==================== lsu_mem_ctrl
==> lsu_mem_ctrl/flops_by_reg.png <==
Scale: 4 px per um. Other sequential cells in the stronger gray, the rest of the logic in the fainter gray.
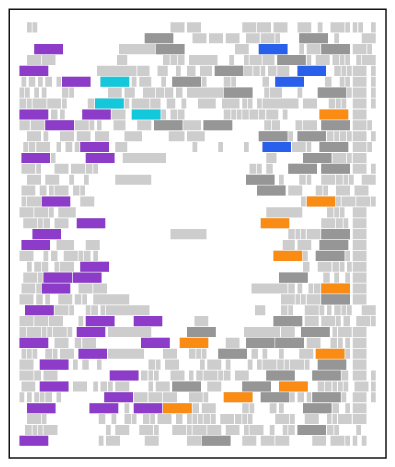
[src/rtl/mips_pkg.sv]
// Shared load/store types: access opcodes, sequencer states, size codes and decode helpers.
package mips_pkg;

    typedef enum logic [2:0] {
        LB  = 3'd0,
        LBU = 3'd1,
        LH  = 3'd2,
        LHU = 3'd3,
        LW  = 3'd4,
        SB  = 3'd5,
        SH  = 3'd6,
        SW  = 3'd7
    } lsu_op_t;

    typedef enum logic [1:0] {
        IDLE  = 2'd0,
        ISSUE = 2'd1,
        WAIT  = 2'd2,
        DONE  = 2'd3
    } lsu_state_t;

    localparam logic [1:0] SZ_B = 2'd0;
    localparam logic [1:0] SZ_H = 2'd1;
    localparam logic [1:0] SZ_W = 2'd2;

    // True for the three store opcodes
    function automatic logic is_store(lsu_op_t op);
        return (op == SB) || (op == SH) || (op == SW);
    endfunction

    // True for loads whose result is sign-extended
    function automatic logic is_signed(lsu_op_t op);
        return (op == LB) || (op == LH);
    endfunction

    // Access size code of an opcode
    function automatic logic [1:0] op_size(lsu_op_t op);
        case (op)
            LB, LBU, SB: return SZ_B;
            LH, LHU, SH: return SZ_H;
            default:     return SZ_W;
        endcase
    endfunction

endpackage

[src/rtl/lsu_be_gen.sv]
// Byte-enable / extension-mode decode from opcode and low address bits.
// With LSU_MISALIGN_TRAP_EN defined it also flags misaligned half/word accesses.
module lsu_be_gen
    import mips_pkg::*;
(
    input  logic [2:0] op,
    input  logic [1:0] addr_lo,
    output logic [3:0] be,
    output logic       ue
`ifdef LSU_MISALIGN_TRAP_EN
    ,
    output logic       misaligned
`endif
);

    // Lane selection: halves and words ignore the low bits they cannot address
    always_comb begin
        be = 4'b0000;
        ue = is_signed(lsu_op_t'(op));
`ifdef LSU_MISALIGN_TRAP_EN
        misaligned = 1'b0;
`endif
        case (op_size(lsu_op_t'(op)))
            SZ_B: be = 4'b0001 << addr_lo;
            SZ_H: begin
                be = addr_lo[1] ? 4'b1100 : 4'b0011;
`ifdef LSU_MISALIGN_TRAP_EN
                misaligned = addr_lo[0];
`endif
            end
            default: begin
                be = 4'b1111;
`ifdef LSU_MISALIGN_TRAP_EN
                misaligned = |addr_lo;
`endif
            end
        endcase
    end

endmodule

[src/rtl/lsu_mem_ctrl.sv]
// Load/store sequencer between the control FSM and the data memory.
// IDLE -> ISSUE -> [WAIT] -> DONE -> IDLE; all outputs registered.
// Optional macro LSU_MISALIGN_TRAP_EN: misaligned half/word accesses trap
// straight to DONE with misalign/badvaddr instead of touching memory.
module lsu_mem_ctrl
    import mips_pkg::*;
#(
    parameter int unsigned RD_LAT = 1,
    parameter int unsigned ADDR_W = 12
) (
    input  logic              clk,
    input  logic              rst,
    input  logic              req,
    input  logic [2:0]        op,
    input  logic [31:0]       addr,
    input  logic [31:0]       wdata,
    output logic [ADDR_W-3:0] dm_addr,
    output logic [3:0]        dm_be,
    output logic [31:0]       dm_din,
    output logic              dm_wr,
    output logic              dm_ue,
    input  logic [31:0]       dm_dout,
    output logic [31:0]       mdr,
    output logic              busy,
    output logic              done,
    output logic              misalign,
    output logic [31:0]       badvaddr
);

    localparam int unsigned CNT_W = 3;

    lsu_state_t       state;
    lsu_op_t          op_q;
    logic [CNT_W-1:0] cnt;
    logic [3:0]       be_c;
    logic             ue_c;

`ifdef LSU_MISALIGN_TRAP_EN
    logic             mis_c;

    lsu_be_gen u_be_gen (
        .op         (op),
        .addr_lo    (addr[1:0]),
        .be         (be_c),
        .ue         (ue_c),
        .misaligned (mis_c)
    );
`else
    logic             unused_addr_hi;

    lsu_be_gen u_be_gen (
        .op      (op),
        .addr_lo (addr[1:0]),
        .be      (be_c),
        .ue      (ue_c)
    );

    assign unused_addr_hi = ^addr[31:ADDR_W];
    assign misalign       = 1'b0;
    assign badvaddr       = '0;
`endif

    // Sequencer: state, memory-side registers, MDR capture and strobes
    always_ff @(posedge clk) begin
        if (rst) begin
            state    <= IDLE;
            op_q     <= LB;
            cnt      <= '0;
            dm_addr  <= '0;
            dm_be    <= '0;
            dm_din   <= '0;
            dm_wr    <= 1'b0;
            dm_ue    <= 1'b0;
            mdr      <= '0;
            busy     <= 1'b0;
            done     <= 1'b0;
`ifdef LSU_MISALIGN_TRAP_EN
            misalign <= 1'b0;
            badvaddr <= '0;
`endif
        end else begin
            dm_wr    <= 1'b0;
            done     <= 1'b0;
`ifdef LSU_MISALIGN_TRAP_EN
            misalign <= 1'b0;
`endif
            case (state)
                IDLE: begin
                    if (req) begin
`ifdef LSU_MISALIGN_TRAP_EN
                        if (mis_c) begin
                            state    <= DONE;
                            busy     <= 1'b1;
                            done     <= 1'b1;
                            misalign <= 1'b1;
                            badvaddr <= addr;
                        end else
`endif
                        begin
                            state   <= ISSUE;
                            busy    <= 1'b1;
                            op_q    <= lsu_op_t'(op);
                            dm_addr <= addr[ADDR_W-1:2];
                            dm_be   <= be_c;
                            dm_ue   <= ue_c;
                            dm_din  <= wdata;
                            dm_wr   <= is_store(lsu_op_t'(op));
                        end
                    end
                end
                ISSUE: begin
                    if (is_store(op_q)) begin
                        state <= DONE;
                        done  <= 1'b1;
                    end else begin
                        state <= WAIT;
                        cnt   <= CNT_W'(RD_LAT - 1);
                    end
                end
                WAIT: begin
                    if (cnt == '0) begin
                        mdr   <= dm_dout;
                        state <= DONE;
                        done  <= 1'b1;
                    end else begin
                        cnt <= cnt - CNT_W'(1);
                    end
                end
                default: begin
                    state <= IDLE;
                    busy  <= 1'b0;
                end
            endcase
        end
    end

endmodule

[config.mk]
export PLATFORM = sky130hd
export DESIGN_NAME = lsu_mem_ctrl
export DESIGN_NICKNAME = d
export VERILOG_FILES = /design/src/rtl/mips_pkg.sv /design/src/rtl/lsu_be_gen.sv /design/src/rtl/lsu_mem_ctrl.sv
export SDC_FILE = /design/constraint.sdc
export NUM_CORES = 1
export LEC_CHECK = 0
export CAP_MARGIN = 15
export CORE_ASPECT_RATIO = 1.2
export CORE_MARGIN = 2
export CORE_UTILIZATION = 37
export DETAILED_ROUTE_END_ITERATION = 8
export GPL_TIMING_DRIVEN = 0
export HOLD_SLACK_MARGIN = 0.1
export PLACE_DENSITY = 0.8
export REMOVE_ABC_BUFFERS = 1
export SYNTH_ARGS = -nofsm -noshare
export SYNTH_HDL_FRONTEND = slang
export SYNTH_SLANG_ARGS = --single-unit
[constraint.sdc]
create_clock -name clk -period 1.7 [get_ports clk]
set_input_delay 0.34 -clock clk [delete_from_list [all_inputs] [get_ports clk]]
set_output_delay 0.34 -clock clk [all_outputs]
set_load 0.02 [all_outputs]
==> run summary <==
Reports from this run.

- The number of non-clock inverters is 7.
- The sequential cell count is approximately 90.
- The number of cells on the worst hold path reads 2.
- The met1 routed wirelength after detailed routing reads 3.793 mm.
- The distinct cell type count after synthesis is 27.
- In this run the most critical hold path is launched from mdr[7].
- Per the cell usage report, the commonest logic cell in the layout is clkdlybuf4s50_1.
- The fraction of power spent switching nets reads 0.3491.
- The commonest cells after synthesis are nand2_1 (159), dfxtp_1 (90), a21oi_1 (83).
- The initial antenna violation count is 0.
- The count of cells in the finished layout, fillers not included, comes to 719.
- The filler cells instantiated in the layout total roughly 810.
- The net count reported at finish reads between 600 and 700.
- The number of global-route vias before repair is around 3200.
- For this run the top cell type by instance count after synthesis was nand2_1.
- The number of H-tree levels is 3.
- The die is 93.82 um wide.
- The run finished with clean final reports.
- The worst-case clock skew is approximately 0.0057 ns.
- The area of the core reads ~9500 um2.
About lsu_mem_ctrl/flops_by_reg.png:
[purple] mdr | placed flops: 32 | where: a column on the left
[orange] dm_addr | placed flops: 10
[cyan] cnt | placed flops: 3
[blue] dm_be | placed flops: 4 | where: top right
not colored: 41
footprint of the flip-flops and latches: 1802 um2
power consumed by sequential cells: 0.00279 W
share of cell area taken by flip-flops and latches: 0.3276


==================== dot_arbiter
===== src/rtl/dot_arbiter.sv =====
// dot_arbiter: shares one dot-product unit between N_REQ requesters.
// An issue FSM round-robin grants a non-empty requester, latches its x/y pair for the dot unit,
// and records the requester index as a tag. Results come back in issue order and are routed to
// the requester named by the oldest tag.
// Ports:
//   clock, reset        rising-edge clock, asynchronous active-high reset
//   req_x/req_y         per-requester operand vectors (head of each requester FIFO)
//   req_empty/req_rd_en per-requester FIFO empty / pop strobe (one-hot or zero)
//   dot_x/dot_y         operand pair presented to the dot unit
//   dot_in_empty        low while dot_x/dot_y hold a valid pair
//   dot_in_rd_en        dot unit consumes the pair
//   dot_out/_empty/_rd_en  first-word-fall-through dot result FIFO interface
//   res_dout            shared result bus, 0 when nothing is written
//   res_full/res_wr_en  per-requester result FIFO full / write strobe (one-hot or zero)
//   inflight            tags issued but not yet returned
module dot_arbiter #(
  parameter int unsigned N_REQ     = 4,
  parameter int unsigned TAG_DEPTH = 16,
  parameter int unsigned TAG_W     = 3
) (
  input  logic                              clock,
  input  logic                              reset,
  input  logic signed [N_REQ-1:0][2:0][31:0] req_x,
  input  logic signed [N_REQ-1:0][2:0][31:0] req_y,
  input  logic [N_REQ-1:0]                  req_empty,
  output logic [N_REQ-1:0]                  req_rd_en,
  output logic signed [2:0][31:0]           dot_x,
  output logic signed [2:0][31:0]           dot_y,
  output logic                              dot_in_empty,
  input  logic                              dot_in_rd_en,
  input  logic signed [31:0]                dot_out,
  input  logic                              dot_out_empty,
  output logic                              dot_out_rd_en,
  output logic signed [31:0]                res_dout,
  input  logic [N_REQ-1:0]                  res_full,
  output logic [N_REQ-1:0]                  res_wr_en,
  output logic [$clog2(TAG_DEPTH):0]        inflight
);

  localparam int unsigned AW = $clog2(TAG_DEPTH);
  localparam int unsigned PW = $clog2(N_REQ);

  typedef enum logic [0:0] {StArb, StHold} state_e;

  state_e                 state_q, state_d;
  logic [PW-1:0]          rr_ptr_q, rr_ptr_nxt;
  logic [PW-1:0]          gnt_idx, idx;
  logic                   gnt_valid;
  logic                   push, pop, head_full;
  logic                   tag_full, tag_empty;
  logic [TAG_W-1:0]       tag_mem [TAG_DEPTH];
  logic [TAG_W-1:0]       tag_head;
  logic [AW-1:0]          wr_ptr_q, rd_ptr_q;
  logic [AW:0]            count_q;
  logic signed [2:0][31:0] x_q, y_q;

  assign tag_full     = (count_q == (AW+1)'(TAG_DEPTH));
  assign tag_empty    = (count_q == '0);
  assign tag_head     = tag_mem[rd_ptr_q];
  assign inflight     = count_q;
  assign dot_x        = x_q;
  assign dot_y        = y_q;
  assign dot_in_empty = (state_q == StArb);
  assign rr_ptr_nxt   = PW'((int'(gnt_idx) + 1) % N_REQ);

  // Round-robin search: first non-empty requester at or after rr_ptr.
  always_comb begin
    gnt_valid = 1'b0;
    gnt_idx   = '0;
    idx       = '0;
    for (int k = 0; k < N_REQ; k++) begin
      idx = PW'((int'(rr_ptr_q) + k) % N_REQ);
      if (!gnt_valid && !req_empty[idx]) begin
        gnt_valid = 1'b1;
        gnt_idx   = idx;
      end
    end
  end

  // Issue FSM; strobes are forced low while reset is asserted.
  always_comb begin
    state_d   = state_q;
    push      = 1'b0;
    req_rd_en = '0;
    unique case (state_q)
      StArb: begin
        if (gnt_valid && !tag_full && !reset) begin
          push               = 1'b1;
          req_rd_en[gnt_idx] = 1'b1;
          state_d            = StHold;
        end
      end
      StHold: begin
        if (dot_in_rd_en) state_d = StArb;
      end
      default: state_d = StArb;
    endcase
  end

  // Return path: route the result to the oldest tag's requester unless its FIFO is full.
  // A result with no tag outstanding is left in the dot FIFO untouched.
  always_comb begin
    head_full = 1'b0;
    for (int i = 0; i < N_REQ; i++) begin
      if (tag_head == TAG_W'(i)) head_full = res_full[i];
    end
    pop       = !dot_out_empty && !tag_empty && !head_full && !reset;
    res_wr_en = '0;
    for (int i = 0; i < N_REQ; i++) begin
      res_wr_en[i] = pop && (tag_head == TAG_W'(i));
    end
    dot_out_rd_en = pop;
    res_dout      = pop ? dot_out : '0;
  end

  always_ff @(posedge clock or posedge reset) begin
    if (reset) begin
      state_q  <= StArb;
      rr_ptr_q <= '0;
      x_q      <= '0;
      y_q      <= '0;
      wr_ptr_q <= '0;
      rd_ptr_q <= '0;
      count_q  <= '0;
    end else begin
      state_q <= state_d;
      if (push) begin
        rr_ptr_q <= rr_ptr_nxt;
        x_q      <= req_x[gnt_idx];
        y_q      <= req_y[gnt_idx];
        wr_ptr_q <= wr_ptr_q + 1'b1;
      end
      if (pop) rd_ptr_q <= rd_ptr_q + 1'b1;
      unique case ({push, pop})
        2'b10:   count_q <= count_q + 1'b1;
        2'b01:   count_q <= count_q - 1'b1;
        default: count_q <= count_q;
      endcase
    end
  end

  // Tag storage needs no reset: only entries between the pointers are ever read.
  always_ff @(posedge clock) begin
    if (push) tag_mem[wr_ptr_q] <= TAG_W'(gnt_idx);
  end

endmodule


===== config.mk =====
export PLATFORM = sky130hd
export DESIGN_NAME = dot_arbiter
export DESIGN_NICKNAME = d
export VERILOG_FILES = /design/src/rtl/dot_arbiter.sv
export SDC_FILE = /design/constraint.sdc
export NUM_CORES = 1
export LEC_CHECK = 0
export CAP_MARGIN = 10
export CORE_AREA = 3 3 403 405
export CTS_BUF_LIST = sky130_fd_sc_hd__clkbuf_8
export DETAILED_ROUTE_END_ITERATION = 8
export DIE_AREA = 0 0 406 408
export SLEW_MARGIN = 20
export SYNTH_ARGS = -nofsm -noshare
export SYNTH_HDL_FRONTEND = slang
export SYNTH_SLANG_ARGS = --single-unit

===== constraint.sdc =====
create_clock -name clock -period 7.6 [get_ports clock]
set_input_delay 2.28 -clock clock [delete_from_list [all_inputs] [get_ports clock]]
set_output_delay 2.28 -clock clock [all_outputs]
set_load 0.02 [all_outputs]

==> run summary <==
Reports from this run.

- The buffers plus inverters on the worst setup path reads 3.
- Yosys printed 0 warnings.
- The run finished with clean final reports.
- The number of failing hold endpoints at the final stage reads 0.
- The xor/xnor cell area share of the yosys netlist reads 0.007764.
- For this design, the sink count on the clock tree is 240.
- The initial core utilization reads 0.09848.
- The largest net degree at the start of global routing reads approximately 170.
- The routed wire length on met3 reads around 10 mm.
- The share of flip-flops with an asynchronous set or reset reads 0.8667.
- The slowest stage cell on the critical path is a21oi_4.
- Routed signal wires occupy layers up through met5.
- The signed area change from the synthesized netlist to the final layout reads 87.46%.
- The total overflow reported by the global router is 0.
- The kind of critical path reads in2out.
- On met1, the global router reports a usage of 0.1567.
- The final layout report lists a filler cell count of 18051.
- Subtracting the final worst setup slack from the clock period gives ~7.4 ns.
- The clock-cell share of area is 0.03629.
- For reference, the post-synthesis area per instance comes to between 6 and 7 um2.
- The area of the core is between 150000 and 200000 um2.
==> dot_arbiter/layer_met4.png <==
Scale: 1.5 px per um. Supply wires on this layer in gray.
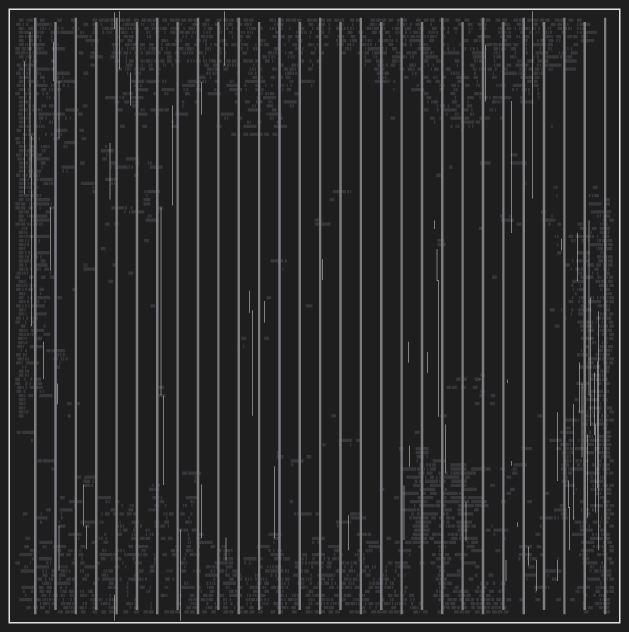
main direction: vertical
share of all routed wire: 2.4%
longest straight run: 159 um
nets with wire on the layer: 38
wire length on this layer: 2720 um
sum of routed wire length over all layers: 115.5 mm
routed via count: 19898

==> dot_arbiter/flops_by_reg.png <==
Scale: 1 px per um. Other sequential cells in the stronger gray, the rest of the logic in the fainter gray.
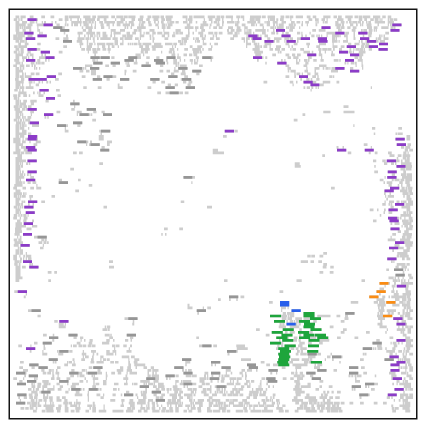
[purple] dot_x | placed flops: 96 | where: widely spread
[blue] wr_ptr_q | placed flops: 4
[green] tag_mem | placed flops: 32
[orange] inflight | placed flops: 5
final core occ: 0.1846
power consumed by sequential cells: 0.00227 W
footprint of the flip-flops and latches: 6166 um2


==================== mem_wb_skid_reg
**src/rtl/mem_wb_skid_reg.sv**
```systemverilog
// MEM->WB pipeline register with valid/ready handshake, 2-entry skid buffer and flush.
// Optional stall/bubble performance counters are enabled by defining MEM2WB_PERF_CNT_EN.
module mem_wb_skid_reg #(
    parameter int WORD_W = 32,
    parameter int ADDR_W = 4,
    parameter int CNT_W  = 16
) (
    input  logic              clk,
    input  logic              rst,
    input  logic              flush,
    input  logic              in_valid,
    output logic              in_ready,
    input  logic              in_wb_en,
    input  logic              in_mem_r_en,
    input  logic [ADDR_W-1:0] in_dest,
    input  logic [WORD_W-1:0] in_alu_res,
    input  logic [WORD_W-1:0] in_mem_rd,
    output logic              out_valid,
    input  logic              out_ready,
    output logic              out_wb_en,
    output logic              out_mem_r_en,
    output logic [ADDR_W-1:0] out_dest,
    output logic [WORD_W-1:0] out_alu_res,
    output logic [WORD_W-1:0] out_mem_rd,
    output logic [WORD_W-1:0] out_wb_val,
    output logic [CNT_W-1:0]  stall_cnt,
    output logic [CNT_W-1:0]  bubble_cnt
);

    typedef struct packed {
        logic              wb_en;
        logic              mem_r_en;
        logic [ADDR_W-1:0] dest;
        logic [WORD_W-1:0] alu_res;
        logic [WORD_W-1:0] mem_rd;
    } entry_t;

    typedef enum logic [1:0] {
        S_EMPTY = 2'd0,
        S_ONE   = 2'd1,
        S_FULL  = 2'd2
    } state_t;

    state_t state_q, state_d;
    entry_t main_q, main_d;
    entry_t skid_q, skid_d;
    entry_t entry_in_s;
    logic   in_ready_q;
    logic   out_valid_s;
    logic   accept_s;
    logic   consume_s;

    assign entry_in_s = '{wb_en: in_wb_en, mem_r_en: in_mem_r_en, dest: in_dest,
                          alu_res: in_alu_res, mem_rd: in_mem_rd};
    assign out_valid_s = (state_q != S_EMPTY);
    assign accept_s    = in_valid & in_ready_q;
    assign consume_s   = out_valid_s & out_ready;

    // State, storage and registered ready; ready reflects the skid slot being free.
    always_ff @(posedge clk) begin
        if (rst) begin
            state_q    <= S_EMPTY;
            main_q     <= '0;
            skid_q     <= '0;
            in_ready_q <= 1'b1;
        end else begin
            state_q    <= state_d;
            main_q     <= main_d;
            skid_q     <= skid_d;
            in_ready_q <= (state_d != S_FULL);
        end
    end

    // Next-state and storage update; flush drops everything, data is left untouched.
    always_comb begin
        state_d = state_q;
        main_d  = main_q;
        skid_d  = skid_q;
        if (flush) begin
            state_d = S_EMPTY;
        end else begin
            case (state_q)
                S_EMPTY: begin
                    if (accept_s) begin
                        state_d = S_ONE;
                        main_d  = entry_in_s;
                    end else begin
                        state_d = S_EMPTY;
                    end
                end
                S_ONE: begin
                    if (accept_s && consume_s) begin
                        main_d = entry_in_s;
                    end else if (accept_s) begin
                        state_d = S_FULL;
                        skid_d  = entry_in_s;
                    end else if (consume_s) begin
                        state_d = S_EMPTY;
                    end else begin
                        state_d = S_ONE;
                    end
                end
                S_FULL: begin
                    if (consume_s) begin
                        state_d = S_ONE;
                        main_d  = skid_q;
                    end else begin
                        state_d = S_FULL;
                    end
                end
                default: begin
                    state_d = S_EMPTY;
                end
            endcase
        end
    end

    // Output decode from the main entry; wb_en is gated so a bubble never writes.
    always_comb begin
        in_ready     = in_ready_q;
        out_valid    = out_valid_s;
        out_wb_en    = main_q.wb_en & out_valid_s;
        out_mem_r_en = main_q.mem_r_en;
        out_dest     = main_q.dest;
        out_alu_res  = main_q.alu_res;
        out_mem_rd   = main_q.mem_rd;
        if (main_q.mem_r_en) begin
            out_wb_val = main_q.mem_rd;
        end else begin
            out_wb_val = main_q.alu_res;
        end
    end

`ifdef MEM2WB_PERF_CNT_EN
    logic [CNT_W-1:0] stall_q;
    logic [CNT_W-1:0] bubble_q;
    localparam logic [CNT_W-1:0] CNT_MAX = {CNT_W{1'b1}};

    // Saturating stall/bubble counters; only reset clears them.
    always_ff @(posedge clk) begin
        if (rst) begin
            stall_q  <= '0;
            bubble_q <= '0;
        end else begin
            if (out_valid_s && !out_ready && (stall_q != CNT_MAX)) begin
                stall_q <= stall_q + {{(CNT_W-1){1'b0}}, 1'b1};
            end
            if (!out_valid_s && (bubble_q != CNT_MAX)) begin
                bubble_q <= bubble_q + {{(CNT_W-1){1'b0}}, 1'b1};
            end
        end
    end

    assign stall_cnt  = stall_q;
    assign bubble_cnt = bubble_q;
`else
    assign stall_cnt  = '0;
    assign bubble_cnt = '0;
`endif

endmodule

```
**config.mk**
```make
export PLATFORM = sky130hd
export DESIGN_NAME = mem_wb_skid_reg
export DESIGN_NICKNAME = d
export VERILOG_FILES = /design/src/rtl/mem_wb_skid_reg.sv
export SDC_FILE = /design/constraint.sdc
export NUM_CORES = 1
export LEC_CHECK = 0
export CAP_MARGIN = 30
export CORE_MARGIN = 4
export CORE_UTILIZATION = 51
export CTS_CLUSTER_DIAMETER = 50
export DETAILED_ROUTE_END_ITERATION = 10
export MAX_ROUTING_LAYER = met4
export PLACE_DENSITY = 0.88
export SLEW_MARGIN = 5
export SYNTH_ARGS = -nofsm -noshare
export SYNTH_HDL_FRONTEND = slang
export SYNTH_SLANG_ARGS = --single-unit
```
**constraint.sdc**
```tcl
create_clock -name clk -period 3.4 [get_ports clk]
set_input_delay 0.68 -clock clk [delete_from_list [all_inputs] [get_ports clk]]
set_output_delay 0.68 -clock clk [all_outputs]
set_load 0.02 [all_outputs]
```
==> run summary <==
Reports from this run.

- The final setup TNS reads 0 ns.
- The internal power summed over all cells is 0.003250 W.
- The fraction of final cell area spent on clock buffers and inverters in this run is 0.06834.
- The global placement routability congestion is between 0.8 and 0.9.
- After synthesis, the cell types taking the most area are dfxtp_1 (42%), buf_4 (12%), mux2i_1 (11%).
- The layout buffering overhead excluding clock cells reads 0.2199.
- The TritonCTS clock tree reads built.
- The run finished with clean final reports.
- The cell count after synthesis reads ~770.
- The detailed router's first-iteration violation count reads ~350.
- The xor/xnor cell area share of the yosys netlist is 0.
- Sequential cells placed in the final layout were counted as approximately 140.
- The chip width is about 120 um.
- The number of cells on the worst hold path is 2.
- The most common logic cell in the final layout is clkdlybuf4s50_1.
- The total cells reported by yosys after synthesis is roughly 770.
- The critical path endpoint is out_wb_val[13].
- The yosys warning tally is 0.
- Measured along the y axis, the die boundary spans approximately 120 um.
- The number of filler instances in the final layout reads between 900 and 1000.
- The post-place setup slack is between 0.5 and 0.6 ns.
- The top cell type by instance count after synthesis is dfxtp_1.
- The final timing report derives a shortest allowable period of ~3.0 ns.
==> mem_wb_skid_reg/cell_density.png <==
Scale: 3 px per um. The die is cut into 12 by 12 equal tiles; white is low, dark blue is high, 0 to 100% covered.
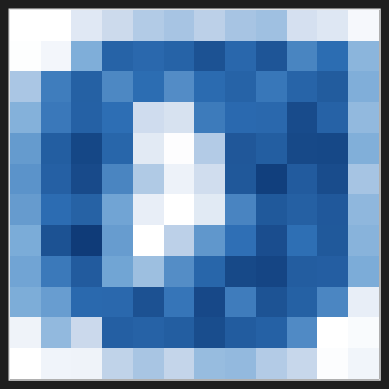
emptiest ninth of the die: middle
fullest tile: 96%
tiles over 75% full: 41%
mean over tiles: 55%
nearly empty tiles: 6.2%
final core occ: 0.6708
Core Util at FP: 0.5288
area of the core region: 12770 um2

==> mem_wb_skid_reg/wires.png <==
Scale: 4 px per um.
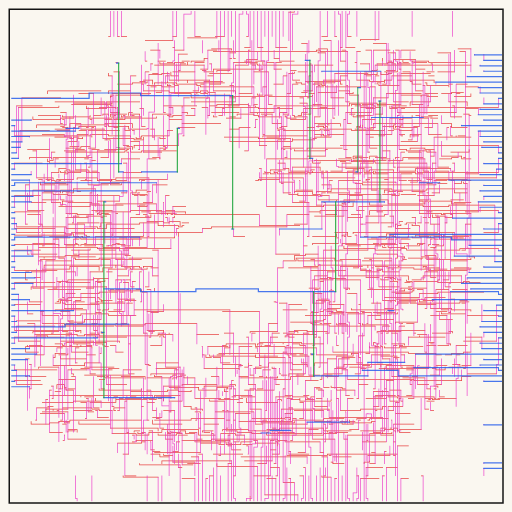
[blue] metal 3 | wire length: 1040 um
[magenta] metal 2 | wire length: 7560 um
[green] metal 4 | wire length: 235 um
[red] metal 1 | wire length: 6920 um
Avg WL per Cell: 15.21 um
sum of routed wire length over all layers: 15.76 mm
routed via count: 5336
global-route total usage across every layer: 0.2167


==================== prio_arbiter
==> prio_arbiter/power_grid.png <==
Scale: 6 px per um. Pins as bars on the die edge. Tap cells in gray.
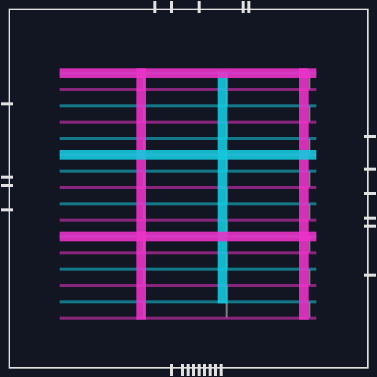
**config.mk**
```make
export PLATFORM = sky130hd
export DESIGN_NAME = prio_arbiter
export DESIGN_NICKNAME = d
export VERILOG_FILES = /design/src/rtl/prio_arbiter.sv
export SDC_FILE = /design/constraint.sdc
export NUM_CORES = 1
export LEC_CHECK = 0
export ABC_AREA = 1
export CAP_MARGIN = 20
export CORE_MARGIN = 8
export CORE_UTILIZATION = 47
export CTS_BUF_LIST = sky130_fd_sc_hd__clkbuf_16
export DETAILED_ROUTE_END_ITERATION = 10
export PLACE_DENSITY = 0.8
export SYNTH_ARGS = -nofsm -noshare
export SYNTH_HDL_FRONTEND = slang
export SYNTH_SLANG_ARGS = --single-unit
```
**constraint.sdc**
```tcl
create_clock -name clk -period 1.7 [get_ports clk]
set_input_delay 0.17 -clock clk [delete_from_list [all_inputs] [get_ports clk]]
set_output_delay 0.17 -clock clk [all_outputs]
set_load 0.02 [all_outputs]
```
**src/rtl/prio_arbiter.sv**
```systemverilog
// Registered N-way priority arbiter with valid/ready grant handshake and grant locking.
// Define PRIO_ARBITER_ROUND_ROBIN_EN for round-robin selection; otherwise the highest index wins.
module prio_arbiter #(
  parameter int N = 8,
  parameter int W = $clog2(N)
) (
  input  logic         clk,
  input  logic         rst_n,
  input  logic [N-1:0] req,
  input  logic         lock,
  input  logic         out_ready,
  output logic         out_valid,
  output logic [W-1:0] out_idx,
  output logic [N-1:0] gnt
);

  localparam logic [1:0] ST_IDLE  = 2'd0;
  localparam logic [1:0] ST_GRANT = 2'd1;
  localparam logic [1:0] ST_HOLD  = 2'd2;

  logic [1:0]   state_q, state_d;
  logic         valid_q, valid_d;
  logic [W-1:0] idx_q, idx_d;
  logic [N-1:0] gnt_q, gnt_d;

  logic         any_req;
  logic         accept;
  logic [W-1:0] win_idx;
  logic [N-1:0] win_onehot;

  assign any_req = |req;
  // out_valid is high exactly in GRANT, so accept only needs the state.
  assign accept  = (state_q == ST_GRANT) & out_ready;

  for (genvar gi = 0; gi < N; gi++) begin : g_onehot
    assign win_onehot[gi] = (win_idx == W'(gi));
  end

`ifdef PRIO_ARBITER_ROUND_ROBIN_EN
  logic [W-1:0] rr_ptr_q, rr_ptr_d;
  logic [W-1:0] search_base;
  logic         found;

  function automatic logic [W-1:0] wrap_inc(input logic [W-1:0] v);
    return (v == W'(N - 1)) ? '0 : v + W'(1);
  endfunction

  // A re-arbitration in GRANT must already see the pointer moved past the
  // accepted owner, which is not registered until this same edge.
  always_comb begin
    int pos;
    search_base = (state_q == ST_GRANT) ? wrap_inc(idx_q) : rr_ptr_q;
    win_idx     = search_base;
    found       = 1'b0;
    pos         = 0;
    for (int k = 0; k < N; k++) begin
      pos = int'(search_base) + k;
      if (pos >= N) pos = pos - N;
      if (!found && req[pos]) begin
        win_idx = W'(pos);
        found   = 1'b1;
      end
    end
  end

  always_comb begin
    rr_ptr_d = accept ? wrap_inc(idx_q) : rr_ptr_q;
  end

  always_ff @(posedge clk or negedge rst_n) begin
    if (!rst_n) rr_ptr_q <= '0;
    else        rr_ptr_q <= rr_ptr_d;
  end
`else
  always_comb begin
    win_idx = '0;
    for (int i = 0; i < N; i++) begin
      if (req[i]) win_idx = W'(i);
    end
  end
`endif

  always_comb begin
    state_d = state_q;
    valid_d = valid_q;
    idx_d   = idx_q;
    gnt_d   = gnt_q;
    case (state_q)
      ST_IDLE: begin
        if (any_req) begin
          state_d = ST_GRANT;
          valid_d = 1'b1;
          idx_d   = win_idx;
          gnt_d   = win_onehot;
        end
      end
      ST_GRANT: begin
        if (accept) begin
          if (lock) begin
            state_d = ST_HOLD;
            valid_d = 1'b0;
          end else if (any_req) begin
            idx_d = win_idx;
            gnt_d = win_onehot;
          end else begin
            state_d = ST_IDLE;
            valid_d = 1'b0;
            idx_d   = '0;
            gnt_d   = '0;
          end
        end
      end
      ST_HOLD: begin
        if (!req[idx_q]) begin
          state_d = ST_IDLE;
          valid_d = 1'b0;
          idx_d   = '0;
          gnt_d   = '0;
        end
      end
      default: begin
        state_d = ST_IDLE;
        valid_d = 1'b0;
        idx_d   = '0;
        gnt_d   = '0;
      end
    endcase
  end

  always_ff @(posedge clk or negedge rst_n) begin
    if (!rst_n) begin
      state_q <= ST_IDLE;
      valid_q <= 1'b0;
      idx_q   <= '0;
      gnt_q   <= '0;
    end else begin
      state_q <= state_d;
      valid_q <= valid_d;
      idx_q   <= idx_d;
      gnt_q   <= gnt_d;
    end
  end

  assign out_valid = valid_q;
  assign out_idx   = idx_q;
  assign gnt       = gnt_q;

endmodule

```
==> run summary <==
Reports from this run.

- The worst relative slew slack is 0.6067.
- The commonest non-fill, non-tap cell in the layout is nand2_1.
- The number of buffers on the longest clock path reads 2.
- Counting flops with a built-in enable in the synthesized netlist gives 0.
- Entering global routing, the biggest net connects 21 pins.
- The critical path launch point type is a flip-flop.
- The share of total power in sequential cells is 0.259.
- The clock-cell share of area reads 0.06383.
- The number of non-clock inverters is 21.
- The antenna cell count reads 0.
- The reg2reg setup slack reads between 0.2 and 0.25 ns.
- In the floorplan report the effective utilization is 0.5097.
- The cell family contributing the most delay on the critical path is buffers and inverters.
- The hold buffer count at CTS is 0.
- The power in sequential cells reads just over 0.0005 W.
- The row count is 15.
- The signed area change from the synthesized netlist to the final layout is 38.82%.
- The layout buffering overhead excluding clock cells is 0.2087.
- The critical path maximum fanout is 7.
- The routed design shows a via density per instance of 4.903.
- The number of placed I/O pins is 24.
- The cell class with the largest area share is multi-input combinational cells.
- The layout report gives the register share of total cell area as 0.2634.
- The share of total power dissipated in combinational logic is 0.526.
- The number of filler instances in the final layout reads 152.
- Sorting the synthesized cells by area gives the leading types as dfrtp_1 (37%), nand2_1 (16%), o21ai_2 (8.9%).
- The storage element area reads between 300 and 400 um2.
- The tree is rooted in a clkbuf_16.
- The post-layout instance area reads roughly 1200 um2.
- According to the floorplan report, the total die area is approximately 3500 um2.
- The data required time of the worst path is around 1.5 ns.
- The arithmetic-cell share of the synthesized area counting full adders, half adders and majority gates is 0.
- The number of clock sinks seen by CTS is 13.
- Tap insertion was completed with 25 tapcells.
- The basic-gate share of the synthesized area counting and, or, nand and nor cells reads 0.3685.
- The total vias in the final route reads around 860.
- The total cells reported by yosys after synthesis is around 120.
- Data arrives at the worst endpoint at about 1.4 ns.
- The number of cell instances on the worst register-to-register path is 10.
- The net count reported at finish reads roughly 160.
- The logic area is between 400 and 500 um2.
- The flow ran to the end, and the final reports show no timing, DRC or antenna violations.
- The switching power of the nets reads around 0.00085 W.
- The number of input and output port buffers inserted reads 23.
- The library cell occupying the most area in the post-synthesis netlist reads dfrtp_1.
Notes on prio_arbiter/power_grid.png above:
[magenta] VSS
[cyan] VDD
tap cells: 25
met5 straps: 3
die outline width: 59.51 um
worst ir drop on vdd: 1333 uV
area of the core region: 1745 um2


==================== mpmc10_wdf_burst_gen
==> mpmc10_wdf_burst_gen/wires.png <==
Scale: 4 px per um.
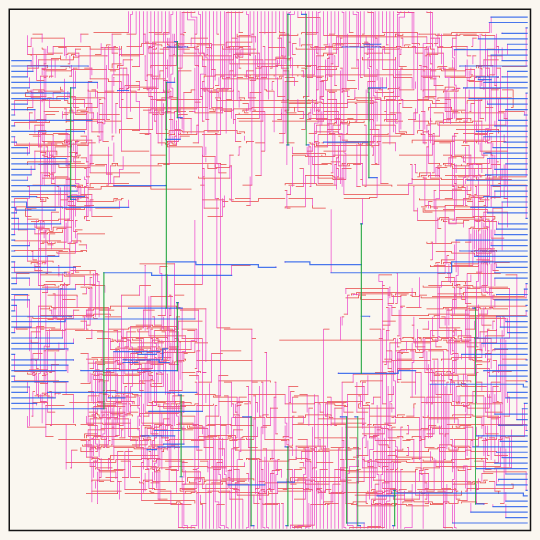
==> mpmc10_wdf_burst_gen/flops_by_reg.png <==
Scale: 4 px per um. Other sequential cells in the stronger gray, the rest of the logic in the fainter gray.
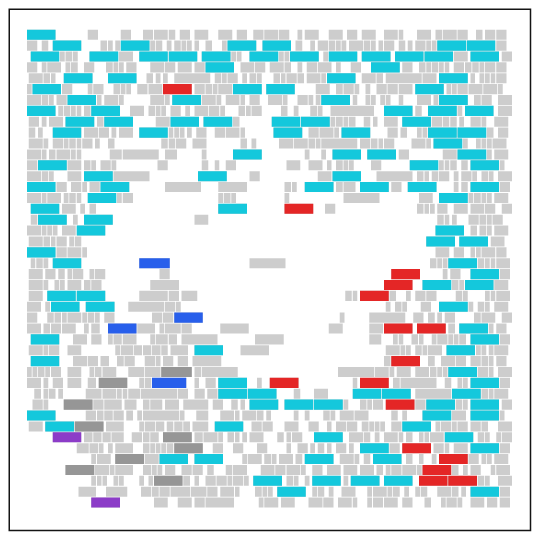
==> mpmc10_wdf_burst_gen/layer_met4.png <==
Scale: 4 px per um. Supply wires on this layer in gray.
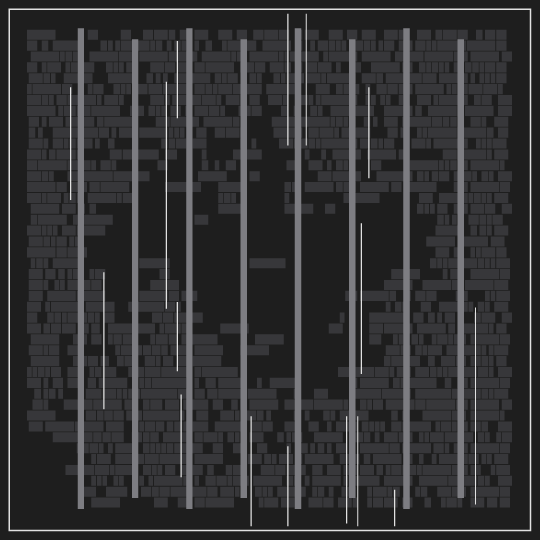
**src/rtl/mpmc10_wdf_burst_gen.sv**
```systemverilog
// Purpose : multi-beat write-data burst engine feeding the MIG app_wdf_* write-data FIFO.
// Latency : beat accepted from upstream in cycle k appears on app_wdf_wren in cycle k+1; done pulses one cycle after the final transfer.
// Backpr. : app_wdf_rdy low holds the output beat bit-stable and drops din_ready; the output register refills in the same cycle it drains.
//
// Ports:
//   clk, rstn                    clock, synchronous active-low reset
//   start, beats                 burst request (IDLE only) and beat count (0 -> 1, clamped to MAX_BEATS)
//   din_valid/ready/data/mask    upstream beat buffer handshake
//   app_wdf_rdy/wren/end/data/mask  MIG UI write-data channel
//   busy, done, start_err        burst status
module mpmc10_wdf_burst_gen #(
    parameter int DATA_WIDTH = 128,
    parameter int MAX_BEATS  = 8,
    parameter int CW         = $clog2(MAX_BEATS + 1)
) (
    input  logic                    clk,
    input  logic                    rstn,
    input  logic                    start,
    input  logic [CW-1:0]           beats,
    input  logic                    din_valid,
    output logic                    din_ready,
    input  logic [DATA_WIDTH-1:0]   din_data,
    input  logic [DATA_WIDTH/8-1:0] din_mask,
    input  logic                    app_wdf_rdy,
    output logic                    app_wdf_wren,
    output logic                    app_wdf_end,
    output logic [DATA_WIDTH-1:0]   app_wdf_data,
    output logic [DATA_WIDTH/8-1:0] app_wdf_mask,
    output logic                    busy,
    output logic                    done,
    output logic                    start_err
);

    localparam int            MW    = DATA_WIDTH / 8;
    localparam logic [CW-1:0] ONE   = CW'(1);
    localparam logic [CW-1:0] MAX_C = CW'(MAX_BEATS);

    typedef enum logic [1:0] {
        IDLE  = 2'd0,
        BURST = 2'd1,
        DRAIN = 2'd2
    } state_t;

    state_t        state;
    logic [CW-1:0] rem_in;   // beats still to pull from upstream
    logic [CW-1:0] rem_out;  // beats still to hand to the MIG
    logic [CW-1:0] n_eff;
    logic          accept;
    logic          xfer;

    // Effective burst length: zero means one beat, oversize requests clamp.
    always_comb begin
        n_eff = beats;
        if (beats == '0) begin
            n_eff = ONE;
        end else if (beats > MAX_C) begin
            n_eff = MAX_C;
        end
    end

    // The output register can take a new beat when it is empty or draining
    // this cycle; din_valid is deliberately kept out of this path.
    assign din_ready = (state == BURST) && (rem_in != '0) && (!app_wdf_wren || app_wdf_rdy);
    assign accept    = din_valid && din_ready;
    assign xfer      = app_wdf_wren && app_wdf_rdy;

    always_ff @(posedge clk) begin
        if (!rstn) begin
            state        <= IDLE;
            rem_in       <= '0;
            rem_out      <= '0;
            app_wdf_wren <= 1'b0;
            app_wdf_end  <= 1'b0;
            app_wdf_data <= '0;
            app_wdf_mask <= '0;
            busy         <= 1'b0;
            done         <= 1'b0;
            start_err    <= 1'b0;
        end else begin
            done      <= 1'b0;
            start_err <= 1'b0;

            if (start && (state != IDLE)) begin
                start_err <= 1'b1;
            end

            // Output beat register: a new accept overwrites a beat that is
            // transferring this same cycle, so back-to-back beats have no bubble.
            if (accept) begin
                app_wdf_data <= din_data;
                app_wdf_mask <= din_mask;
                app_wdf_wren <= 1'b1;
                app_wdf_end  <= (rem_in == ONE);
            end else if (xfer) begin
                app_wdf_wren <= 1'b0;
                app_wdf_end  <= 1'b0;
            end

            case (state)
                IDLE: begin
                    if (start) begin
                        rem_in  <= n_eff;
                        rem_out <= n_eff;
                        busy    <= 1'b1;
                        state   <= BURST;
                    end
                end
                BURST: begin
                    if (accept && (rem_in != '0)) begin
                        rem_in <= rem_in - ONE;
                        if (rem_in == ONE) begin
                            state <= DRAIN;
                        end
                    end
                    if (xfer && (rem_out != '0)) begin
                        rem_out <= rem_out - ONE;
                    end
                end
                DRAIN: begin
                    // The last beat is always in the output register here.
                    if (xfer && (rem_out != '0)) begin
                        rem_out <= rem_out - ONE;
                        if (rem_out == ONE) begin
                            state <= IDLE;
                            busy  <= 1'b0;
                            done  <= 1'b1;
                        end
                    end
                end
                default: begin
                    state <= IDLE;
                end
            endcase
        end
    end

    logic [MW-1:0] unused_mw;
    assign unused_mw = '0;

endmodule

```
**config.mk**
```make
export PLATFORM = sky130hd
export DESIGN_NAME = mpmc10_wdf_burst_gen
export DESIGN_NICKNAME = d
export VERILOG_FILES = /design/src/rtl/mpmc10_wdf_burst_gen.sv
export SDC_FILE = /design/constraint.sdc
export NUM_CORES = 1
export LEC_CHECK = 0
export CAP_MARGIN = 20
export CORE_MARGIN = 4
export CORE_UTILIZATION = 40
export DETAILED_ROUTE_END_ITERATION = 6
export PLACE_DENSITY = 0.91
export SYNTH_ARGS = -nofsm -noshare
export SYNTH_HDL_FRONTEND = slang
export SYNTH_SLANG_ARGS = --single-unit
```
**constraint.sdc**
```tcl
create_clock -name clk -period 2.4 [get_ports clk]
set_input_delay 0.72 -clock clk [delete_from_list [all_inputs] [get_ports clk]]
set_output_delay 0.72 -clock clk [all_outputs]
set_load 0.1 [all_outputs]
```
==> run summary <==
Reports from this run.

- The maximum achievable frequency is 415.3 MHz.
- Post-route period utilization is reported as 1.003.
- The yosys warning tally reads 0.
- The peak fanout along the critical path is 2.
- The critical path endpoint reads din_ready.
- The shortest clock period the worst path allows after layout reads roughly 2.4 ns.
- The count of clock buffers in the final design is 19.
- The run finished, with violations left.
- Port buffering added 302 buffers.
- Across all setup checks in the final design, the least slack found is -0.007878 ns.
- The count of cells resized by post-cts repair is 9.
- The gate family responsible for the most delay along the worst path reads buffers and inverters.
- The initial core utilization reads 0.4093.
- The data arrival time reported for the critical path is 1.69 ns.
- The flop and latch count out of synthesis reads roughly 160.
- For this run, the final setup violation count is recorded as 1.
- The final reports fail on setup timing.
- The total overflow reported by the global router is 0.
- The die is between 100 and 150 um wide.
- The power group with the highest consumption is combinational cells.
- The yosys stat chip area is 5948 um2.
- CTS placed an instance of clkbuf_16 at the clock tree root.
About mpmc10_wdf_burst_gen/wires.png:
[green] metal 4 | wire length: 458 um
[blue] metal 3 | wire length: 1790 um
[magenta] metal 2 | wire length: 9880 um
[red] metal 1 | wire length: 6820 um
sum of routed wire length over all layers: 18.95 mm
Avg WL per Cell: 15.39 um
routed via count: 6117

About mpmc10_wdf_burst_gen/flops_by_reg.png:
[purple] state | placed flops: 2
[red] app_wdf_mask | placed flops: 16
[cyan] app_wdf_data | placed flops: 128 | where: widely spread
[blue] rem_in | placed flops: 4
share of cell area taken by flip-flops and latches: 0.3389
power consumed by sequential cells: 0.00325 W
footprint of the flip-flops and latches: 3189 um2

About mpmc10_wdf_burst_gen/layer_met4.png:
wire length on this layer: 458 um
longest straight run: 56.4 um
share of all routed wire: 2.4%
nets with wire on the layer: 14
main direction: vertical


==================== cond_eval_unit
<file path="src/rtl/cond_eval_unit.sv">
// Condition evaluation unit: owns the NZCV flag register and its save slot,
// and evaluates NUM_CH condition codes per cycle into a registered result pipeline.
module cond_eval_unit #(
  parameter int NUM_CH  = 2,
  parameter int BYPASS  = 1,
  parameter int LATENCY = 1
) (
  input  logic                  clk,
  input  logic                  rst_n,
  input  logic                  flag_we,
  input  logic [3:0]            flag_in,
  input  logic                  save,
  input  logic                  restore,
  input  logic                  stall,
  input  logic [NUM_CH-1:0]     q_valid,
  input  logic [4*NUM_CH-1:0]   q_code,
  output logic [NUM_CH-1:0]     r_valid,
  output logic [NUM_CH-1:0]     r_cond,
  output logic [3:0]            flags,
  output logic [3:0]            saved_flags
);

  logic [3:0]        flags_q;
  logic [3:0]        saved_q;
  logic [3:0]        eff;
  logic [NUM_CH-1:0] cond_now;
  logic [NUM_CH-1:0] vld_p0;
  logic [NUM_CH-1:0] cond_p0;

  function automatic logic cond_pass(input logic [3:0] code, input logic [3:0] f);
    logic n, z, c, v;
    n = f[3];
    z = f[2];
    c = f[1];
    v = f[0];
    case (code)
      4'h0:    return z;
      4'h1:    return !z;
      4'h2:    return c;
      4'h3:    return !c;
      4'h4:    return n;
      4'h5:    return !n;
      4'h6:    return v;
      4'h7:    return !v;
      4'h8:    return c & !z;
      4'h9:    return !c | z;
      4'hA:    return n == v;
      4'hB:    return n != v;
      4'hC:    return !z & (n == v);
      4'hD:    return z | (n != v);
      4'hE:    return 1'b1;
      default: return 1'b0;
    endcase
  endfunction

  // Restore outranks a flag write; save always captures the pre-update register,
  // which makes save+restore a swap.
  always_ff @(posedge clk or negedge rst_n) begin
    if (!rst_n) begin
      flags_q <= '0;
      saved_q <= '0;
    end else begin
      if (restore)
        flags_q <= saved_q;
      else if (flag_we)
        flags_q <= flag_in;
      if (save)
        saved_q <= flags_q;
    end
  end

  assign flags       = flags_q;
  assign saved_flags = saved_q;

  always_comb begin
    eff = flags_q;
    if (BYPASS != 0) begin
      if (restore)
        eff = saved_q;
      else if (flag_we)
        eff = flag_in;
    end
  end

  always_comb begin
    cond_now = '0;
    for (int i = 0; i < NUM_CH; i++)
      cond_now[i] = q_valid[i] & cond_pass(q_code[4*i +: 4], eff);
  end

  // ---- stage p0: capture queries (held upstream while stalled) ----
  always_ff @(posedge clk or negedge rst_n) begin
    if (!rst_n) begin
      vld_p0  <= '0;
      cond_p0 <= '0;
    end else if (!stall) begin
      vld_p0  <= q_valid;
      cond_p0 <= cond_now;
    end
  end

  generate
    if (LATENCY == 2) begin : g_lat2
      logic [NUM_CH-1:0] vld_p1;
      logic [NUM_CH-1:0] cond_p1;

      // ---- stage p1: optional extra output register ----
      always_ff @(posedge clk or negedge rst_n) begin
        if (!rst_n) begin
          vld_p1  <= '0;
          cond_p1 <= '0;
        end else if (!stall) begin
          vld_p1  <= vld_p0;
          cond_p1 <= cond_p0;
        end
      end

      assign r_valid = vld_p1;
      assign r_cond  = cond_p1;
    end else begin : g_lat1
      assign r_valid = vld_p0;
      assign r_cond  = cond_p0;
    end
  endgenerate

endmodule

</file>
<file path="config.mk">
export PLATFORM = sky130hd
export DESIGN_NAME = cond_eval_unit
export DESIGN_NICKNAME = d
export VERILOG_FILES = /design/src/rtl/cond_eval_unit.sv
export SDC_FILE = /design/constraint.sdc
export NUM_CORES = 1
export LEC_CHECK = 0
export CAP_MARGIN = 20
export CORE_UTILIZATION = 35
export DETAILED_ROUTE_END_ITERATION = 12
export PLACE_DENSITY_LB_ADDON = 0.05
export SYNTH_ARGS = -nofsm -noshare
export SYNTH_HDL_FRONTEND = slang
export SYNTH_SLANG_ARGS = --single-unit
</file>
<file path="constraint.sdc">
create_clock -name clk -period 1.6 [get_ports clk]
set_clock_uncertainty 0.05 [all_clocks]
set_input_delay 0.4 -clock clk [delete_from_list [all_inputs] [get_ports clk]]
set_output_delay 0.4 -clock clk [all_outputs]
set_load 0.1 [all_outputs]
</file>
==> cond_eval_unit/clocks.png <==
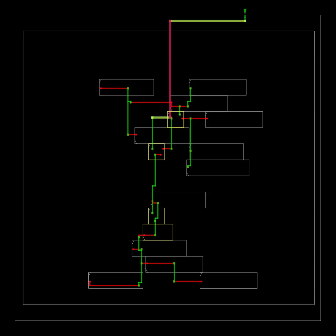
final sequential cell count: 12
clock-net power: 0.000230 W

==> run summary <==
Reports from this run.

- The flow ran to the end, but the final reports show violations.
- The layout buffering overhead excluding clock cells reads 0.4045.
- STA classifies the critical path endpoint as a flip-flop.
- The number of ordinary and repair buffers in the finished layout is approximately 61.
- The power group with the highest consumption is combinational cells.
- The data required time of the worst path is 1.69 ns.
- Per STA, the worst path is made up of mux2_4 > mux2i_4 > xor2_2 > buf_4 > mux2i_2 > xnor2_1 > nand4b_1 > o211ai_2.
- The cell count after synthesis reads between 90 and 100.
- At the pin with the least slew margin, the transition time is 0.3920 ns.
- The switching power of the nets reads around 0.0009 W.
- The maximum achievable frequency reads just over 500 MHz.
- The arithmetic-cell share of the synthesized area counting full adders, half adders and majority gates is 0.
- The share of total power in combinational logic reads 0.674.
- The total power is 0.002012 W.
- The worst setup path is launched from a flip-flop.
- The average instance area after synthesis is between 9 and 10 um2.
- The peak fanout along the critical path is 3.
- The met1 routed wirelength after detailed routing is slightly above 1 mm.
- After synthesis the cells add up to between 800 and 900 um2.
- The final reports fail on setup timing.
- Of the available clock period, the critical path in the final layout requires 1.204.
- The combinational gate power reads 0.00136 W.
- The floorplan die height is 51.67 um.
- The critical path in the final layout is reported with a setup slack of -0.3269 ns.
- Per the Yosys statistics, synthesis produced around 91 cells.
- The yosys warning tally reads 0.
- The library cell occupying the most area in the post-synthesis netlist is dfrtp_1.
- The number of placed I/O pins reads 32.
- OpenSTA lists the critical path startpoint as flags[3].
- By instance count, the leading cell after synthesis is dfrtp_1.
- The main kind of combinational logic by area reads multiplexers.
- The clock share of power is 0.115.
- The smallest clock period supported by the final layout is computed as 1.927 ns.
- The number of failing setup endpoints in the final timing report is 2.
- The count of multi-input combinational gates is ~70.
- The highest metal layer used by the detailed router reads met4.

==================== keypad_poll_ctrl
### src/rtl/keypad_poll_ctrl.sv
// Keypad peripheral poll sequencer: polls ready status, reads and acknowledges key
// codes, suppresses repeats/idle codes, and queues new codes in a small FWFT FIFO.
module keypad_poll_ctrl #(
  parameter int unsigned POLL_GAP     = 16,
  parameter int unsigned DEPTH        = 4,
  parameter int unsigned ZERO_IS_IDLE = 1
) (
  input  logic                     clk,
  input  logic                     rst_n,
  input  logic                     enable,
  input  logic                     clr,
  output logic                     statusordata,
  output logic                     ack,
  input  logic [15:0]              keyout,
  output logic [3:0]               key_data,
  output logic                     key_valid,
  input  logic                     key_pop,
  output logic [$clog2(DEPTH):0]   fifo_count,
  output logic                     overflow
);

  localparam int unsigned PW = $clog2(DEPTH);
  localparam int unsigned CW = PW + 1;
  localparam int unsigned GW = (POLL_GAP > 1) ? $clog2(POLL_GAP) : 1;
  localparam logic [GW-1:0] GAP_RELOAD = GW'(POLL_GAP - 1);
  localparam logic [CW-1:0] FULL_COUNT = CW'(DEPTH);

  localparam logic [2:0] S_GAP  = 3'd0;
  localparam logic [2:0] S_STAT = 3'd1;
  localparam logic [2:0] S_CHK  = 3'd2;
  localparam logic [2:0] S_DATA = 3'd3;
  localparam logic [2:0] S_CAPT = 3'd4;
  localparam logic [2:0] S_ACK  = 3'd5;

  logic [2:0]    state;
  logic [2:0]    state_nxt;
  logic [GW-1:0] gap_cnt;
  logic [GW-1:0] gap_nxt;
  logic          sod_nxt;
  logic          ack_nxt;

  logic [3:0]    last_key;
  logic          last_valid;

  logic [3:0]    mem [DEPTH];
  logic [PW-1:0] rd_ptr;
  logic [PW-1:0] wr_ptr;
  logic [CW-1:0] count;

  logic          capt_c;
  logic [3:0]    code_c;
  logic          idle_c;
  logic          repeat_c;
  logic          push_c;
  logic          pop_ok_c;
  logic          push_ok_c;
  logic          drop_c;
  logic [CW-1:0] count_nxt;
  logic [PW-1:0] rd_nxt;
  logic [3:0]    head_nxt;

  // Upper data bits carry no information for this sequencer.
  logic unused_keyout;
  assign unused_keyout = ^keyout[15:4];

  // Next-state logic; only GAP looks at enable, so a started transaction always completes.
  always_comb begin
    state_nxt = state;
    gap_nxt   = gap_cnt;
    case (state)
      S_GAP: begin
        if (gap_cnt != '0) begin
          gap_nxt = gap_cnt - GW'(1);
        end else if (enable) begin
          state_nxt = S_STAT;
          gap_nxt   = GAP_RELOAD;
        end
      end
      S_STAT: state_nxt = S_CHK;
      S_CHK:  state_nxt = keyout[0] ? S_DATA : S_GAP;
      S_DATA: state_nxt = S_CAPT;
      S_CAPT: state_nxt = S_ACK;
      S_ACK:  state_nxt = S_GAP;
      default: begin
        state_nxt = S_GAP;
        gap_nxt   = GAP_RELOAD;
      end
    endcase
    sod_nxt = (state_nxt != S_DATA) && (state_nxt != S_CAPT);
    ack_nxt = (state_nxt == S_ACK);
  end

  always_ff @(posedge clk or negedge rst_n) begin
    if (!rst_n) begin
      state        <= S_GAP;
      gap_cnt      <= GAP_RELOAD;
      statusordata <= 1'b1;
      ack          <= 1'b0;
    end else begin
      state        <= state_nxt;
      gap_cnt      <= gap_nxt;
      statusordata <= sod_nxt;
      ack          <= ack_nxt;
    end
  end

  // Capture filter: drop idle codes and repeats of the last accepted code.
  always_comb begin
    capt_c   = (state == S_CAPT);
    code_c   = keyout[3:0];
    idle_c   = (ZERO_IS_IDLE != 0) && (code_c == 4'h0);
    repeat_c = last_valid && (code_c == last_key);
    push_c   = capt_c && !idle_c && !repeat_c;
  end

  always_ff @(posedge clk or negedge rst_n) begin
    if (!rst_n) begin
      last_key   <= 4'h0;
      last_valid <= 1'b0;
    end else if (clr) begin
      last_valid <= 1'b0;
    end else if (capt_c) begin
      if (idle_c) begin
        last_valid <= 1'b0;
      end else if (!repeat_c) begin
        last_key   <= code_c;
        last_valid <= 1'b1;
      end
    end
  end

  // FIFO bookkeeping; a pop in the same cycle frees the slot a full-FIFO push needs.
  always_comb begin
    pop_ok_c  = key_pop && (count != '0);
    push_ok_c = push_c && ((count != FULL_COUNT) || pop_ok_c);
    drop_c    = push_c && !push_ok_c;
    count_nxt = count + CW'(push_ok_c) - CW'(pop_ok_c);
    rd_nxt    = rd_ptr + PW'(pop_ok_c);
    head_nxt  = 4'h0;
    if (count_nxt != '0) begin
      if (push_ok_c && (rd_nxt == wr_ptr)) begin
        head_nxt = code_c;
      end else begin
        head_nxt = mem[rd_nxt];
      end
    end
  end

  always_ff @(posedge clk) begin
    if (!clr && push_ok_c) begin
      mem[wr_ptr] <= code_c;
    end
  end

  always_ff @(posedge clk or negedge rst_n) begin
    if (!rst_n) begin
      rd_ptr    <= '0;
      wr_ptr    <= '0;
      count     <= '0;
      key_data  <= 4'h0;
      key_valid <= 1'b0;
      overflow  <= 1'b0;
    end else if (clr) begin
      rd_ptr    <= '0;
      wr_ptr    <= '0;
      count     <= '0;
      key_data  <= 4'h0;
      key_valid <= 1'b0;
      overflow  <= 1'b0;
    end else begin
      rd_ptr    <= rd_nxt;
      wr_ptr    <= wr_ptr + PW'(push_ok_c);
      count     <= count_nxt;
      key_data  <= head_nxt;
      key_valid <= (count_nxt != '0);
      if (drop_c) begin
        overflow <= 1'b1;
      end
    end
  end

  assign fifo_count = count;

endmodule

### config.mk
export PLATFORM = sky130hd
export DESIGN_NAME = keypad_poll_ctrl
export DESIGN_NICKNAME = d
export VERILOG_FILES = /design/src/rtl/keypad_poll_ctrl.sv
export SDC_FILE = /design/constraint.sdc
export NUM_CORES = 1
export LEC_CHECK = 0
export ABC_AREA = 1
export CAP_MARGIN = 5
export CORE_UTILIZATION = 55
export CTS_CLUSTER_SIZE = 16
export DETAILED_ROUTE_END_ITERATION = 16
export HOLD_SLACK_MARGIN = 0.03
export PLACE_DENSITY_LB_ADDON = 0.05
export SLEW_MARGIN = 0
export SYNTH_ARGS = -nofsm -noshare
export SYNTH_HDL_FRONTEND = slang
export SYNTH_SLANG_ARGS = --single-unit
### constraint.sdc
create_clock -name clk -period 7 [get_ports clk]
set_clock_uncertainty 0.1 [all_clocks]
set_input_delay 0.7 -clock clk [delete_from_list [all_inputs] [get_ports clk]]
set_output_delay 0.7 -clock clk [all_outputs]
set_load 0.02 [all_outputs]
==> keypad_poll_ctrl/flops_by_reg.png <==
Scale: 8 px per um. Other sequential cells in the stronger gray, the rest of the logic in the fainter gray.
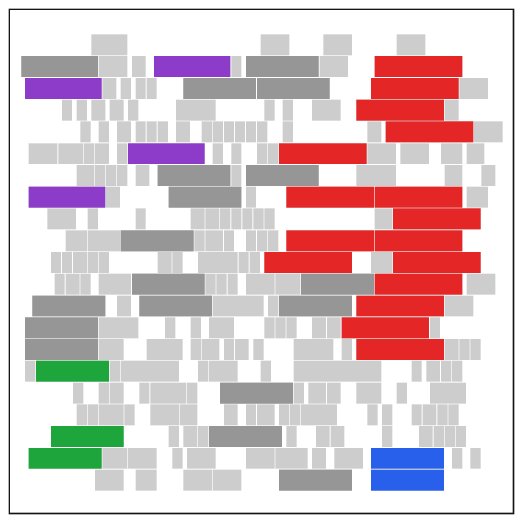
[green] fifo_count | placed flops: 3
[blue] rd_ptr | placed flops: 2
[red] mem | placed flops: 16
[purple] gap_cnt | placed flops: 4 | where: top left
share of cell area taken by flip-flops and latches: 0.4854
final core occ: 0.6957

==> run summary <==
Reports from this run.

- The run finished with clean final reports.
- The total cells reported by yosys after synthesis reads 213.
- The gate family responsible for the most delay along the worst path is buffers and inverters.
- The data arrival time of the critical path is approximately 3.4 ns.
- The floorplan die height is approximately 63 um.
- The xor/xnor cell area share of the yosys netlist is 0.01721.
- The maximum achievable frequency reads 298.5 MHz.
- Ranking logic cells in the layout by count gives the top entries nand2_1 (41), nor2_1 (31), inv_1 (28).
- The clock latency reported for the late side of the worst-skew pair is 0.30 ns.
- The mux cell area share after synthesis reads 0.01475.
- After floorplanning, the core was sized to cover 3442 um2.
- The worst setup path is captured at a flip-flop.
- Setup repair after global routing left no endpoint under its margin.
- The number of buffers on the longest clock path is 2.
- The clock distribution power is between 0.00015 and 0.0002 W.
- The main kind of combinational logic by area is simple AND/OR/NAND/NOR gates.
- The first-pass GRT wire length reads around 6.6 mm.
- The register with the highest flop count is mem.
- The combinational gate power reads about 0.00041 W.
- The power report attributes to the combinational group a share of 0.427.
- The number of input and output port buffers inserted is 19.
- The biggest slice of the total power is consumed by combinational cells.
- The register with the most flip-flops in the layout has 16 of them.
==> keypad_poll_ctrl/clocks.png <==
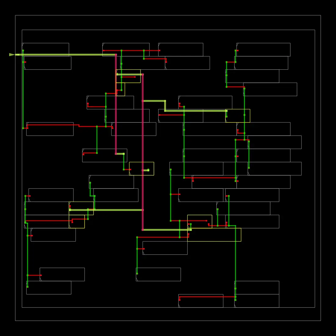
TritonCTS Sinks: 43
number of clock-tree buffers in the layout: 5


==================== spi_frame_rx
==> spi_frame_rx/wires.png <==
Scale: 6 px per um.
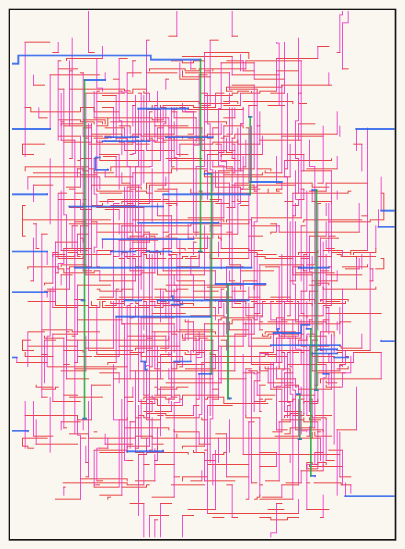
==> spi_frame_rx/cell_density.png <==
Scale: 4 px per um. The die is cut into 6 by 9 equal tiles; white is low, dark blue is high, 0 to 100% covered.
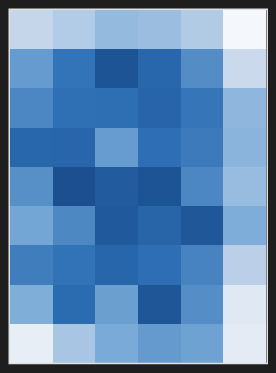
[config.mk]
export PLATFORM = sky130hd
export DESIGN_NAME = spi_frame_rx
export DESIGN_NICKNAME = d
export VERILOG_FILES = /design/src/rtl/spi_link_pkg.sv /design/src/rtl/sync_edge.sv /design/src/rtl/spi_frame_rx.sv
export SDC_FILE = /design/constraint.sdc
export NUM_CORES = 1
export LEC_CHECK = 0
export CAP_MARGIN = 0
export CORE_ASPECT_RATIO = 1.4
export CORE_MARGIN = 2
export CORE_UTILIZATION = 60
export CTS_BUF_LIST = sky130_fd_sc_hd__clkbuf_4
export DETAILED_ROUTE_END_ITERATION = 8
export PLACE_DENSITY = 0.78
export SLEW_MARGIN = 5
export SYNTH_ARGS = -nofsm -noshare
export SYNTH_HDL_FRONTEND = slang
export SYNTH_SLANG_ARGS = --single-unit
[constraint.sdc]
create_clock -name clk -period 3.85 [get_ports clk]
set_input_delay 1.155 -clock clk [delete_from_list [all_inputs] [get_ports clk]]
set_output_delay 1.155 -clock clk [all_outputs]
set_load 0.02 [all_outputs]
[src/rtl/spi_link_pkg.sv]
`default_nettype none
// ============================================================================
// Module      : spi_link_pkg
// Description : Shared SPI link constants, frame field layout and rx FSM states.
// Revision    : 1.0
// ============================================================================
package spi_link_pkg;

    localparam int LINK_FRAME_BITS = 16;
    localparam int LINK_DATA_W     = 14;
    localparam int LINK_MAX_VALUE  = 9999;

    // Frame layout: reserved bits above the payload must be transmitted as 0.
    localparam int RSV_MSB = LINK_FRAME_BITS - 1;
    localparam int RSV_LSB = LINK_DATA_W;
    localparam int PAY_MSB = LINK_DATA_W - 1;
    localparam int PAY_LSB = 0;

    typedef enum logic [1:0] {
        IDLE  = 2'd0,
        SHIFT = 2'd1,
        CHECK = 2'd2
    } rx_state_t;

endpackage
`default_nettype wire

[src/rtl/sync_edge.sv]
`default_nettype none
// ============================================================================
// Module      : sync_edge
// Description : N-stage synchronizer with single-cycle rise/fall pulse outputs.
// Revision    : 1.0
// ============================================================================
module sync_edge #(
    parameter int   STAGES  = 2,
    parameter logic RST_VAL = 1'b0
) (
    input  logic clk,
    input  logic reset,
    input  logic i_d,
    output logic o_sync,
    output logic o_rise,
    output logic o_fall
);

    logic [STAGES-1:0] r_sync;
    logic              r_dly;

    // Reset to the line's idle level so release never fabricates an edge.
    always_ff @(posedge clk or negedge reset) begin
        if (!reset) begin
            r_sync <= {STAGES{RST_VAL}};
            r_dly  <= RST_VAL;
        end else begin
            r_sync <= {r_sync[STAGES-2:0], i_d};
            r_dly  <= r_sync[STAGES-1];
        end
    end

    assign o_sync = r_sync[STAGES-1];
    assign o_rise =  r_sync[STAGES-1] & ~r_dly;
    assign o_fall = ~r_sync[STAGES-1] &  r_dly;

endmodule
`default_nettype wire

[src/rtl/spi_frame_rx.sv]
`default_nettype none
// ============================================================================
// Module      : spi_frame_rx
// Description : SPI mode-0 slave deframer; validates 16-bit frames into a
//               14-bit counter value and returns the last value on miso.
// Revision    : 1.0
// ============================================================================
module spi_frame_rx
    import spi_link_pkg::*;
#(
    parameter int DATA_W      = LINK_DATA_W,
    parameter int FRAME_BITS  = LINK_FRAME_BITS,
    parameter int MAX_VALUE   = LINK_MAX_VALUE,
    parameter int SYNC_STAGES = 2
) (
    input  logic              clk,
    input  logic              reset,
    input  logic              sclk,
    input  logic              mosi,
    input  logic              ss,
    output logic              miso,
    output logic [DATA_W-1:0] o_counter,
    output logic              o_data_valid,
    output logic              o_frame_err,
    output logic              o_busy
);

    localparam int CNT_W = $clog2(FRAME_BITS);

    logic w_unused_sclk_lvl;
    logic w_sclk_rise;
    logic w_sclk_fall;
    logic w_ss_sync;
    logic w_ss_rise;
    logic w_ss_fall;
    logic w_mosi_sync;

    logic [SYNC_STAGES-1:0] r_mosi_sync;
    rx_state_t              r_state;
    logic [CNT_W-1:0]       r_bit_cnt;
    logic [FRAME_BITS-1:0]  r_shift;
    logic [FRAME_BITS-1:0]  r_tx;
    logic [DATA_W-1:0]      r_counter;
    logic                   r_valid;
    logic                   r_err;

    logic                   w_last_bit;
    logic [CNT_W-1:0]       w_cnt_next;
    logic [DATA_W-1:0]      w_payload;
    logic                   w_accept;

    sync_edge #(.STAGES(SYNC_STAGES), .RST_VAL(1'b0)) u_sclk_sync (
        .clk    (clk),
        .reset  (reset),
        .i_d    (sclk),
        .o_sync (w_unused_sclk_lvl),
        .o_rise (w_sclk_rise),
        .o_fall (w_sclk_fall)
    );

    sync_edge #(.STAGES(SYNC_STAGES), .RST_VAL(1'b1)) u_ss_sync (
        .clk    (clk),
        .reset  (reset),
        .i_d    (ss),
        .o_sync (w_ss_sync),
        .o_rise (w_ss_rise),
        .o_fall (w_ss_fall)
    );

    always_ff @(posedge clk or negedge reset) begin
        if (!reset) begin
            r_mosi_sync <= '0;
        end else begin
            r_mosi_sync <= {r_mosi_sync[SYNC_STAGES-2:0], mosi};
        end
    end
    assign w_mosi_sync = r_mosi_sync[SYNC_STAGES-1];

    // Bit count after this cycle's sample, used by both completion and abort.
    assign w_last_bit = (r_bit_cnt == CNT_W'(FRAME_BITS - 1));
    assign w_cnt_next = !w_sclk_rise ? r_bit_cnt :
                        (w_last_bit ? '0 : r_bit_cnt + 1'b1);

    assign w_payload = r_shift[DATA_W-1:0];
    assign w_accept  = (r_shift[FRAME_BITS-1:DATA_W] == '0) &&
                       (w_payload <= DATA_W'(MAX_VALUE));

    always_ff @(posedge clk or negedge reset) begin
        if (!reset) begin
            r_state   <= IDLE;
            r_bit_cnt <= '0;
            r_shift   <= '0;
            r_tx      <= '0;
            r_counter <= '0;
            r_valid   <= 1'b0;
            r_err     <= 1'b0;
        end else begin
            r_valid <= 1'b0;
            r_err   <= 1'b0;
            case (r_state)
                IDLE: begin
                    if (w_ss_fall) begin
                        r_state   <= SHIFT;
                        r_bit_cnt <= '0;
                        r_tx      <= FRAME_BITS'(r_counter);
                    end
                end
                SHIFT: begin
                    if (w_sclk_rise) begin
                        r_shift <= {r_shift[FRAME_BITS-2:0], w_mosi_sync};
                    end
                    // The trailing fall of the previous frame must not consume the reloaded MSB.
                    if (w_sclk_fall && (r_bit_cnt != '0)) begin
                        r_tx <= {r_tx[FRAME_BITS-2:0], 1'b0};
                    end
                    r_bit_cnt <= w_cnt_next;
                    if (w_sclk_rise && w_last_bit) begin
                        r_state <= CHECK;
                    end else if (w_ss_rise) begin
                        r_state   <= IDLE;
                        r_bit_cnt <= '0;
                        r_err     <= (w_cnt_next != '0);
                    end
                end
                CHECK: begin
                    if (w_accept) begin
                        r_counter <= w_payload;
                        r_valid   <= 1'b1;
                    end else begin
                        r_err <= 1'b1;
                    end
                    if (!w_ss_sync) begin
                        r_state <= SHIFT;
                        r_tx    <= FRAME_BITS'(w_accept ? w_payload : r_counter);
                    end else begin
                        r_state <= IDLE;
                    end
                end
                default: r_state <= IDLE;
            endcase
        end
    end

    assign miso         = r_tx[FRAME_BITS-1] & ~w_ss_sync;
    assign o_counter    = r_counter;
    assign o_data_valid = r_valid;
    assign o_frame_err  = r_err;
    assign o_busy       = ~w_ss_sync;

endmodule
`default_nettype wire

==> run summary <==
Reports from this run.

- The fraction of power spent switching nets is 0.3956.
- The launch point of the worst register-to-register path is recorded as r_state[1].
- The post-place setup slack reads 1.262 ns.
- The signed area change from the synthesized netlist to the final layout is 10.96%.
- Ranking logic cells in the layout by count gives the top entries dfrtp_1 (59), nand2_1 (27), a21oi_1 (23).
- The net count reported at finish is between 300 and 400.
- The share of flip-flops with an asynchronous set or reset reads 1.000.
- The post-synthesis instance area is around 3000 um2.
- The global-route track usage on met1 reads 0.3052.
- The sequential cell area fraction in the yosys report is 0.5122.
- The synthesized design contains 0 enable-type register cells.
- The number of ordinary and repair buffers in the finished layout is 25.
- The cell area after placement reads 3266 um2.
- The basic-gate share of the synthesized area counting and, or, nand and nor cells is 0.1438.
- The final cycle utilization of the critical path is 0.7396.
- The critical path in the final layout is reported with a setup slack of between 1 and 1.5 ns.
- The switching power of the nets reads around 0.00082 W.
- The routed wire length on met3 reads between 300 and 400 um.
- The count of multi-input combinational gates is 191.
- The leading register cell type out of synthesis is dfrtp_1.
- The number of placed I/O pins is 23.
- The clock share of power reads 0.173.
- The met3 demand-to-capacity share in global routing reads 0.04242.
- Among the non-sequential cells, AND-OR/OR-AND gates take the most area.
- The critical path launch point type is a flip-flop.
- The cell-mix breakdown from Yosys lists the adder-cell area share as 0.02472.
- The total power is roughly 0.0021 W.
- The worst register-to-register path ends at r_bit_cnt[1].
- The flow ran to the end, and the final reports show no timing, DRC or antenna violations.
- The number of cell instances on the worst register-to-register path is 6.
- Walking the worst path, the cells encountered are inv_1 > clkdlybuf4s50_1.
- Counting flops and latches in the post-synthesis netlist gives 62.
- The post-layout instance area reads about 3400 um2.
- The average instance area after synthesis is between 10 and 15 um2.
- The per-cell via count in the routed design is 6.336.
- The tightest hold path in the finished design has a slack of about 0.36 ns.
- The total cells reported by yosys after synthesis is around 280.
Notes on spi_frame_rx/wires.png above:
[red] metal 1 | wire length: 2790 um
[blue] metal 3 | wire length: 318 um
[green] metal 4 | wire length: 219 um
[magenta] metal 2 | wire length: 3440 um
routed via count: 2319
global-route total usage across every layer: 0.2612
sum of routed wire length over all layers: 6.761 mm
Avg WL per Cell: 18.47 um

Notes on spi_frame_rx/cell_density.png above:
densest ninth of the die: middle
fullest tile: 87%
tiles over 75% full: 28%
mean over tiles: 58%
Core Util at FP: 0.6223
area of the core region: 4880 um2
final core occ: 0.6905


==================== spi_slave_control
**src/rtl/spi_slave_control.sv**
```systemverilog
// SPI mode-3 slave controller: synchronises the SPI pins into clk_i,
// shifts LSB-first bytes in and out, packs received bytes into a 32-bit
// word and feeds transmit data from a single-entry 32-bit buffer.
module spi_slave_control #(
    parameter int SYNC_STAGES = 2
) (
    input  logic        clk_i,
    input  logic        rst_i,
    input  logic        spi_clk_i,
    input  logic        spi_cs_n_i,
    input  logic        spi_mosi_i,
    output logic        spi_miso_o,
    input  logic [31:0] tx_data_i,
    input  logic        tx_valid_i,
    output logic        tx_ready_o,
    output logic [31:0] rx_data_o,
    output logic [2:0]  rx_bytes_valid_o,
    output logic        rx_byte_strobe_o,
    output logic        frame_done_o,
    output logic        tx_underrun_o,
    output logic        busy_o
);

    typedef enum logic [0:0] {
        IDLE   = 1'b0,
        ACTIVE = 1'b1
    } state_t;

    state_t state;
    state_t state_next;

    logic [SYNC_STAGES-1:0] sck_sync;
    logic [SYNC_STAGES-1:0] cs_sync;
    logic [SYNC_STAGES-1:0] mosi_sync;
    logic [SYNC_STAGES-1:0] flush;

    logic sck_cur;
    logic cs_cur;
    logic mosi_cur;
    logic sck_prev;
    logic cs_prev;
    logic cs_armed;

    logic sck_rise;
    logic sck_fall;
    logic cs_rise;
    logic cs_fall;

    logic start_frame;
    logic end_frame;
    logic sck_rise_act;
    logic sck_fall_act;

    logic [2:0]  bit_idx;
    logic [1:0]  byte_idx;
    logic [7:0]  rx_shift;
    logic [7:0]  rx_byte_next;
    logic [31:0] tx_shift;
    logic [31:0] tx_buf;
    logic        tx_full;
    logic        tx_xfer;
    logic        byte_complete;
    logic        word_wrap;
    logic        tx_load;

    assign sck_cur  = sck_sync[SYNC_STAGES-1];
    assign cs_cur   = cs_sync[SYNC_STAGES-1];
    assign mosi_cur = mosi_sync[SYNC_STAGES-1];

    // Pin synchronisers; they reset to the idle bus levels, and the flush
    // chain marks when the synchronised values truly reflect the pins.
    always_ff @(posedge clk_i or posedge rst_i) begin
        if (rst_i) begin
            sck_sync  <= '1;
            cs_sync   <= '1;
            mosi_sync <= '1;
            flush     <= '0;
        end else begin
            sck_sync  <= {sck_sync[SYNC_STAGES-2:0], spi_clk_i};
            cs_sync   <= {cs_sync[SYNC_STAGES-2:0], spi_cs_n_i};
            mosi_sync <= {mosi_sync[SYNC_STAGES-2:0], spi_mosi_i};
            flush     <= {flush[SYNC_STAGES-2:0], 1'b1};
        end
    end

    // Previous-value flops for edge detection; chip select is only armed
    // once it has genuinely been seen high, so a CS held low through reset
    // cannot look like a fresh falling edge.
    always_ff @(posedge clk_i or posedge rst_i) begin
        if (rst_i) begin
            sck_prev <= 1'b1;
            cs_prev  <= 1'b1;
            cs_armed <= 1'b0;
        end else begin
            sck_prev <= sck_cur;
            cs_prev  <= cs_cur;
            cs_armed <= cs_armed | (flush[SYNC_STAGES-1] & cs_cur);
        end
    end

    assign sck_rise = ~sck_prev & sck_cur;
    assign sck_fall = sck_prev & ~sck_cur;
    assign cs_rise  = ~cs_prev & cs_cur;
    assign cs_fall  = cs_armed & cs_prev & ~cs_cur;

    // State register.
    always_ff @(posedge clk_i or posedge rst_i) begin
        if (rst_i) begin
            state <= IDLE;
        end else begin
            state <= state_next;
        end
    end

    // Next-state logic and per-cycle control strobes; SPI clock edges only
    // count while a frame is active and CS is not being released.
    always_comb begin
        state_next   = state;
        start_frame  = 1'b0;
        end_frame    = 1'b0;
        sck_rise_act = 1'b0;
        sck_fall_act = 1'b0;
        case (state)
            IDLE: begin
                if (cs_fall) begin
                    state_next  = ACTIVE;
                    start_frame = 1'b1;
                end
            end
            ACTIVE: begin
                if (cs_rise) begin
                    state_next = IDLE;
                    end_frame  = 1'b1;
                end else begin
                    sck_rise_act = sck_rise;
                    sck_fall_act = sck_fall;
                end
            end
            default: begin
                state_next = IDLE;
            end
        endcase
    end

    // Receive byte with the bit being sampled this cycle merged in.
    always_comb begin
        rx_byte_next          = rx_shift;
        rx_byte_next[bit_idx] = mosi_cur;
    end

    assign byte_complete = sck_rise_act & (bit_idx == 3'd7);
    assign word_wrap     = byte_complete & (byte_idx == 2'd3);
    assign tx_load       = start_frame | word_wrap;
    assign tx_xfer       = tx_valid_i & ~tx_full;
    assign tx_ready_o    = ~tx_full;
    assign busy_o        = (state == ACTIVE);

    // Bit/byte counters, receive packing, MISO drive and event pulses.
    always_ff @(posedge clk_i or posedge rst_i) begin
        if (rst_i) begin
            bit_idx          <= 3'd0;
            byte_idx         <= 2'd0;
            rx_shift         <= 8'h00;
            rx_data_o        <= 32'h0;
            rx_bytes_valid_o <= 3'd0;
            rx_byte_strobe_o <= 1'b0;
            frame_done_o     <= 1'b0;
            spi_miso_o       <= 1'b1;
        end else begin
            rx_byte_strobe_o <= 1'b0;
            frame_done_o     <= end_frame;
            if (start_frame) begin
                bit_idx          <= 3'd0;
                byte_idx         <= 2'd0;
                rx_data_o        <= 32'h0;
                rx_bytes_valid_o <= 3'd0;
                spi_miso_o       <= 1'b1;
            end else if (end_frame) begin
                bit_idx    <= 3'd0;
                byte_idx   <= 2'd0;
                spi_miso_o <= 1'b1;
            end else begin
                if (sck_fall_act) begin
                    spi_miso_o <= tx_shift[{byte_idx, bit_idx}];
                end
                if (sck_rise_act) begin
                    rx_shift <= rx_byte_next;
                    bit_idx  <= bit_idx + 3'd1;
                    if (bit_idx == 3'd7) begin
                        if (byte_idx == 2'd0) begin
                            rx_data_o <= {24'h0, rx_byte_next};
                        end else begin
                            rx_data_o[{byte_idx, 3'b000} +: 8] <= rx_byte_next;
                        end
                        rx_bytes_valid_o <= {1'b0, byte_idx} + 3'd1;
                        rx_byte_strobe_o <= 1'b1;
                        byte_idx         <= byte_idx + 2'd1;
                    end
                end
            end
        end
    end

    // Transmit buffer and shift word; a handshake landing in the same cycle
    // as a load refills the buffer for the following load.
    always_ff @(posedge clk_i or posedge rst_i) begin
        if (rst_i) begin
            tx_shift      <= 32'hFFFF_FFFF;
            tx_buf        <= 32'h0;
            tx_full       <= 1'b0;
            tx_underrun_o <= 1'b0;
        end else begin
            tx_underrun_o <= tx_load & ~tx_full;
            if (tx_load) begin
                tx_shift <= tx_full ? tx_buf : 32'hFFFF_FFFF;
            end
            if (tx_xfer) begin
                tx_buf <= tx_data_i;
            end
            tx_full <= (tx_full & ~tx_load) | tx_xfer;
        end
    end

endmodule

```
**config.mk**
```make
export PLATFORM = sky130hd
export DESIGN_NAME = spi_slave_control
export DESIGN_NICKNAME = d
export VERILOG_FILES = /design/src/rtl/spi_slave_control.sv
export SDC_FILE = /design/constraint.sdc
export NUM_CORES = 1
export LEC_CHECK = 0
export CAP_MARGIN = 15
export CORE_MARGIN = 3
export CORE_UTILIZATION = 61
export CTS_BUF_LIST = sky130_fd_sc_hd__clkbuf_4 sky130_fd_sc_hd__clkbuf_8
export DETAILED_ROUTE_END_ITERATION = 10
export PLACE_DENSITY = 0.88
export SKIP_CTS_REPAIR_TIMING = 1
export SLEW_MARGIN = 10
export SYNTH_ARGS = -nofsm -noshare
export SYNTH_HDL_FRONTEND = slang
export SYNTH_SLANG_ARGS = --single-unit
```
**constraint.sdc**
```tcl
create_clock -name clk_i -period 7.5 [get_ports clk_i]
set_input_delay 1.125 -clock clk_i [delete_from_list [all_inputs] [get_ports clk_i]]
set_output_delay 1.125 -clock clk_i [all_outputs]
set_load 0.02 [all_outputs]
```
==> spi_slave_control/wires.png <==
Scale: 4 px per um.
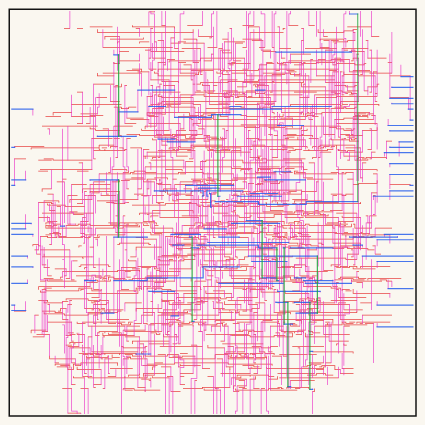
[magenta] metal 2 | wire length: 5820 um
[green] metal 4 | wire length: 222 um
[red] metal 1 | wire length: 5050 um
[blue] metal 3 | wire length: 684 um
sum of routed wire length over all layers: 11.77 mm
global-route total usage across every layer: 0.2369
routed via count: 4012
Avg WL per Cell: 16.60 um

==> run summary <==
Reports from this run.

- Dividing total power by cell area gives a power density of between 300 and 400 nW/um2.
- The peak fanout along the critical path reads 7.
- The library cell occupying the most area in the post-synthesis netlist reads dfrtp_1.
- The worst relative slew slack reads 0.3602.
- The capturing element type of the critical path is an output port.
- The signed area change from the synthesized netlist to the final layout reads 23.62%.
- The average instance area after synthesis is 10.74 um2.
- The worst setup path startpoint is tx_full.
- The data required time of the worst path reads between 6 and 7 ns.
- The flow ran to the end, and the final reports show no timing, DRC or antenna violations.
- Per the log, the first TritonRoute iteration ended with a DRC count of approximately 220.
- The end of the worst register-to-register path reads tx_shift[29].
- The main kind of combinational logic by area is simple AND/OR/NAND/NOR gates.
- STA lists the startpoint of the worst register-to-register path as bit_idx[1].
- The largest registers in the layout are rx_data_o x32, tx_buf x32, tx_shift x32.
- The share of total power in sequential cells reads 0.485.
- The worst setup path is launched from a flip-flop.
- The storage element area reads between 3000 and 4000 um2.
- The clock distribution power is 0.000651 W.
- Yosys mapped a number of flops with a built-in enable equal to 0.

==================== alu_multicycle
[src/rtl/alu_multicycle.sv]
`default_nettype none
// +--------------------------------------------------------------------------+
// | alu_multicycle: multi-cycle ALU started by the rising edge of en_group;  |
// | optional flags via ALU_MULTICYCLE_FLAGS_EN.   Revision: 1.0             |
// +--------------------------------------------------------------------------+
module alu_multicycle #(
  parameter int WIDTH   = 8,
  parameter int LATENCY = 2
) (
  input  logic             clk,
  input  logic             rst,
  input  logic             en_group,
  input  logic [2:0]       alu_func,
  input  logic             alu_in_sel,
  input  logic [WIDTH-1:0] rd_data,
  input  logic [WIDTH-1:0] rs_data,
  input  logic [WIDTH-1:0] imm,
  output logic             alu_end,
  output logic [WIDTH-1:0] alu_out,
  output logic             flag_z,
  output logic             flag_c
);

  typedef enum logic [1:0] {
    S_IDLE = 2'd0,
    S_BUSY = 2'd1,
    S_DONE = 2'd2
  } state_t;

  localparam logic [2:0] CNT_LAST = 3'(LATENCY - 1);
  localparam logic [2:0] F_MOVE   = 3'b000;
  localparam logic [2:0] F_ADD    = 3'b001;
  localparam logic [2:0] F_SUB    = 3'b010;
  localparam logic [2:0] F_AND    = 3'b011;
  localparam logic [2:0] F_OR     = 3'b100;

  state_t             state_q, state_d;
  logic [2:0]         cnt_q, cnt_d;
  logic               en_dly_q, en_dly_d;
  logic               arm_q, arm_d;
  logic [WIDTH-1:0]   a_q, a_d;
  logic [WIDTH-1:0]   b_q, b_d;
  logic [2:0]         func_q, func_d;
  logic               alu_end_q, alu_end_d;
  logic [WIDTH-1:0]   alu_out_q, alu_out_d;
  logic [WIDTH-1:0]   res_w;
  logic               start_w;
  logic               done_entry_w;

  // arm_q keeps a level already high at reset release from counting as a start
  assign start_w      = en_group & ~en_dly_q & arm_q;
  assign done_entry_w = (state_q == S_BUSY) && (cnt_q == CNT_LAST);

  always_comb begin : p_result
    res_w = '0;
    case (func_q)
      F_MOVE:  res_w = b_q;
      F_ADD:   res_w = a_q + b_q;
      F_SUB:   res_w = a_q - b_q;
      F_AND:   res_w = a_q & b_q;
      F_OR:    res_w = a_q | b_q;
      default: res_w = '0;
    endcase
  end

  always_comb begin : p_next
    state_d   = state_q;
    cnt_d     = cnt_q;
    en_dly_d  = en_group;
    arm_d     = arm_q | ~en_group;
    a_d       = a_q;
    b_d       = b_q;
    func_d    = func_q;
    alu_end_d = 1'b0;
    alu_out_d = alu_out_q;
    case (state_q)
      S_IDLE: begin
        if (start_w) begin
          a_d     = rd_data;
          b_d     = alu_in_sel ? imm : rs_data;
          func_d  = alu_func;
          cnt_d   = '0;
          state_d = S_BUSY;
        end
      end
      S_BUSY: begin
        if (done_entry_w) begin
          state_d   = S_DONE;
          alu_end_d = 1'b1;
          alu_out_d = res_w;
        end else begin
          cnt_d = cnt_q + 3'd1;
        end
      end
      S_DONE:  state_d = S_IDLE;
      default: state_d = S_IDLE;
    endcase
  end

  always_ff @(posedge clk or negedge rst) begin
    if (!rst) begin
      state_q   <= S_IDLE;
      cnt_q     <= '0;
      en_dly_q  <= 1'b0;
      arm_q     <= 1'b0;
      a_q       <= '0;
      b_q       <= '0;
      func_q    <= '0;
      alu_end_q <= 1'b0;
      alu_out_q <= '0;
    end else begin
      state_q   <= state_d;
      cnt_q     <= cnt_d;
      en_dly_q  <= en_dly_d;
      arm_q     <= arm_d;
      a_q       <= a_d;
      b_q       <= b_d;
      func_q    <= func_d;
      alu_end_q <= alu_end_d;
      alu_out_q <= alu_out_d;
    end
  end

  assign alu_end = alu_end_q;
  assign alu_out = alu_out_q;

`ifdef ALU_MULTICYCLE_FLAGS_EN
  logic flag_z_q, flag_z_d;
  logic flag_c_q, flag_c_d;
  logic carry_w;

  // add wrapped iff the truncated sum is below an operand; sub borrows iff A < B
  always_comb begin : p_flags
    carry_w = 1'b0;
    case (func_q)
      F_ADD:   carry_w = (res_w < a_q);
      F_SUB:   carry_w = (a_q < b_q);
      default: carry_w = 1'b0;
    endcase
    flag_z_d = done_entry_w ? (res_w == '0) : flag_z_q;
    flag_c_d = done_entry_w ? carry_w       : flag_c_q;
  end

  always_ff @(posedge clk or negedge rst) begin
    if (!rst) begin
      flag_z_q <= 1'b0;
      flag_c_q <= 1'b0;
    end else begin
      flag_z_q <= flag_z_d;
      flag_c_q <= flag_c_d;
    end
  end

  assign flag_z = flag_z_q;
  assign flag_c = flag_c_q;
`else
  assign flag_z = 1'b0;
  assign flag_c = 1'b0;
`endif

endmodule
`default_nettype wire
[config.mk]
export PLATFORM = sky130hd
export DESIGN_NAME = alu_multicycle
export DESIGN_NICKNAME = d
export VERILOG_FILES = /design/src/rtl/alu_multicycle.sv
export SDC_FILE = /design/constraint.sdc
export NUM_CORES = 1
export LEC_CHECK = 0
export CORE_UTILIZATION = 43
export CTS_CLUSTER_DIAMETER = 150
export DETAILED_ROUTE_END_ITERATION = 8
export DONT_BUFFER_PORTS = 1
export GPL_TIMING_DRIVEN = 0
export PLACE_DENSITY_LB_ADDON = 0.15
export RECOVER_POWER = 100
export REMOVE_ABC_BUFFERS = 1
export SKIP_LAST_GASP = 1
export SLEW_MARGIN = 20
export SYNTH_ARGS = -nofsm -noshare
export SYNTH_HDL_FRONTEND = slang
export SYNTH_SLANG_ARGS = --single-unit
[constraint.sdc]
create_clock -name clk -period 5.5 [get_ports clk]
set_input_delay 1.1 -clock clk [delete_from_list [all_inputs] [get_ports clk]]
set_output_delay 1.1 -clock clk [all_outputs]
set_load 0.005 [all_outputs]
==> alu_multicycle/cell_density.png <==
Scale: 4 px per um. The die is cut into 7 by 7 equal tiles; white is low, dark blue is high, 0 to 100% covered.
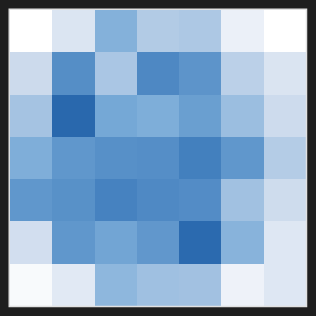
fullest tile: 77%
emptiest ninth of the die: top right
tiles over 75% full: 4.1%
nearly empty tiles: 4.1%
area of the core region: 4848 um2
final core occ: 0.4761
Core Util at FP: 0.4594

==> run summary <==
Reports from this run.

- The flow ran to the end, but the final reports show violations.
- The checks that failed: capacitance limit, slew limit.
- 0 antenna diodes ended up in the layout.
- Wire segments on met3 add up to approximately 170 um in the final route.
- The root buffer selected by CTS reads clkbuf_8.
- The total CTS buffers is 5.
- The start point of the worst min-delay path is arm_q.
- The total overflow left after global routing is 0.
- The logic share of the area reads 0.5041.
- Of the total synthesized cell area, the portion taken by full adders, half adders and majority gates is 0.07640.
- The number of failing setup endpoints in the final timing report is 0.
- The routed length on met2 reads between 1.5 and 2 mm.
- The critical path endpoint reads alu_out[5].
- The number of flops mapped to enable cells by yosys reads 0.
- Max-cap violations in this run came to 1.
- The power group with the highest consumption reads combinational cells.
- According to the timing report, the arrival time at the worst endpoint equals 3.43 ns.
- The largest net degree at the start of global routing is 36.
- The number of cells on the worst hold path is 1.
- The post-place setup slack is 2.777 ns.
- The delay of the slowest critical-path stage is about 1.5 ns.
- The number of input and output port buffers inserted is 0.
- The mapped netlist covers about 2200 um2.
- The post-detailed-placement half-perimeter wirelength reads 3.164 mm.
- The final cycle utilization of the critical path reads 0.5928.
- The final max-slew violation count recorded for this run is 18.
- The power report lists the sequential group at ~0.00054 W.
==> alu_multicycle/clocks.png <==
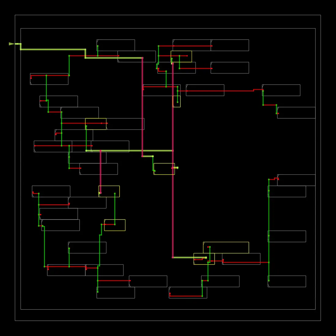
largest clock skew in the final design: 0.004539 ns
insertion delay to the later sink of the worst-skew pair: 0.29 ns
number of clock-tree buffers in the layout: 6
clock-net power: 0.000240 W


==================== pitch_tracker
==> pitch_tracker/clocks.png <==
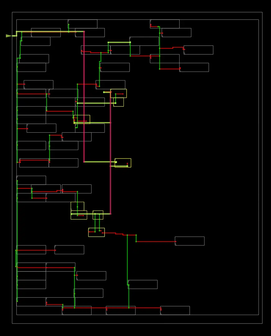
==> pitch_tracker/flops_by_reg.png <==
Scale: 4 px per um. Other sequential cells in the stronger gray, the rest of the logic in the fainter gray.
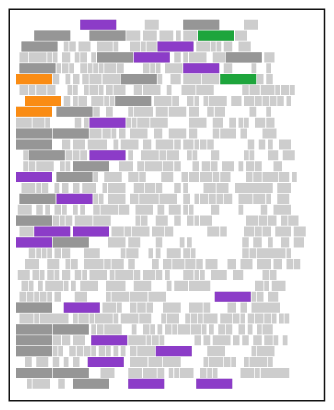
### src/rtl/pitch_tracker.sv
`default_nettype none
// ============================================================================
// Module      : pitch_tracker
// Description : Measures the half-period of an asynchronous square wave and
//               reports tone presence and a frequency-lock indication.
// Revision    : 1.0 - initial release
// ============================================================================
module pitch_tracker #(
    parameter int WIDTH        = 18,
    parameter int DEBOUNCE     = 4,
    parameter int STABLE_COUNT = 3,
    parameter int TOL_SHIFT    = 5
) (
    input  logic             clk,
    input  logic             rst,
    input  logic             sig_in,
    output logic [WIDTH-1:0] counter_top,
    output logic             valid,
    output logic             locked,
    output logic             gate
);

    localparam int DB_W = $clog2(DEBOUNCE + 1);
    localparam int ST_W = $clog2(STABLE_COUNT + 1);
    localparam logic [DB_W-1:0]  c_db_last = DB_W'(DEBOUNCE - 1);
    localparam logic [ST_W-1:0]  c_st_max  = ST_W'(STABLE_COUNT);
    localparam logic [WIDTH-1:0] c_cnt_max = '1;

    typedef enum logic [1:0] {
        SILENT  = 2'd0,
        ARMED   = 2'd1,
        RUNNING = 2'd2
    } state_t;

    state_t            r_state;
    logic              r_sync1;
    logic              r_sync2;
    logic              r_level;
    logic              r_edge;
    logic [DB_W-1:0]   r_db_cnt;
    logic [WIDTH-1:0]  r_period;
    logic [ST_W-1:0]   r_stab;

    logic [WIDTH:0]    w_diff;
    logic              w_in_tol;
    logic [ST_W-1:0]   w_stab_next;
    logic              w_timeout;

    // Synchronizer and debounce filter; r_edge pulses with each accepted level change
    always_ff @(posedge clk or posedge rst) begin
        if (rst) begin
            r_sync1  <= 1'b0;
            r_sync2  <= 1'b0;
            r_level  <= 1'b0;
            r_edge   <= 1'b0;
            r_db_cnt <= '0;
        end else begin
            r_sync1 <= sig_in;
            r_sync2 <= r_sync1;
            r_edge  <= 1'b0;
            if (r_sync2 != r_level) begin
                if (r_db_cnt == c_db_last) begin
                    r_level  <= r_sync2;
                    r_db_cnt <= '0;
                    r_edge   <= 1'b1;
                end else begin
                    r_db_cnt <= r_db_cnt + 1'b1;
                end
            end else begin
                r_db_cnt <= '0;
            end
        end
    end

    // Absolute difference is taken one bit wider so it can never wrap
    always_comb begin
        if (r_period >= counter_top) begin
            w_diff = {1'b0, r_period} - {1'b0, counter_top};
        end else begin
            w_diff = {1'b0, counter_top} - {1'b0, r_period};
        end
        w_in_tol = (w_diff <= {1'b0, counter_top >> TOL_SHIFT});
        if (!w_in_tol) begin
            w_stab_next = '0;
        end else if (r_stab == c_st_max) begin
            w_stab_next = r_stab;
        end else begin
            w_stab_next = r_stab + 1'b1;
        end
    end

    assign w_timeout = (r_state != SILENT) && (r_period == c_cnt_max);

    always_ff @(posedge clk or posedge rst) begin
        if (rst) begin
            r_state     <= SILENT;
            r_period    <= '0;
            r_stab      <= '0;
            counter_top <= '0;
            valid       <= 1'b0;
            locked      <= 1'b0;
            gate        <= 1'b0;
        end else begin
            valid <= 1'b0;
            if (w_timeout) begin
                // A coincident edge is treated as the first edge of a new tone
                r_state  <= r_edge ? ARMED : SILENT;
                r_period <= '0;
                r_stab   <= '0;
                locked   <= 1'b0;
                gate     <= 1'b0;
            end else begin
                case (r_state)
                    SILENT: begin
                        if (r_edge) begin
                            r_state  <= ARMED;
                            r_period <= '0;
                        end
                    end
                    default: begin
                        if (r_edge) begin
                            counter_top <= r_period;
                            valid       <= 1'b1;
                            r_period    <= '0;
                            r_state     <= RUNNING;
                            gate        <= 1'b1;
                            if (r_state == ARMED) begin
                                r_stab <= '0;
                                locked <= (c_st_max == '0);
                            end else begin
                                r_stab <= w_stab_next;
                                locked <= (w_stab_next == c_st_max);
                            end
                        end else begin
                            r_period <= r_period + 1'b1;
                        end
                    end
                endcase
            end
        end
    end

endmodule
`default_nettype wire

### config.mk
export PLATFORM = sky130hd
export DESIGN_NAME = pitch_tracker
export DESIGN_NICKNAME = d
export VERILOG_FILES = /design/src/rtl/pitch_tracker.sv
export SDC_FILE = /design/constraint.sdc
export NUM_CORES = 1
export LEC_CHECK = 0
export CAP_MARGIN = 30
export CORE_ASPECT_RATIO = 1.25
export CORE_UTILIZATION = 60
export DETAILED_ROUTE_END_ITERATION = 10
export PLACE_DENSITY = 0.89
export SLEW_MARGIN = 20
export SYNTH_ARGS = -nofsm -noshare
export SYNTH_HDL_FRONTEND = slang
export SYNTH_SLANG_ARGS = --single-unit
### constraint.sdc
create_clock -name clk -period 7.4 [get_ports clk]
set_input_delay 1.48 -clock clk [delete_from_list [all_inputs] [get_ports clk]]
set_output_delay 1.48 -clock clk [all_outputs]
set_load 0.05 [all_outputs]
==> run summary <==
Reports from this run.

- The run finished with clean final reports.
- The final layout reports a setup TNS of 0 ns.
- The count of pins over their slew limit reads 0.
- Overall routing resource usage recorded by global route was 0.3358.
- Per the synth stats, the proportion of register bits with asynchronous set or reset is 1.000.
- The number of global-route vias before repair is ~4000.
- Counting both buffers and inverters, the worst setup path holds a total of 1.
- The distinct cell type count after synthesis is 66.
- Of the total synthesized cell area, the portion taken by XOR and XNOR cells is 0.04399.
- Looking at the clock tree report, the maximum root-to-sink buffer count equals 2.
- The mux cell area share after synthesis reads 0.01571.
- The inserted tap cell count is 90.
- The root buffer selected by CTS reads clkbuf_8.
- The final report gives the standard cell area, fillers excluded, as between 4000 and 5000 um2.
- The commonest non-fill, non-tap cell in the layout is nand2_1.
- The critical path goes through inv_1 > ha_1 > a21oi_2 > o21ai_1 > a21boi_1 > a211oi_4 > nor2_2 > mux2i_1 > o221ai_1 > a21oi_1 > xnor2_1 > ha_1 > a21o_1 > a21o_1 > a211oi_1 > o211ai_1 > a211o_1 > a211oi_1 > and3_1 > a22o_1.
- The highest metal layer used by the detailed router is met4.
- Leaving out fill and tap cells, the most frequent cells in the layout are nand2_1 (64), o21ai_0 (52), ha_1 (51).
- In the final layout, excluding clock buffers the buffer count is 25.
- The basic-gate share of the synthesized area counting and, or, nand and nor cells is 0.1874.
- The startpoint identified for the worst hold timing path is r_sync1.
- The final wirelength reads between 10 and 15 mm.
- The net count reported at finish reads approximately 610.
- The number of cell instances on the worst register-to-register path reads 20.
- The peak fanout along the critical path is 14.
- The fraction of final cell area spent on non-clock buffers in this run is 0.05373.
- The non-clock inverters instantiated in the layout total ~50.
- Once detail routing completed, the nets flagged for antenna violations numbered 0.
- The clock latency reported for the late side of the worst-skew pair is 0.32 ns.
- The reg2reg setup slack is 1.97 ns.
- The count of cells resized by post-cts repair reads 0.
- The area of the core is roughly 7000 um2.
- The final cycle utilization of the critical path reads 0.7338.
- The reg-to-reg critical path startpoint is counter_top[6].
- The worst setup path startpoint is counter_top[6].
- The initial utilization of the core area, before any placement, comes to 0.6241.
- According to the dpl log, the detail-placed design has an HPWL of 9.494 mm.
- The data required time of the worst path is approximately 7.7 ns.
- The timing report shows that the slowest cell on the worst path is nor2_2.
- The TritonCTS clock tree reads built.
- The sequential cell area fraction in the yosys report reads 0.2856.
- The clock share of power reads 0.072.
Notes on pitch_tracker/clocks.png above:
largest clock skew in the final design: 0.01623 ns
final sequential cell count: 50
clock-net power: 0.000173 W
TritonCTS Sinks: 50

Notes on pitch_tracker/flops_by_reg.png above:
[orange] r_db_cnt | placed flops: 3
[purple] counter_top | placed flops: 18
[green] r_stab | placed flops: 2
not colored: 27
footprint of the flip-flops and latches: 1251 um2
share of cell area taken by flip-flops and latches: 0.2634
power consumed by sequential cells: 0.000359 W
final core occ: 0.6768


==================== line_mem_responder
==> line_mem_responder/layer_met4.png <==
Scale: 1 px per um. Supply wires on this layer in gray.
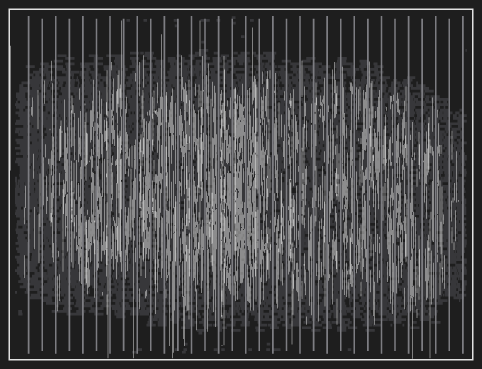
==> line_mem_responder/clocks.png <==
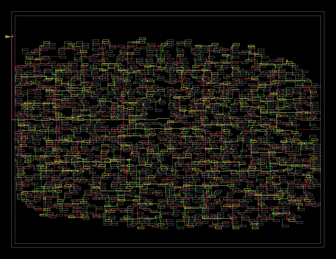
<file path="config.mk">
export PLATFORM = sky130hd
export DESIGN_NAME = line_mem_responder
export DESIGN_NICKNAME = d
export VERILOG_FILES = /design/src/rtl/line_mem_responder.sv
export SDC_FILE = /design/constraint.sdc
export NUM_CORES = 2
export LEC_CHECK = 0
export CAP_MARGIN = 10
export CORE_ASPECT_RATIO = 0.75
export CORE_MARGIN = 5
export CORE_UTILIZATION = 58
export CTS_CLUSTER_DIAMETER = 40
export CTS_CLUSTER_SIZE = 8
export DETAILED_ROUTE_END_ITERATION = 16
export MAX_ROUTING_LAYER = met4
export PLACE_DENSITY = 0.85
export SYNTH_ARGS = -nofsm -noshare
export SYNTH_HDL_FRONTEND = slang
export SYNTH_SLANG_ARGS = --single-unit
</file>
<file path="constraint.sdc">
create_clock -name clk -period 59.1 [get_ports clk]
set_input_delay 11.82 -clock clk [delete_from_list [all_inputs] [get_ports clk]]
set_output_delay 11.82 -clock clk [all_outputs]
set_load 0.05 [all_outputs]
</file>
<file path="src/rtl/line_mem_responder.sv">
// Line memory responder: single-cycle read/write service with one-cycle response,
// write counting, and a sequential whole-array dump.
module line_mem_responder #(
    parameter int unsigned WIDTH = 25,
    parameter int unsigned LINES = 64,
    parameter int unsigned AW    = 6
) (
    input  logic              clk,
    input  logic              rst,
    input  logic              req_read,
    input  logic              req_write,
    input  logic [AW-1:0]     req_addr,
    input  logic [WIDTH-1:0]  wdata,
    input  logic              dump_start,
    input  logic              clr_count,
    output logic [WIDTH-1:0]  rdata,
    output logic              rvalid,
    output logic              wack,
    output logic              err,
    output logic              busy,
    output logic [WIDTH-1:0]  out_data,
    output logic [AW-1:0]     out_addr,
    output logic              out_valid,
    output logic              dump_done,
    output logic [AW:0]       wcount,
    output logic              all_written
);

    localparam logic [AW:0] LINES_V = (AW+1)'(LINES);
    localparam logic [AW:0] LAST_V  = (AW+1)'(LINES - 1);

    typedef enum logic [1:0] {IDLE, RESP, DUMP, FIN} state_t;

    state_t             state, state_d;
    logic [WIDTH-1:0]   mem [LINES];
    logic [AW:0]        ptr, ptr_d, ptr_nxt;
    logic [AW:0]        wcount_d;
    logic [WIDTH-1:0]   rdata_d, out_data_d;
    logic [AW-1:0]      out_addr_d;
    logic               rvalid_d, wack_d, err_d, out_valid_d, dump_done_d, busy_d;
    logic               addr_ok, we_c;

    assign addr_ok     = (AW+1)'(req_addr) < LINES_V;
    assign ptr_nxt     = ptr + (AW+1)'(1);
    assign all_written = (wcount == LINES_V);

    // Next state and next registered outputs
    always_comb begin
        state_d     = state;
        ptr_d       = ptr;
        wcount_d    = wcount;
        rdata_d     = rdata;
        out_data_d  = out_data;
        out_addr_d  = out_addr;
        rvalid_d    = 1'b0;
        wack_d      = 1'b0;
        err_d       = 1'b0;
        out_valid_d = 1'b0;
        dump_done_d = 1'b0;
        we_c        = 1'b0;

        case (state)
            IDLE: begin
                if (dump_start) begin
                    state_d     = DUMP;
                    ptr_d       = '0;
                    out_valid_d = 1'b1;
                    out_addr_d  = '0;
                    out_data_d  = mem[0];
                end else if (req_read || req_write) begin
                    state_d = RESP;
                    if (addr_ok) begin
                        if (req_write) begin
                            we_c   = 1'b1;
                            wack_d = 1'b1;
                            if (wcount != LINES_V) begin
                                wcount_d = wcount + (AW+1)'(1);
                            end
                        end
                        // Read sees the pre-write contents of the same edge
                        if (req_read) begin
                            rvalid_d = 1'b1;
                            rdata_d  = mem[req_addr];
                        end
                    end else begin
                        err_d = 1'b1;
                        if (req_read) begin
                            rvalid_d = 1'b1;
                            rdata_d  = '0;
                        end
                    end
                end
            end
            RESP: begin
                state_d = IDLE;
            end
            DUMP: begin
                if (ptr == LAST_V) begin
                    state_d     = FIN;
                    dump_done_d = 1'b1;
                end else begin
                    ptr_d       = ptr_nxt;
                    out_valid_d = 1'b1;
                    out_addr_d  = ptr_nxt[AW-1:0];
                    out_data_d  = mem[ptr_nxt[AW-1:0]];
                end
            end
            FIN: begin
                state_d = IDLE;
            end
            default: begin
                state_d = IDLE;
            end
        endcase

        if (clr_count) begin
            wcount_d = '0;
        end
        busy_d = (state_d != IDLE);
    end

    // State and output registers
    always_ff @(posedge clk or posedge rst) begin
        if (rst) begin
            state     <= IDLE;
            ptr       <= '0;
            wcount    <= '0;
            rdata     <= '0;
            rvalid    <= 1'b0;
            wack      <= 1'b0;
            err       <= 1'b0;
            busy      <= 1'b0;
            out_data  <= '0;
            out_addr  <= '0;
            out_valid <= 1'b0;
            dump_done <= 1'b0;
        end else begin
            state     <= state_d;
            ptr       <= ptr_d;
            wcount    <= wcount_d;
            rdata     <= rdata_d;
            rvalid    <= rvalid_d;
            wack      <= wack_d;
            err       <= err_d;
            busy      <= busy_d;
            out_data  <= out_data_d;
            out_addr  <= out_addr_d;
            out_valid <= out_valid_d;
            dump_done <= dump_done_d;
        end
    end

    // Line storage, cleared on reset
    always_ff @(posedge clk or posedge rst) begin
        if (rst) begin
            for (int i = 0; i < int'(LINES); i++) begin
                mem[i] <= '0;
            end
        end else if (we_c) begin
            mem[req_addr] <= wdata;
        end
    end

endmodule

</file>
==> run summary <==
Reports from this run.

- The critical path launch point type is an input pin.
- RePlAce ended its routability-driven mode at a weighted congestion of 0.9718.
- The capture point of the worst register-to-register path is recorded as out_data[11].
- The slowest stage cell on the critical path is buf_4.
- The sequential cell count is around 1700.
- After synthesis, the design contains around 6700 cells according to Yosys.
- The number of placed instances, taps included is roughly 8000.
- The endpoint with the worst hold slack reads mem[114].
- The run finished with clean final reports.
- The shortest clock period the worst path allows after layout reads roughly 17 ns.
- The data arrival time of the critical path reads between 15 and 20 ns.
- The post-place setup slack reads between 40 and 50 ns.
- The final design utilization reads 0.6367.
- The commonest non-fill, non-tap cell in the layout reads mux2_2.
- The number of ordinary and repair buffers in the finished layout is about 270.
- Ranked by instance count, the synthesized netlist is headed by mux2_2 (1673), dfrtp_1 (1671), nand2_1 (557).
- The leakage power figure reads between 40 and 50 nW.
- The power group with the highest consumption reads registers.
- By instance count after routing, the leading logic cell types are mux2_2 (1673), dfrtp_1 (1670), nand2_1 (517).
About line_mem_responder/layer_met4.png:
wire length on this layer: 33.7 mm
share of all routed wire: 9.7%
main direction: vertical
routed via count: 69704
sum of routed wire length over all layers: 346.4 mm

About line_mem_responder/clocks.png:
largest clock skew in the final design: 0.03145 ns
number of clock-tree buffers in the layout: 238
Num CTS Buffers: 229


==================== uart_atoi
==> uart_atoi/cell_density.png <==
Scale: 3 px per um. The die is cut into 10 by 19 equal tiles; white is low, dark blue is high, 0 to 100% covered.
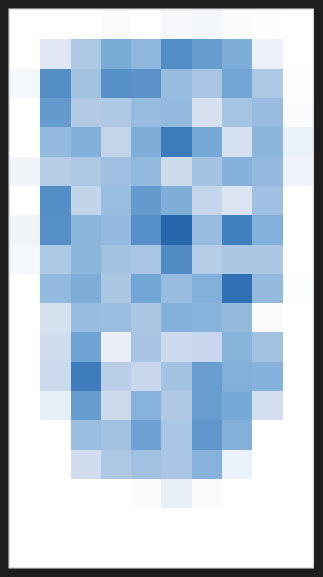
==> uart_atoi/flops_by_reg.png <==
Scale: 3 px per um. Other sequential cells in the stronger gray, the rest of the logic in the fainter gray.
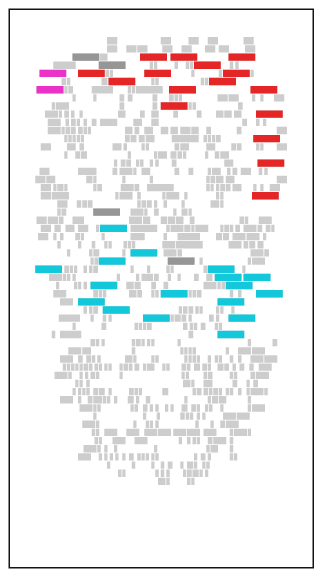
==> config.mk <==
export PLATFORM = sky130hd
export DESIGN_NAME = uart_atoi
export DESIGN_NICKNAME = d
export VERILOG_FILES = /design/src/rtl/uart_atoi.sv
export SDC_FILE = /design/constraint.sdc
export NUM_CORES = 1
export LEC_CHECK = 0
export ABC_AREA = 1
export CAP_MARGIN = 10
export CORE_ASPECT_RATIO = 2
export CORE_MARGIN = 8
export CORE_UTILIZATION = 30
export DETAILED_ROUTE_END_ITERATION = 8
export PLACE_DENSITY = 0.44
export SYNTH_ARGS = -nofsm -noshare
export SYNTH_HDL_FRONTEND = slang
export SYNTH_SLANG_ARGS = --single-unit
==> constraint.sdc <==
create_clock -name clk -period 6.15 [get_ports clk]
set_clock_uncertainty 0.15 [all_clocks]
set_input_delay 1.845 -clock clk [delete_from_list [all_inputs] [get_ports clk]]
set_output_delay 1.845 -clock clk [all_outputs]
set_load 0.005 [all_outputs]
==> src/rtl/uart_atoi.sv <==
// Streaming ASCII-decimal to signed 16-bit parser for the UART receive path.
// Whitespace/comma separated tokens; one o_en pulse per completed token.
module uart_atoi (
    input  logic               clk,
    input  logic               rstn,
    input  logic               i_en,
    input  logic [7:0]         i_data,
    output logic               o_en,
    output logic signed [15:0] o_val,
    output logic               o_err
);

    localparam logic [1:0]  ST_IDLE   = 2'd0;
    localparam logic [1:0]  ST_SIGN   = 2'd1;
    localparam logic [1:0]  ST_DIGITS = 2'd2;
    localparam logic [1:0]  ST_ERROR  = 2'd3;

    localparam logic [16:0] ACC_CLAMP = 17'd32769;
    localparam logic [16:0] POS_LIMIT = 17'd32767;
    localparam logic [16:0] NEG_LIMIT = 17'd32768;

    function automatic logic is_sep(input logic [7:0] b);
        return (b == 8'h0A) || (b == 8'h0D) || (b == 8'h20) || (b == 8'h2C);
    endfunction

    function automatic logic is_sign(input logic [7:0] b);
        return (b == 8'h2D) || (b == 8'h2B);
    endfunction

    function automatic logic is_digit(input logic [7:0] b);
        return (b >= 8'h30) && (b <= 8'h39);
    endfunction

    logic [1:0]         state_q, state_d;
    logic [16:0]        acc_q, acc_d;
    logic               neg_q, neg_d;
    logic               ovf_q, ovf_d;
    logic               o_en_q;
    logic signed [15:0] o_val_q, val_d;
    logic               o_err_q, err_d;

    logic               done_s;
    logic               bad_s;
    logic [16:0]        digit_s;
    logic [20:0]        acc_ext_s;
    logic [20:0]        acc_mac_s;
    logic [16:0]        acc_step_s;
    logic               ovf_step_s;

    // Multiply-accumulate by shift-add, widened so it can never wrap before clamping.
    always_comb begin
        digit_s    = {13'd0, i_data[3:0]};
        acc_ext_s  = {4'd0, acc_q};
        acc_mac_s  = (acc_ext_s << 3) + (acc_ext_s << 1) + {4'd0, digit_s};
        if (acc_mac_s > {4'd0, NEG_LIMIT}) begin
            acc_step_s = ACC_CLAMP;
            ovf_step_s = 1'b1;
        end else begin
            acc_step_s = acc_mac_s[16:0];
            ovf_step_s = ovf_q;
        end
    end

    // Token FSM: state only advances on a byte strobe.
    always_comb begin
        state_d = state_q;
        acc_d   = acc_q;
        neg_d   = neg_q;
        ovf_d   = ovf_q;
        done_s  = 1'b0;
        bad_s   = 1'b0;
        if (i_en) begin
            case (state_q)
                ST_IDLE: begin
                    if (is_sep(i_data)) begin
                        state_d = ST_IDLE;
                    end else if (is_sign(i_data)) begin
                        state_d = ST_SIGN;
                        neg_d   = (i_data == 8'h2D);
                    end else if (is_digit(i_data)) begin
                        state_d = ST_DIGITS;
                        acc_d   = digit_s;
                        neg_d   = 1'b0;
                    end else begin
                        state_d = ST_ERROR;
                    end
                end
                ST_SIGN: begin
                    if (is_digit(i_data)) begin
                        state_d = ST_DIGITS;
                        acc_d   = digit_s;
                    end else if (is_sep(i_data)) begin
                        done_s  = 1'b1;
                        bad_s   = 1'b1;
                    end else begin
                        state_d = ST_ERROR;
                    end
                end
                ST_DIGITS: begin
                    if (is_digit(i_data)) begin
                        acc_d = acc_step_s;
                        ovf_d = ovf_step_s;
                    end else if (is_sep(i_data)) begin
                        done_s = 1'b1;
                    end else begin
                        state_d = ST_ERROR;
                    end
                end
                ST_ERROR: begin
                    if (is_sep(i_data)) begin
                        done_s = 1'b1;
                        bad_s  = 1'b1;
                    end else begin
                        state_d = ST_ERROR;
                    end
                end
                default: begin
                    state_d = ST_IDLE;
                end
            endcase
            if (done_s) begin
                state_d = ST_IDLE;
                acc_d   = 17'd0;
                neg_d   = 1'b0;
                ovf_d   = 1'b0;
            end else begin
                state_d = state_d;
            end
        end else begin
            state_d = state_q;
        end
    end

    // Result of a completing token; -32768 falls out of two's complement negation of 0x8000.
    always_comb begin
        if (bad_s) begin
            val_d = 16'sd0;
            err_d = 1'b1;
        end else if (ovf_q || (acc_q > (neg_q ? NEG_LIMIT : POS_LIMIT))) begin
            val_d = neg_q ? 16'sh8000 : 16'sh7FFF;
            err_d = 1'b1;
        end else if (neg_q) begin
            val_d = 16'sd0 - $signed(acc_q[15:0]);
            err_d = 1'b0;
        end else begin
            val_d = $signed(acc_q[15:0]);
            err_d = 1'b0;
        end
    end

    // Parser state and registered outputs.
    always_ff @(posedge clk or negedge rstn) begin
        if (!rstn) begin
            state_q <= ST_IDLE;
            acc_q   <= 17'd0;
            neg_q   <= 1'b0;
            ovf_q   <= 1'b0;
            o_en_q  <= 1'b0;
            o_val_q <= 16'sd0;
            o_err_q <= 1'b0;
        end else begin
            state_q <= state_d;
            acc_q   <= acc_d;
            neg_q   <= neg_d;
            ovf_q   <= ovf_d;
            o_en_q  <= done_s;
            if (done_s) begin
                o_val_q <= val_d;
                o_err_q <= err_d;
            end else begin
                o_val_q <= o_val_q;
                o_err_q <= o_err_q;
            end
        end
    end

    assign o_en  = o_en_q;
    assign o_val = o_val_q;
    assign o_err = o_err_q;

endmodule

==> run summary <==
Reports from this run.

- Hold timing on the final database bottoms out at a slack of 0.3262 ns.
- The mux cell area share after synthesis reads 0.
- The sequential cell area fraction in the yosys report is 0.2260.
- The H-tree was split into 2 levels.
- Of the total synthesized cell area, the portion taken by XOR and XNOR cells is 0.03650.
- The yosys stat chip area is 4319 um2.
- The capturing element type of the critical path reads a flip-flop.
- After layout, the clock buffer instance count stands at 6.
- In the hold timing report, the worst path depth is 2.
- Sorting the synthesized cells by area gives the leading types as dfrtp_1 (23%), nand2_1 (19%), ha_1 (16%).
- The clock distribution power reads 0.000260 W.
- The critical path runs through a total of 18 cells.
- The kind of critical path reads in2reg.
- In this run the tightest slew margin relative to its limit is 0.3868.
- The total CTS buffers is 5.
- Looking at the area split, the leading class of cells is multi-input combinational cells.
- The Yosys step of the flow raised 0 warnings.
- The power report puts the net switching power at roughly 0.00086 W.
- The number of buffers on the longest clock path reads 2.
- The met2 track demand over resource in global routing is 0.2498.
- The final wirelength reads 12.02 mm.
- The share of flip-flops with an asynchronous set or reset reads 1.000.
- The actual transition at the worst max-transition pin reads roughly 0.9 ns.
- The run finished with clean final reports.
- The root buffer selected by CTS is clkbuf_16.
- The share of total power in combinational logic is 0.624.
- For this design, the CTS-stage hold fixing added 0 buffers.
- The largest share of the power goes to combinational cells.
- The largest net degree at the start of global routing is 40.
- The global-route track usage on met1 reads 0.1617.
- For this block, wires on met1 add up to about 5.4 mm.
- The count of multi-input combinational gates is ~510.
- The most utilized layer in the global route result is met2.
- The commonest non-fill, non-tap cell in the layout reads nand2_1.
- Counting tap cells, the placed design contains a total of 851 instances.
- The completed layout was analyzed and its total power is ~0.0018 W.
- The main kind of combinational logic by area is simple AND/OR/NAND/NOR gates.
Notes on uart_atoi/cell_density.png above:
tiles over 75% full: 0.50%
fullest tile: 78%
nearly empty tiles: 32%
emptiest ninth of the die: bottom left
final core occ: 0.3459
Core Util at FP: 0.3042

Notes on uart_atoi/flops_by_reg.png above:
[cyan] acc_q | placed flops: 17
[red] o_val | placed flops: 16
[magenta] state_q | placed flops: 2
footprint of the flip-flops and latches: 975.9 um2
power consumed by sequential cells: 0.000416 W



==> layout pictures side by side <==
Placement density heat map.
panel A
Scale: 8 px per um. The die is cut into 10 by 10 equal tiles; white is low, dark blue is high, 0 to 100% covered.
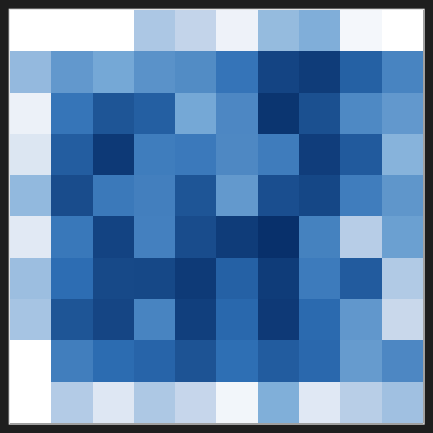
panel B
Scale: 3 px per um. The die is cut into 9 by 11 equal tiles; white is low, dark blue is high, 0 to 100% covered.
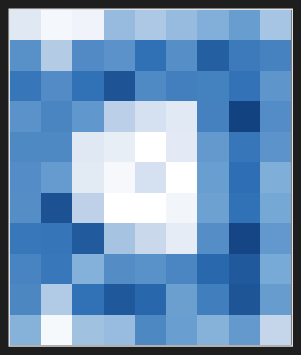
panel C
The die is cut into 23 by 17 equal tiles; white is low, dark blue is high, 0 to 100% covered.
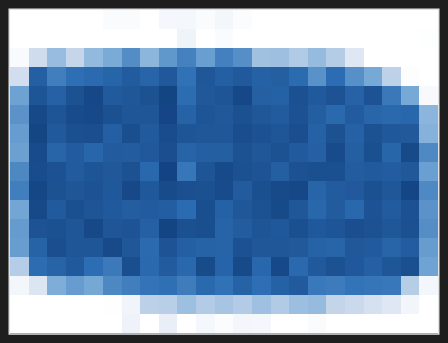
panel D
Scale: 3 px per um. The die is cut into 13 by 13 equal tiles; white is low, dark blue is high, 0 to 100% covered.
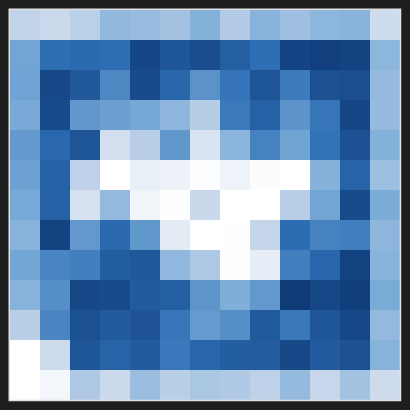
panel E
Scale: 6 px per um. The die is cut into 12 by 12 equal tiles; white is low, dark blue is high, 0 to 100% covered.
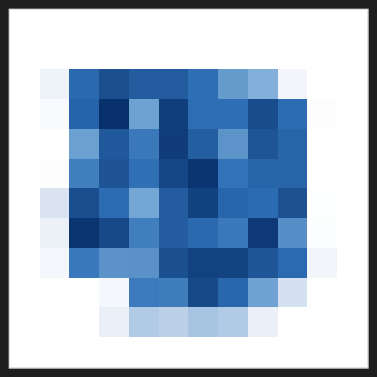
panel F
Scale: 4 px per um. The die is cut into 10 by 10 equal tiles; white is low, dark blue is high, 0 to 100% covered.
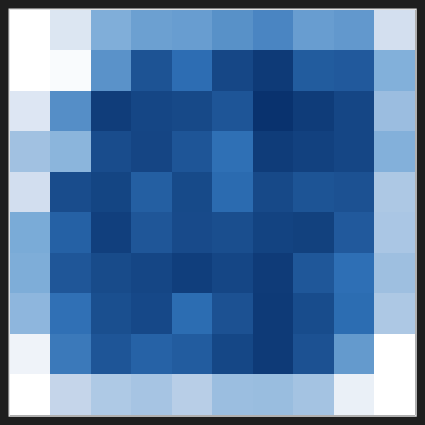
cond_eval_unit -> panel A
lsu_mem_ctrl -> panel B
prio_arbiter -> panel E
mpmc10_wdf_burst_gen -> panel D
line_mem_responder -> panel C
spi_slave_control -> panel F
- largest die: panel C

Key to panel D:
emptiest ninth of the die: middle
nearly empty tiles: 7.1%
fullest tile: 95%
mean over tiles: 54%
tiles over 75% full: 33%


## Gallery

The clock network.
image #1
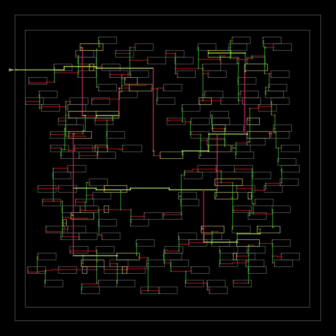
image #2
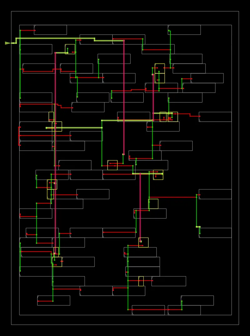
image #3
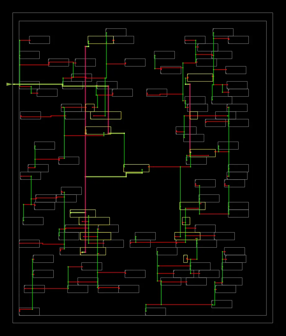
image #4
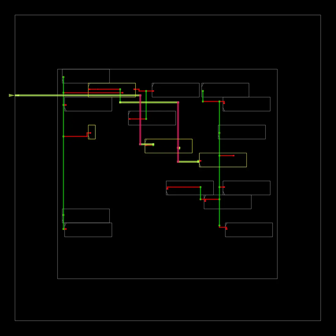
image #5
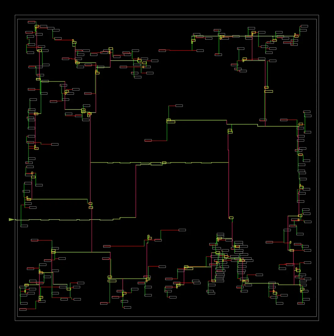
image #6
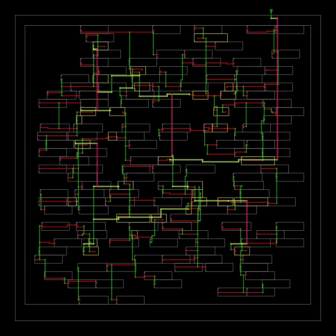
mem_wb_skid_reg is image #1.
spi_frame_rx is image #2.
spi_slave_control is image #6.
lsu_mem_ctrl is image #3.
prio_arbiter is image #4.
dot_arbiter is image #5.
- most sequential cells: image #5

No activity file was given, so power comes from the tool's default toggle rates.
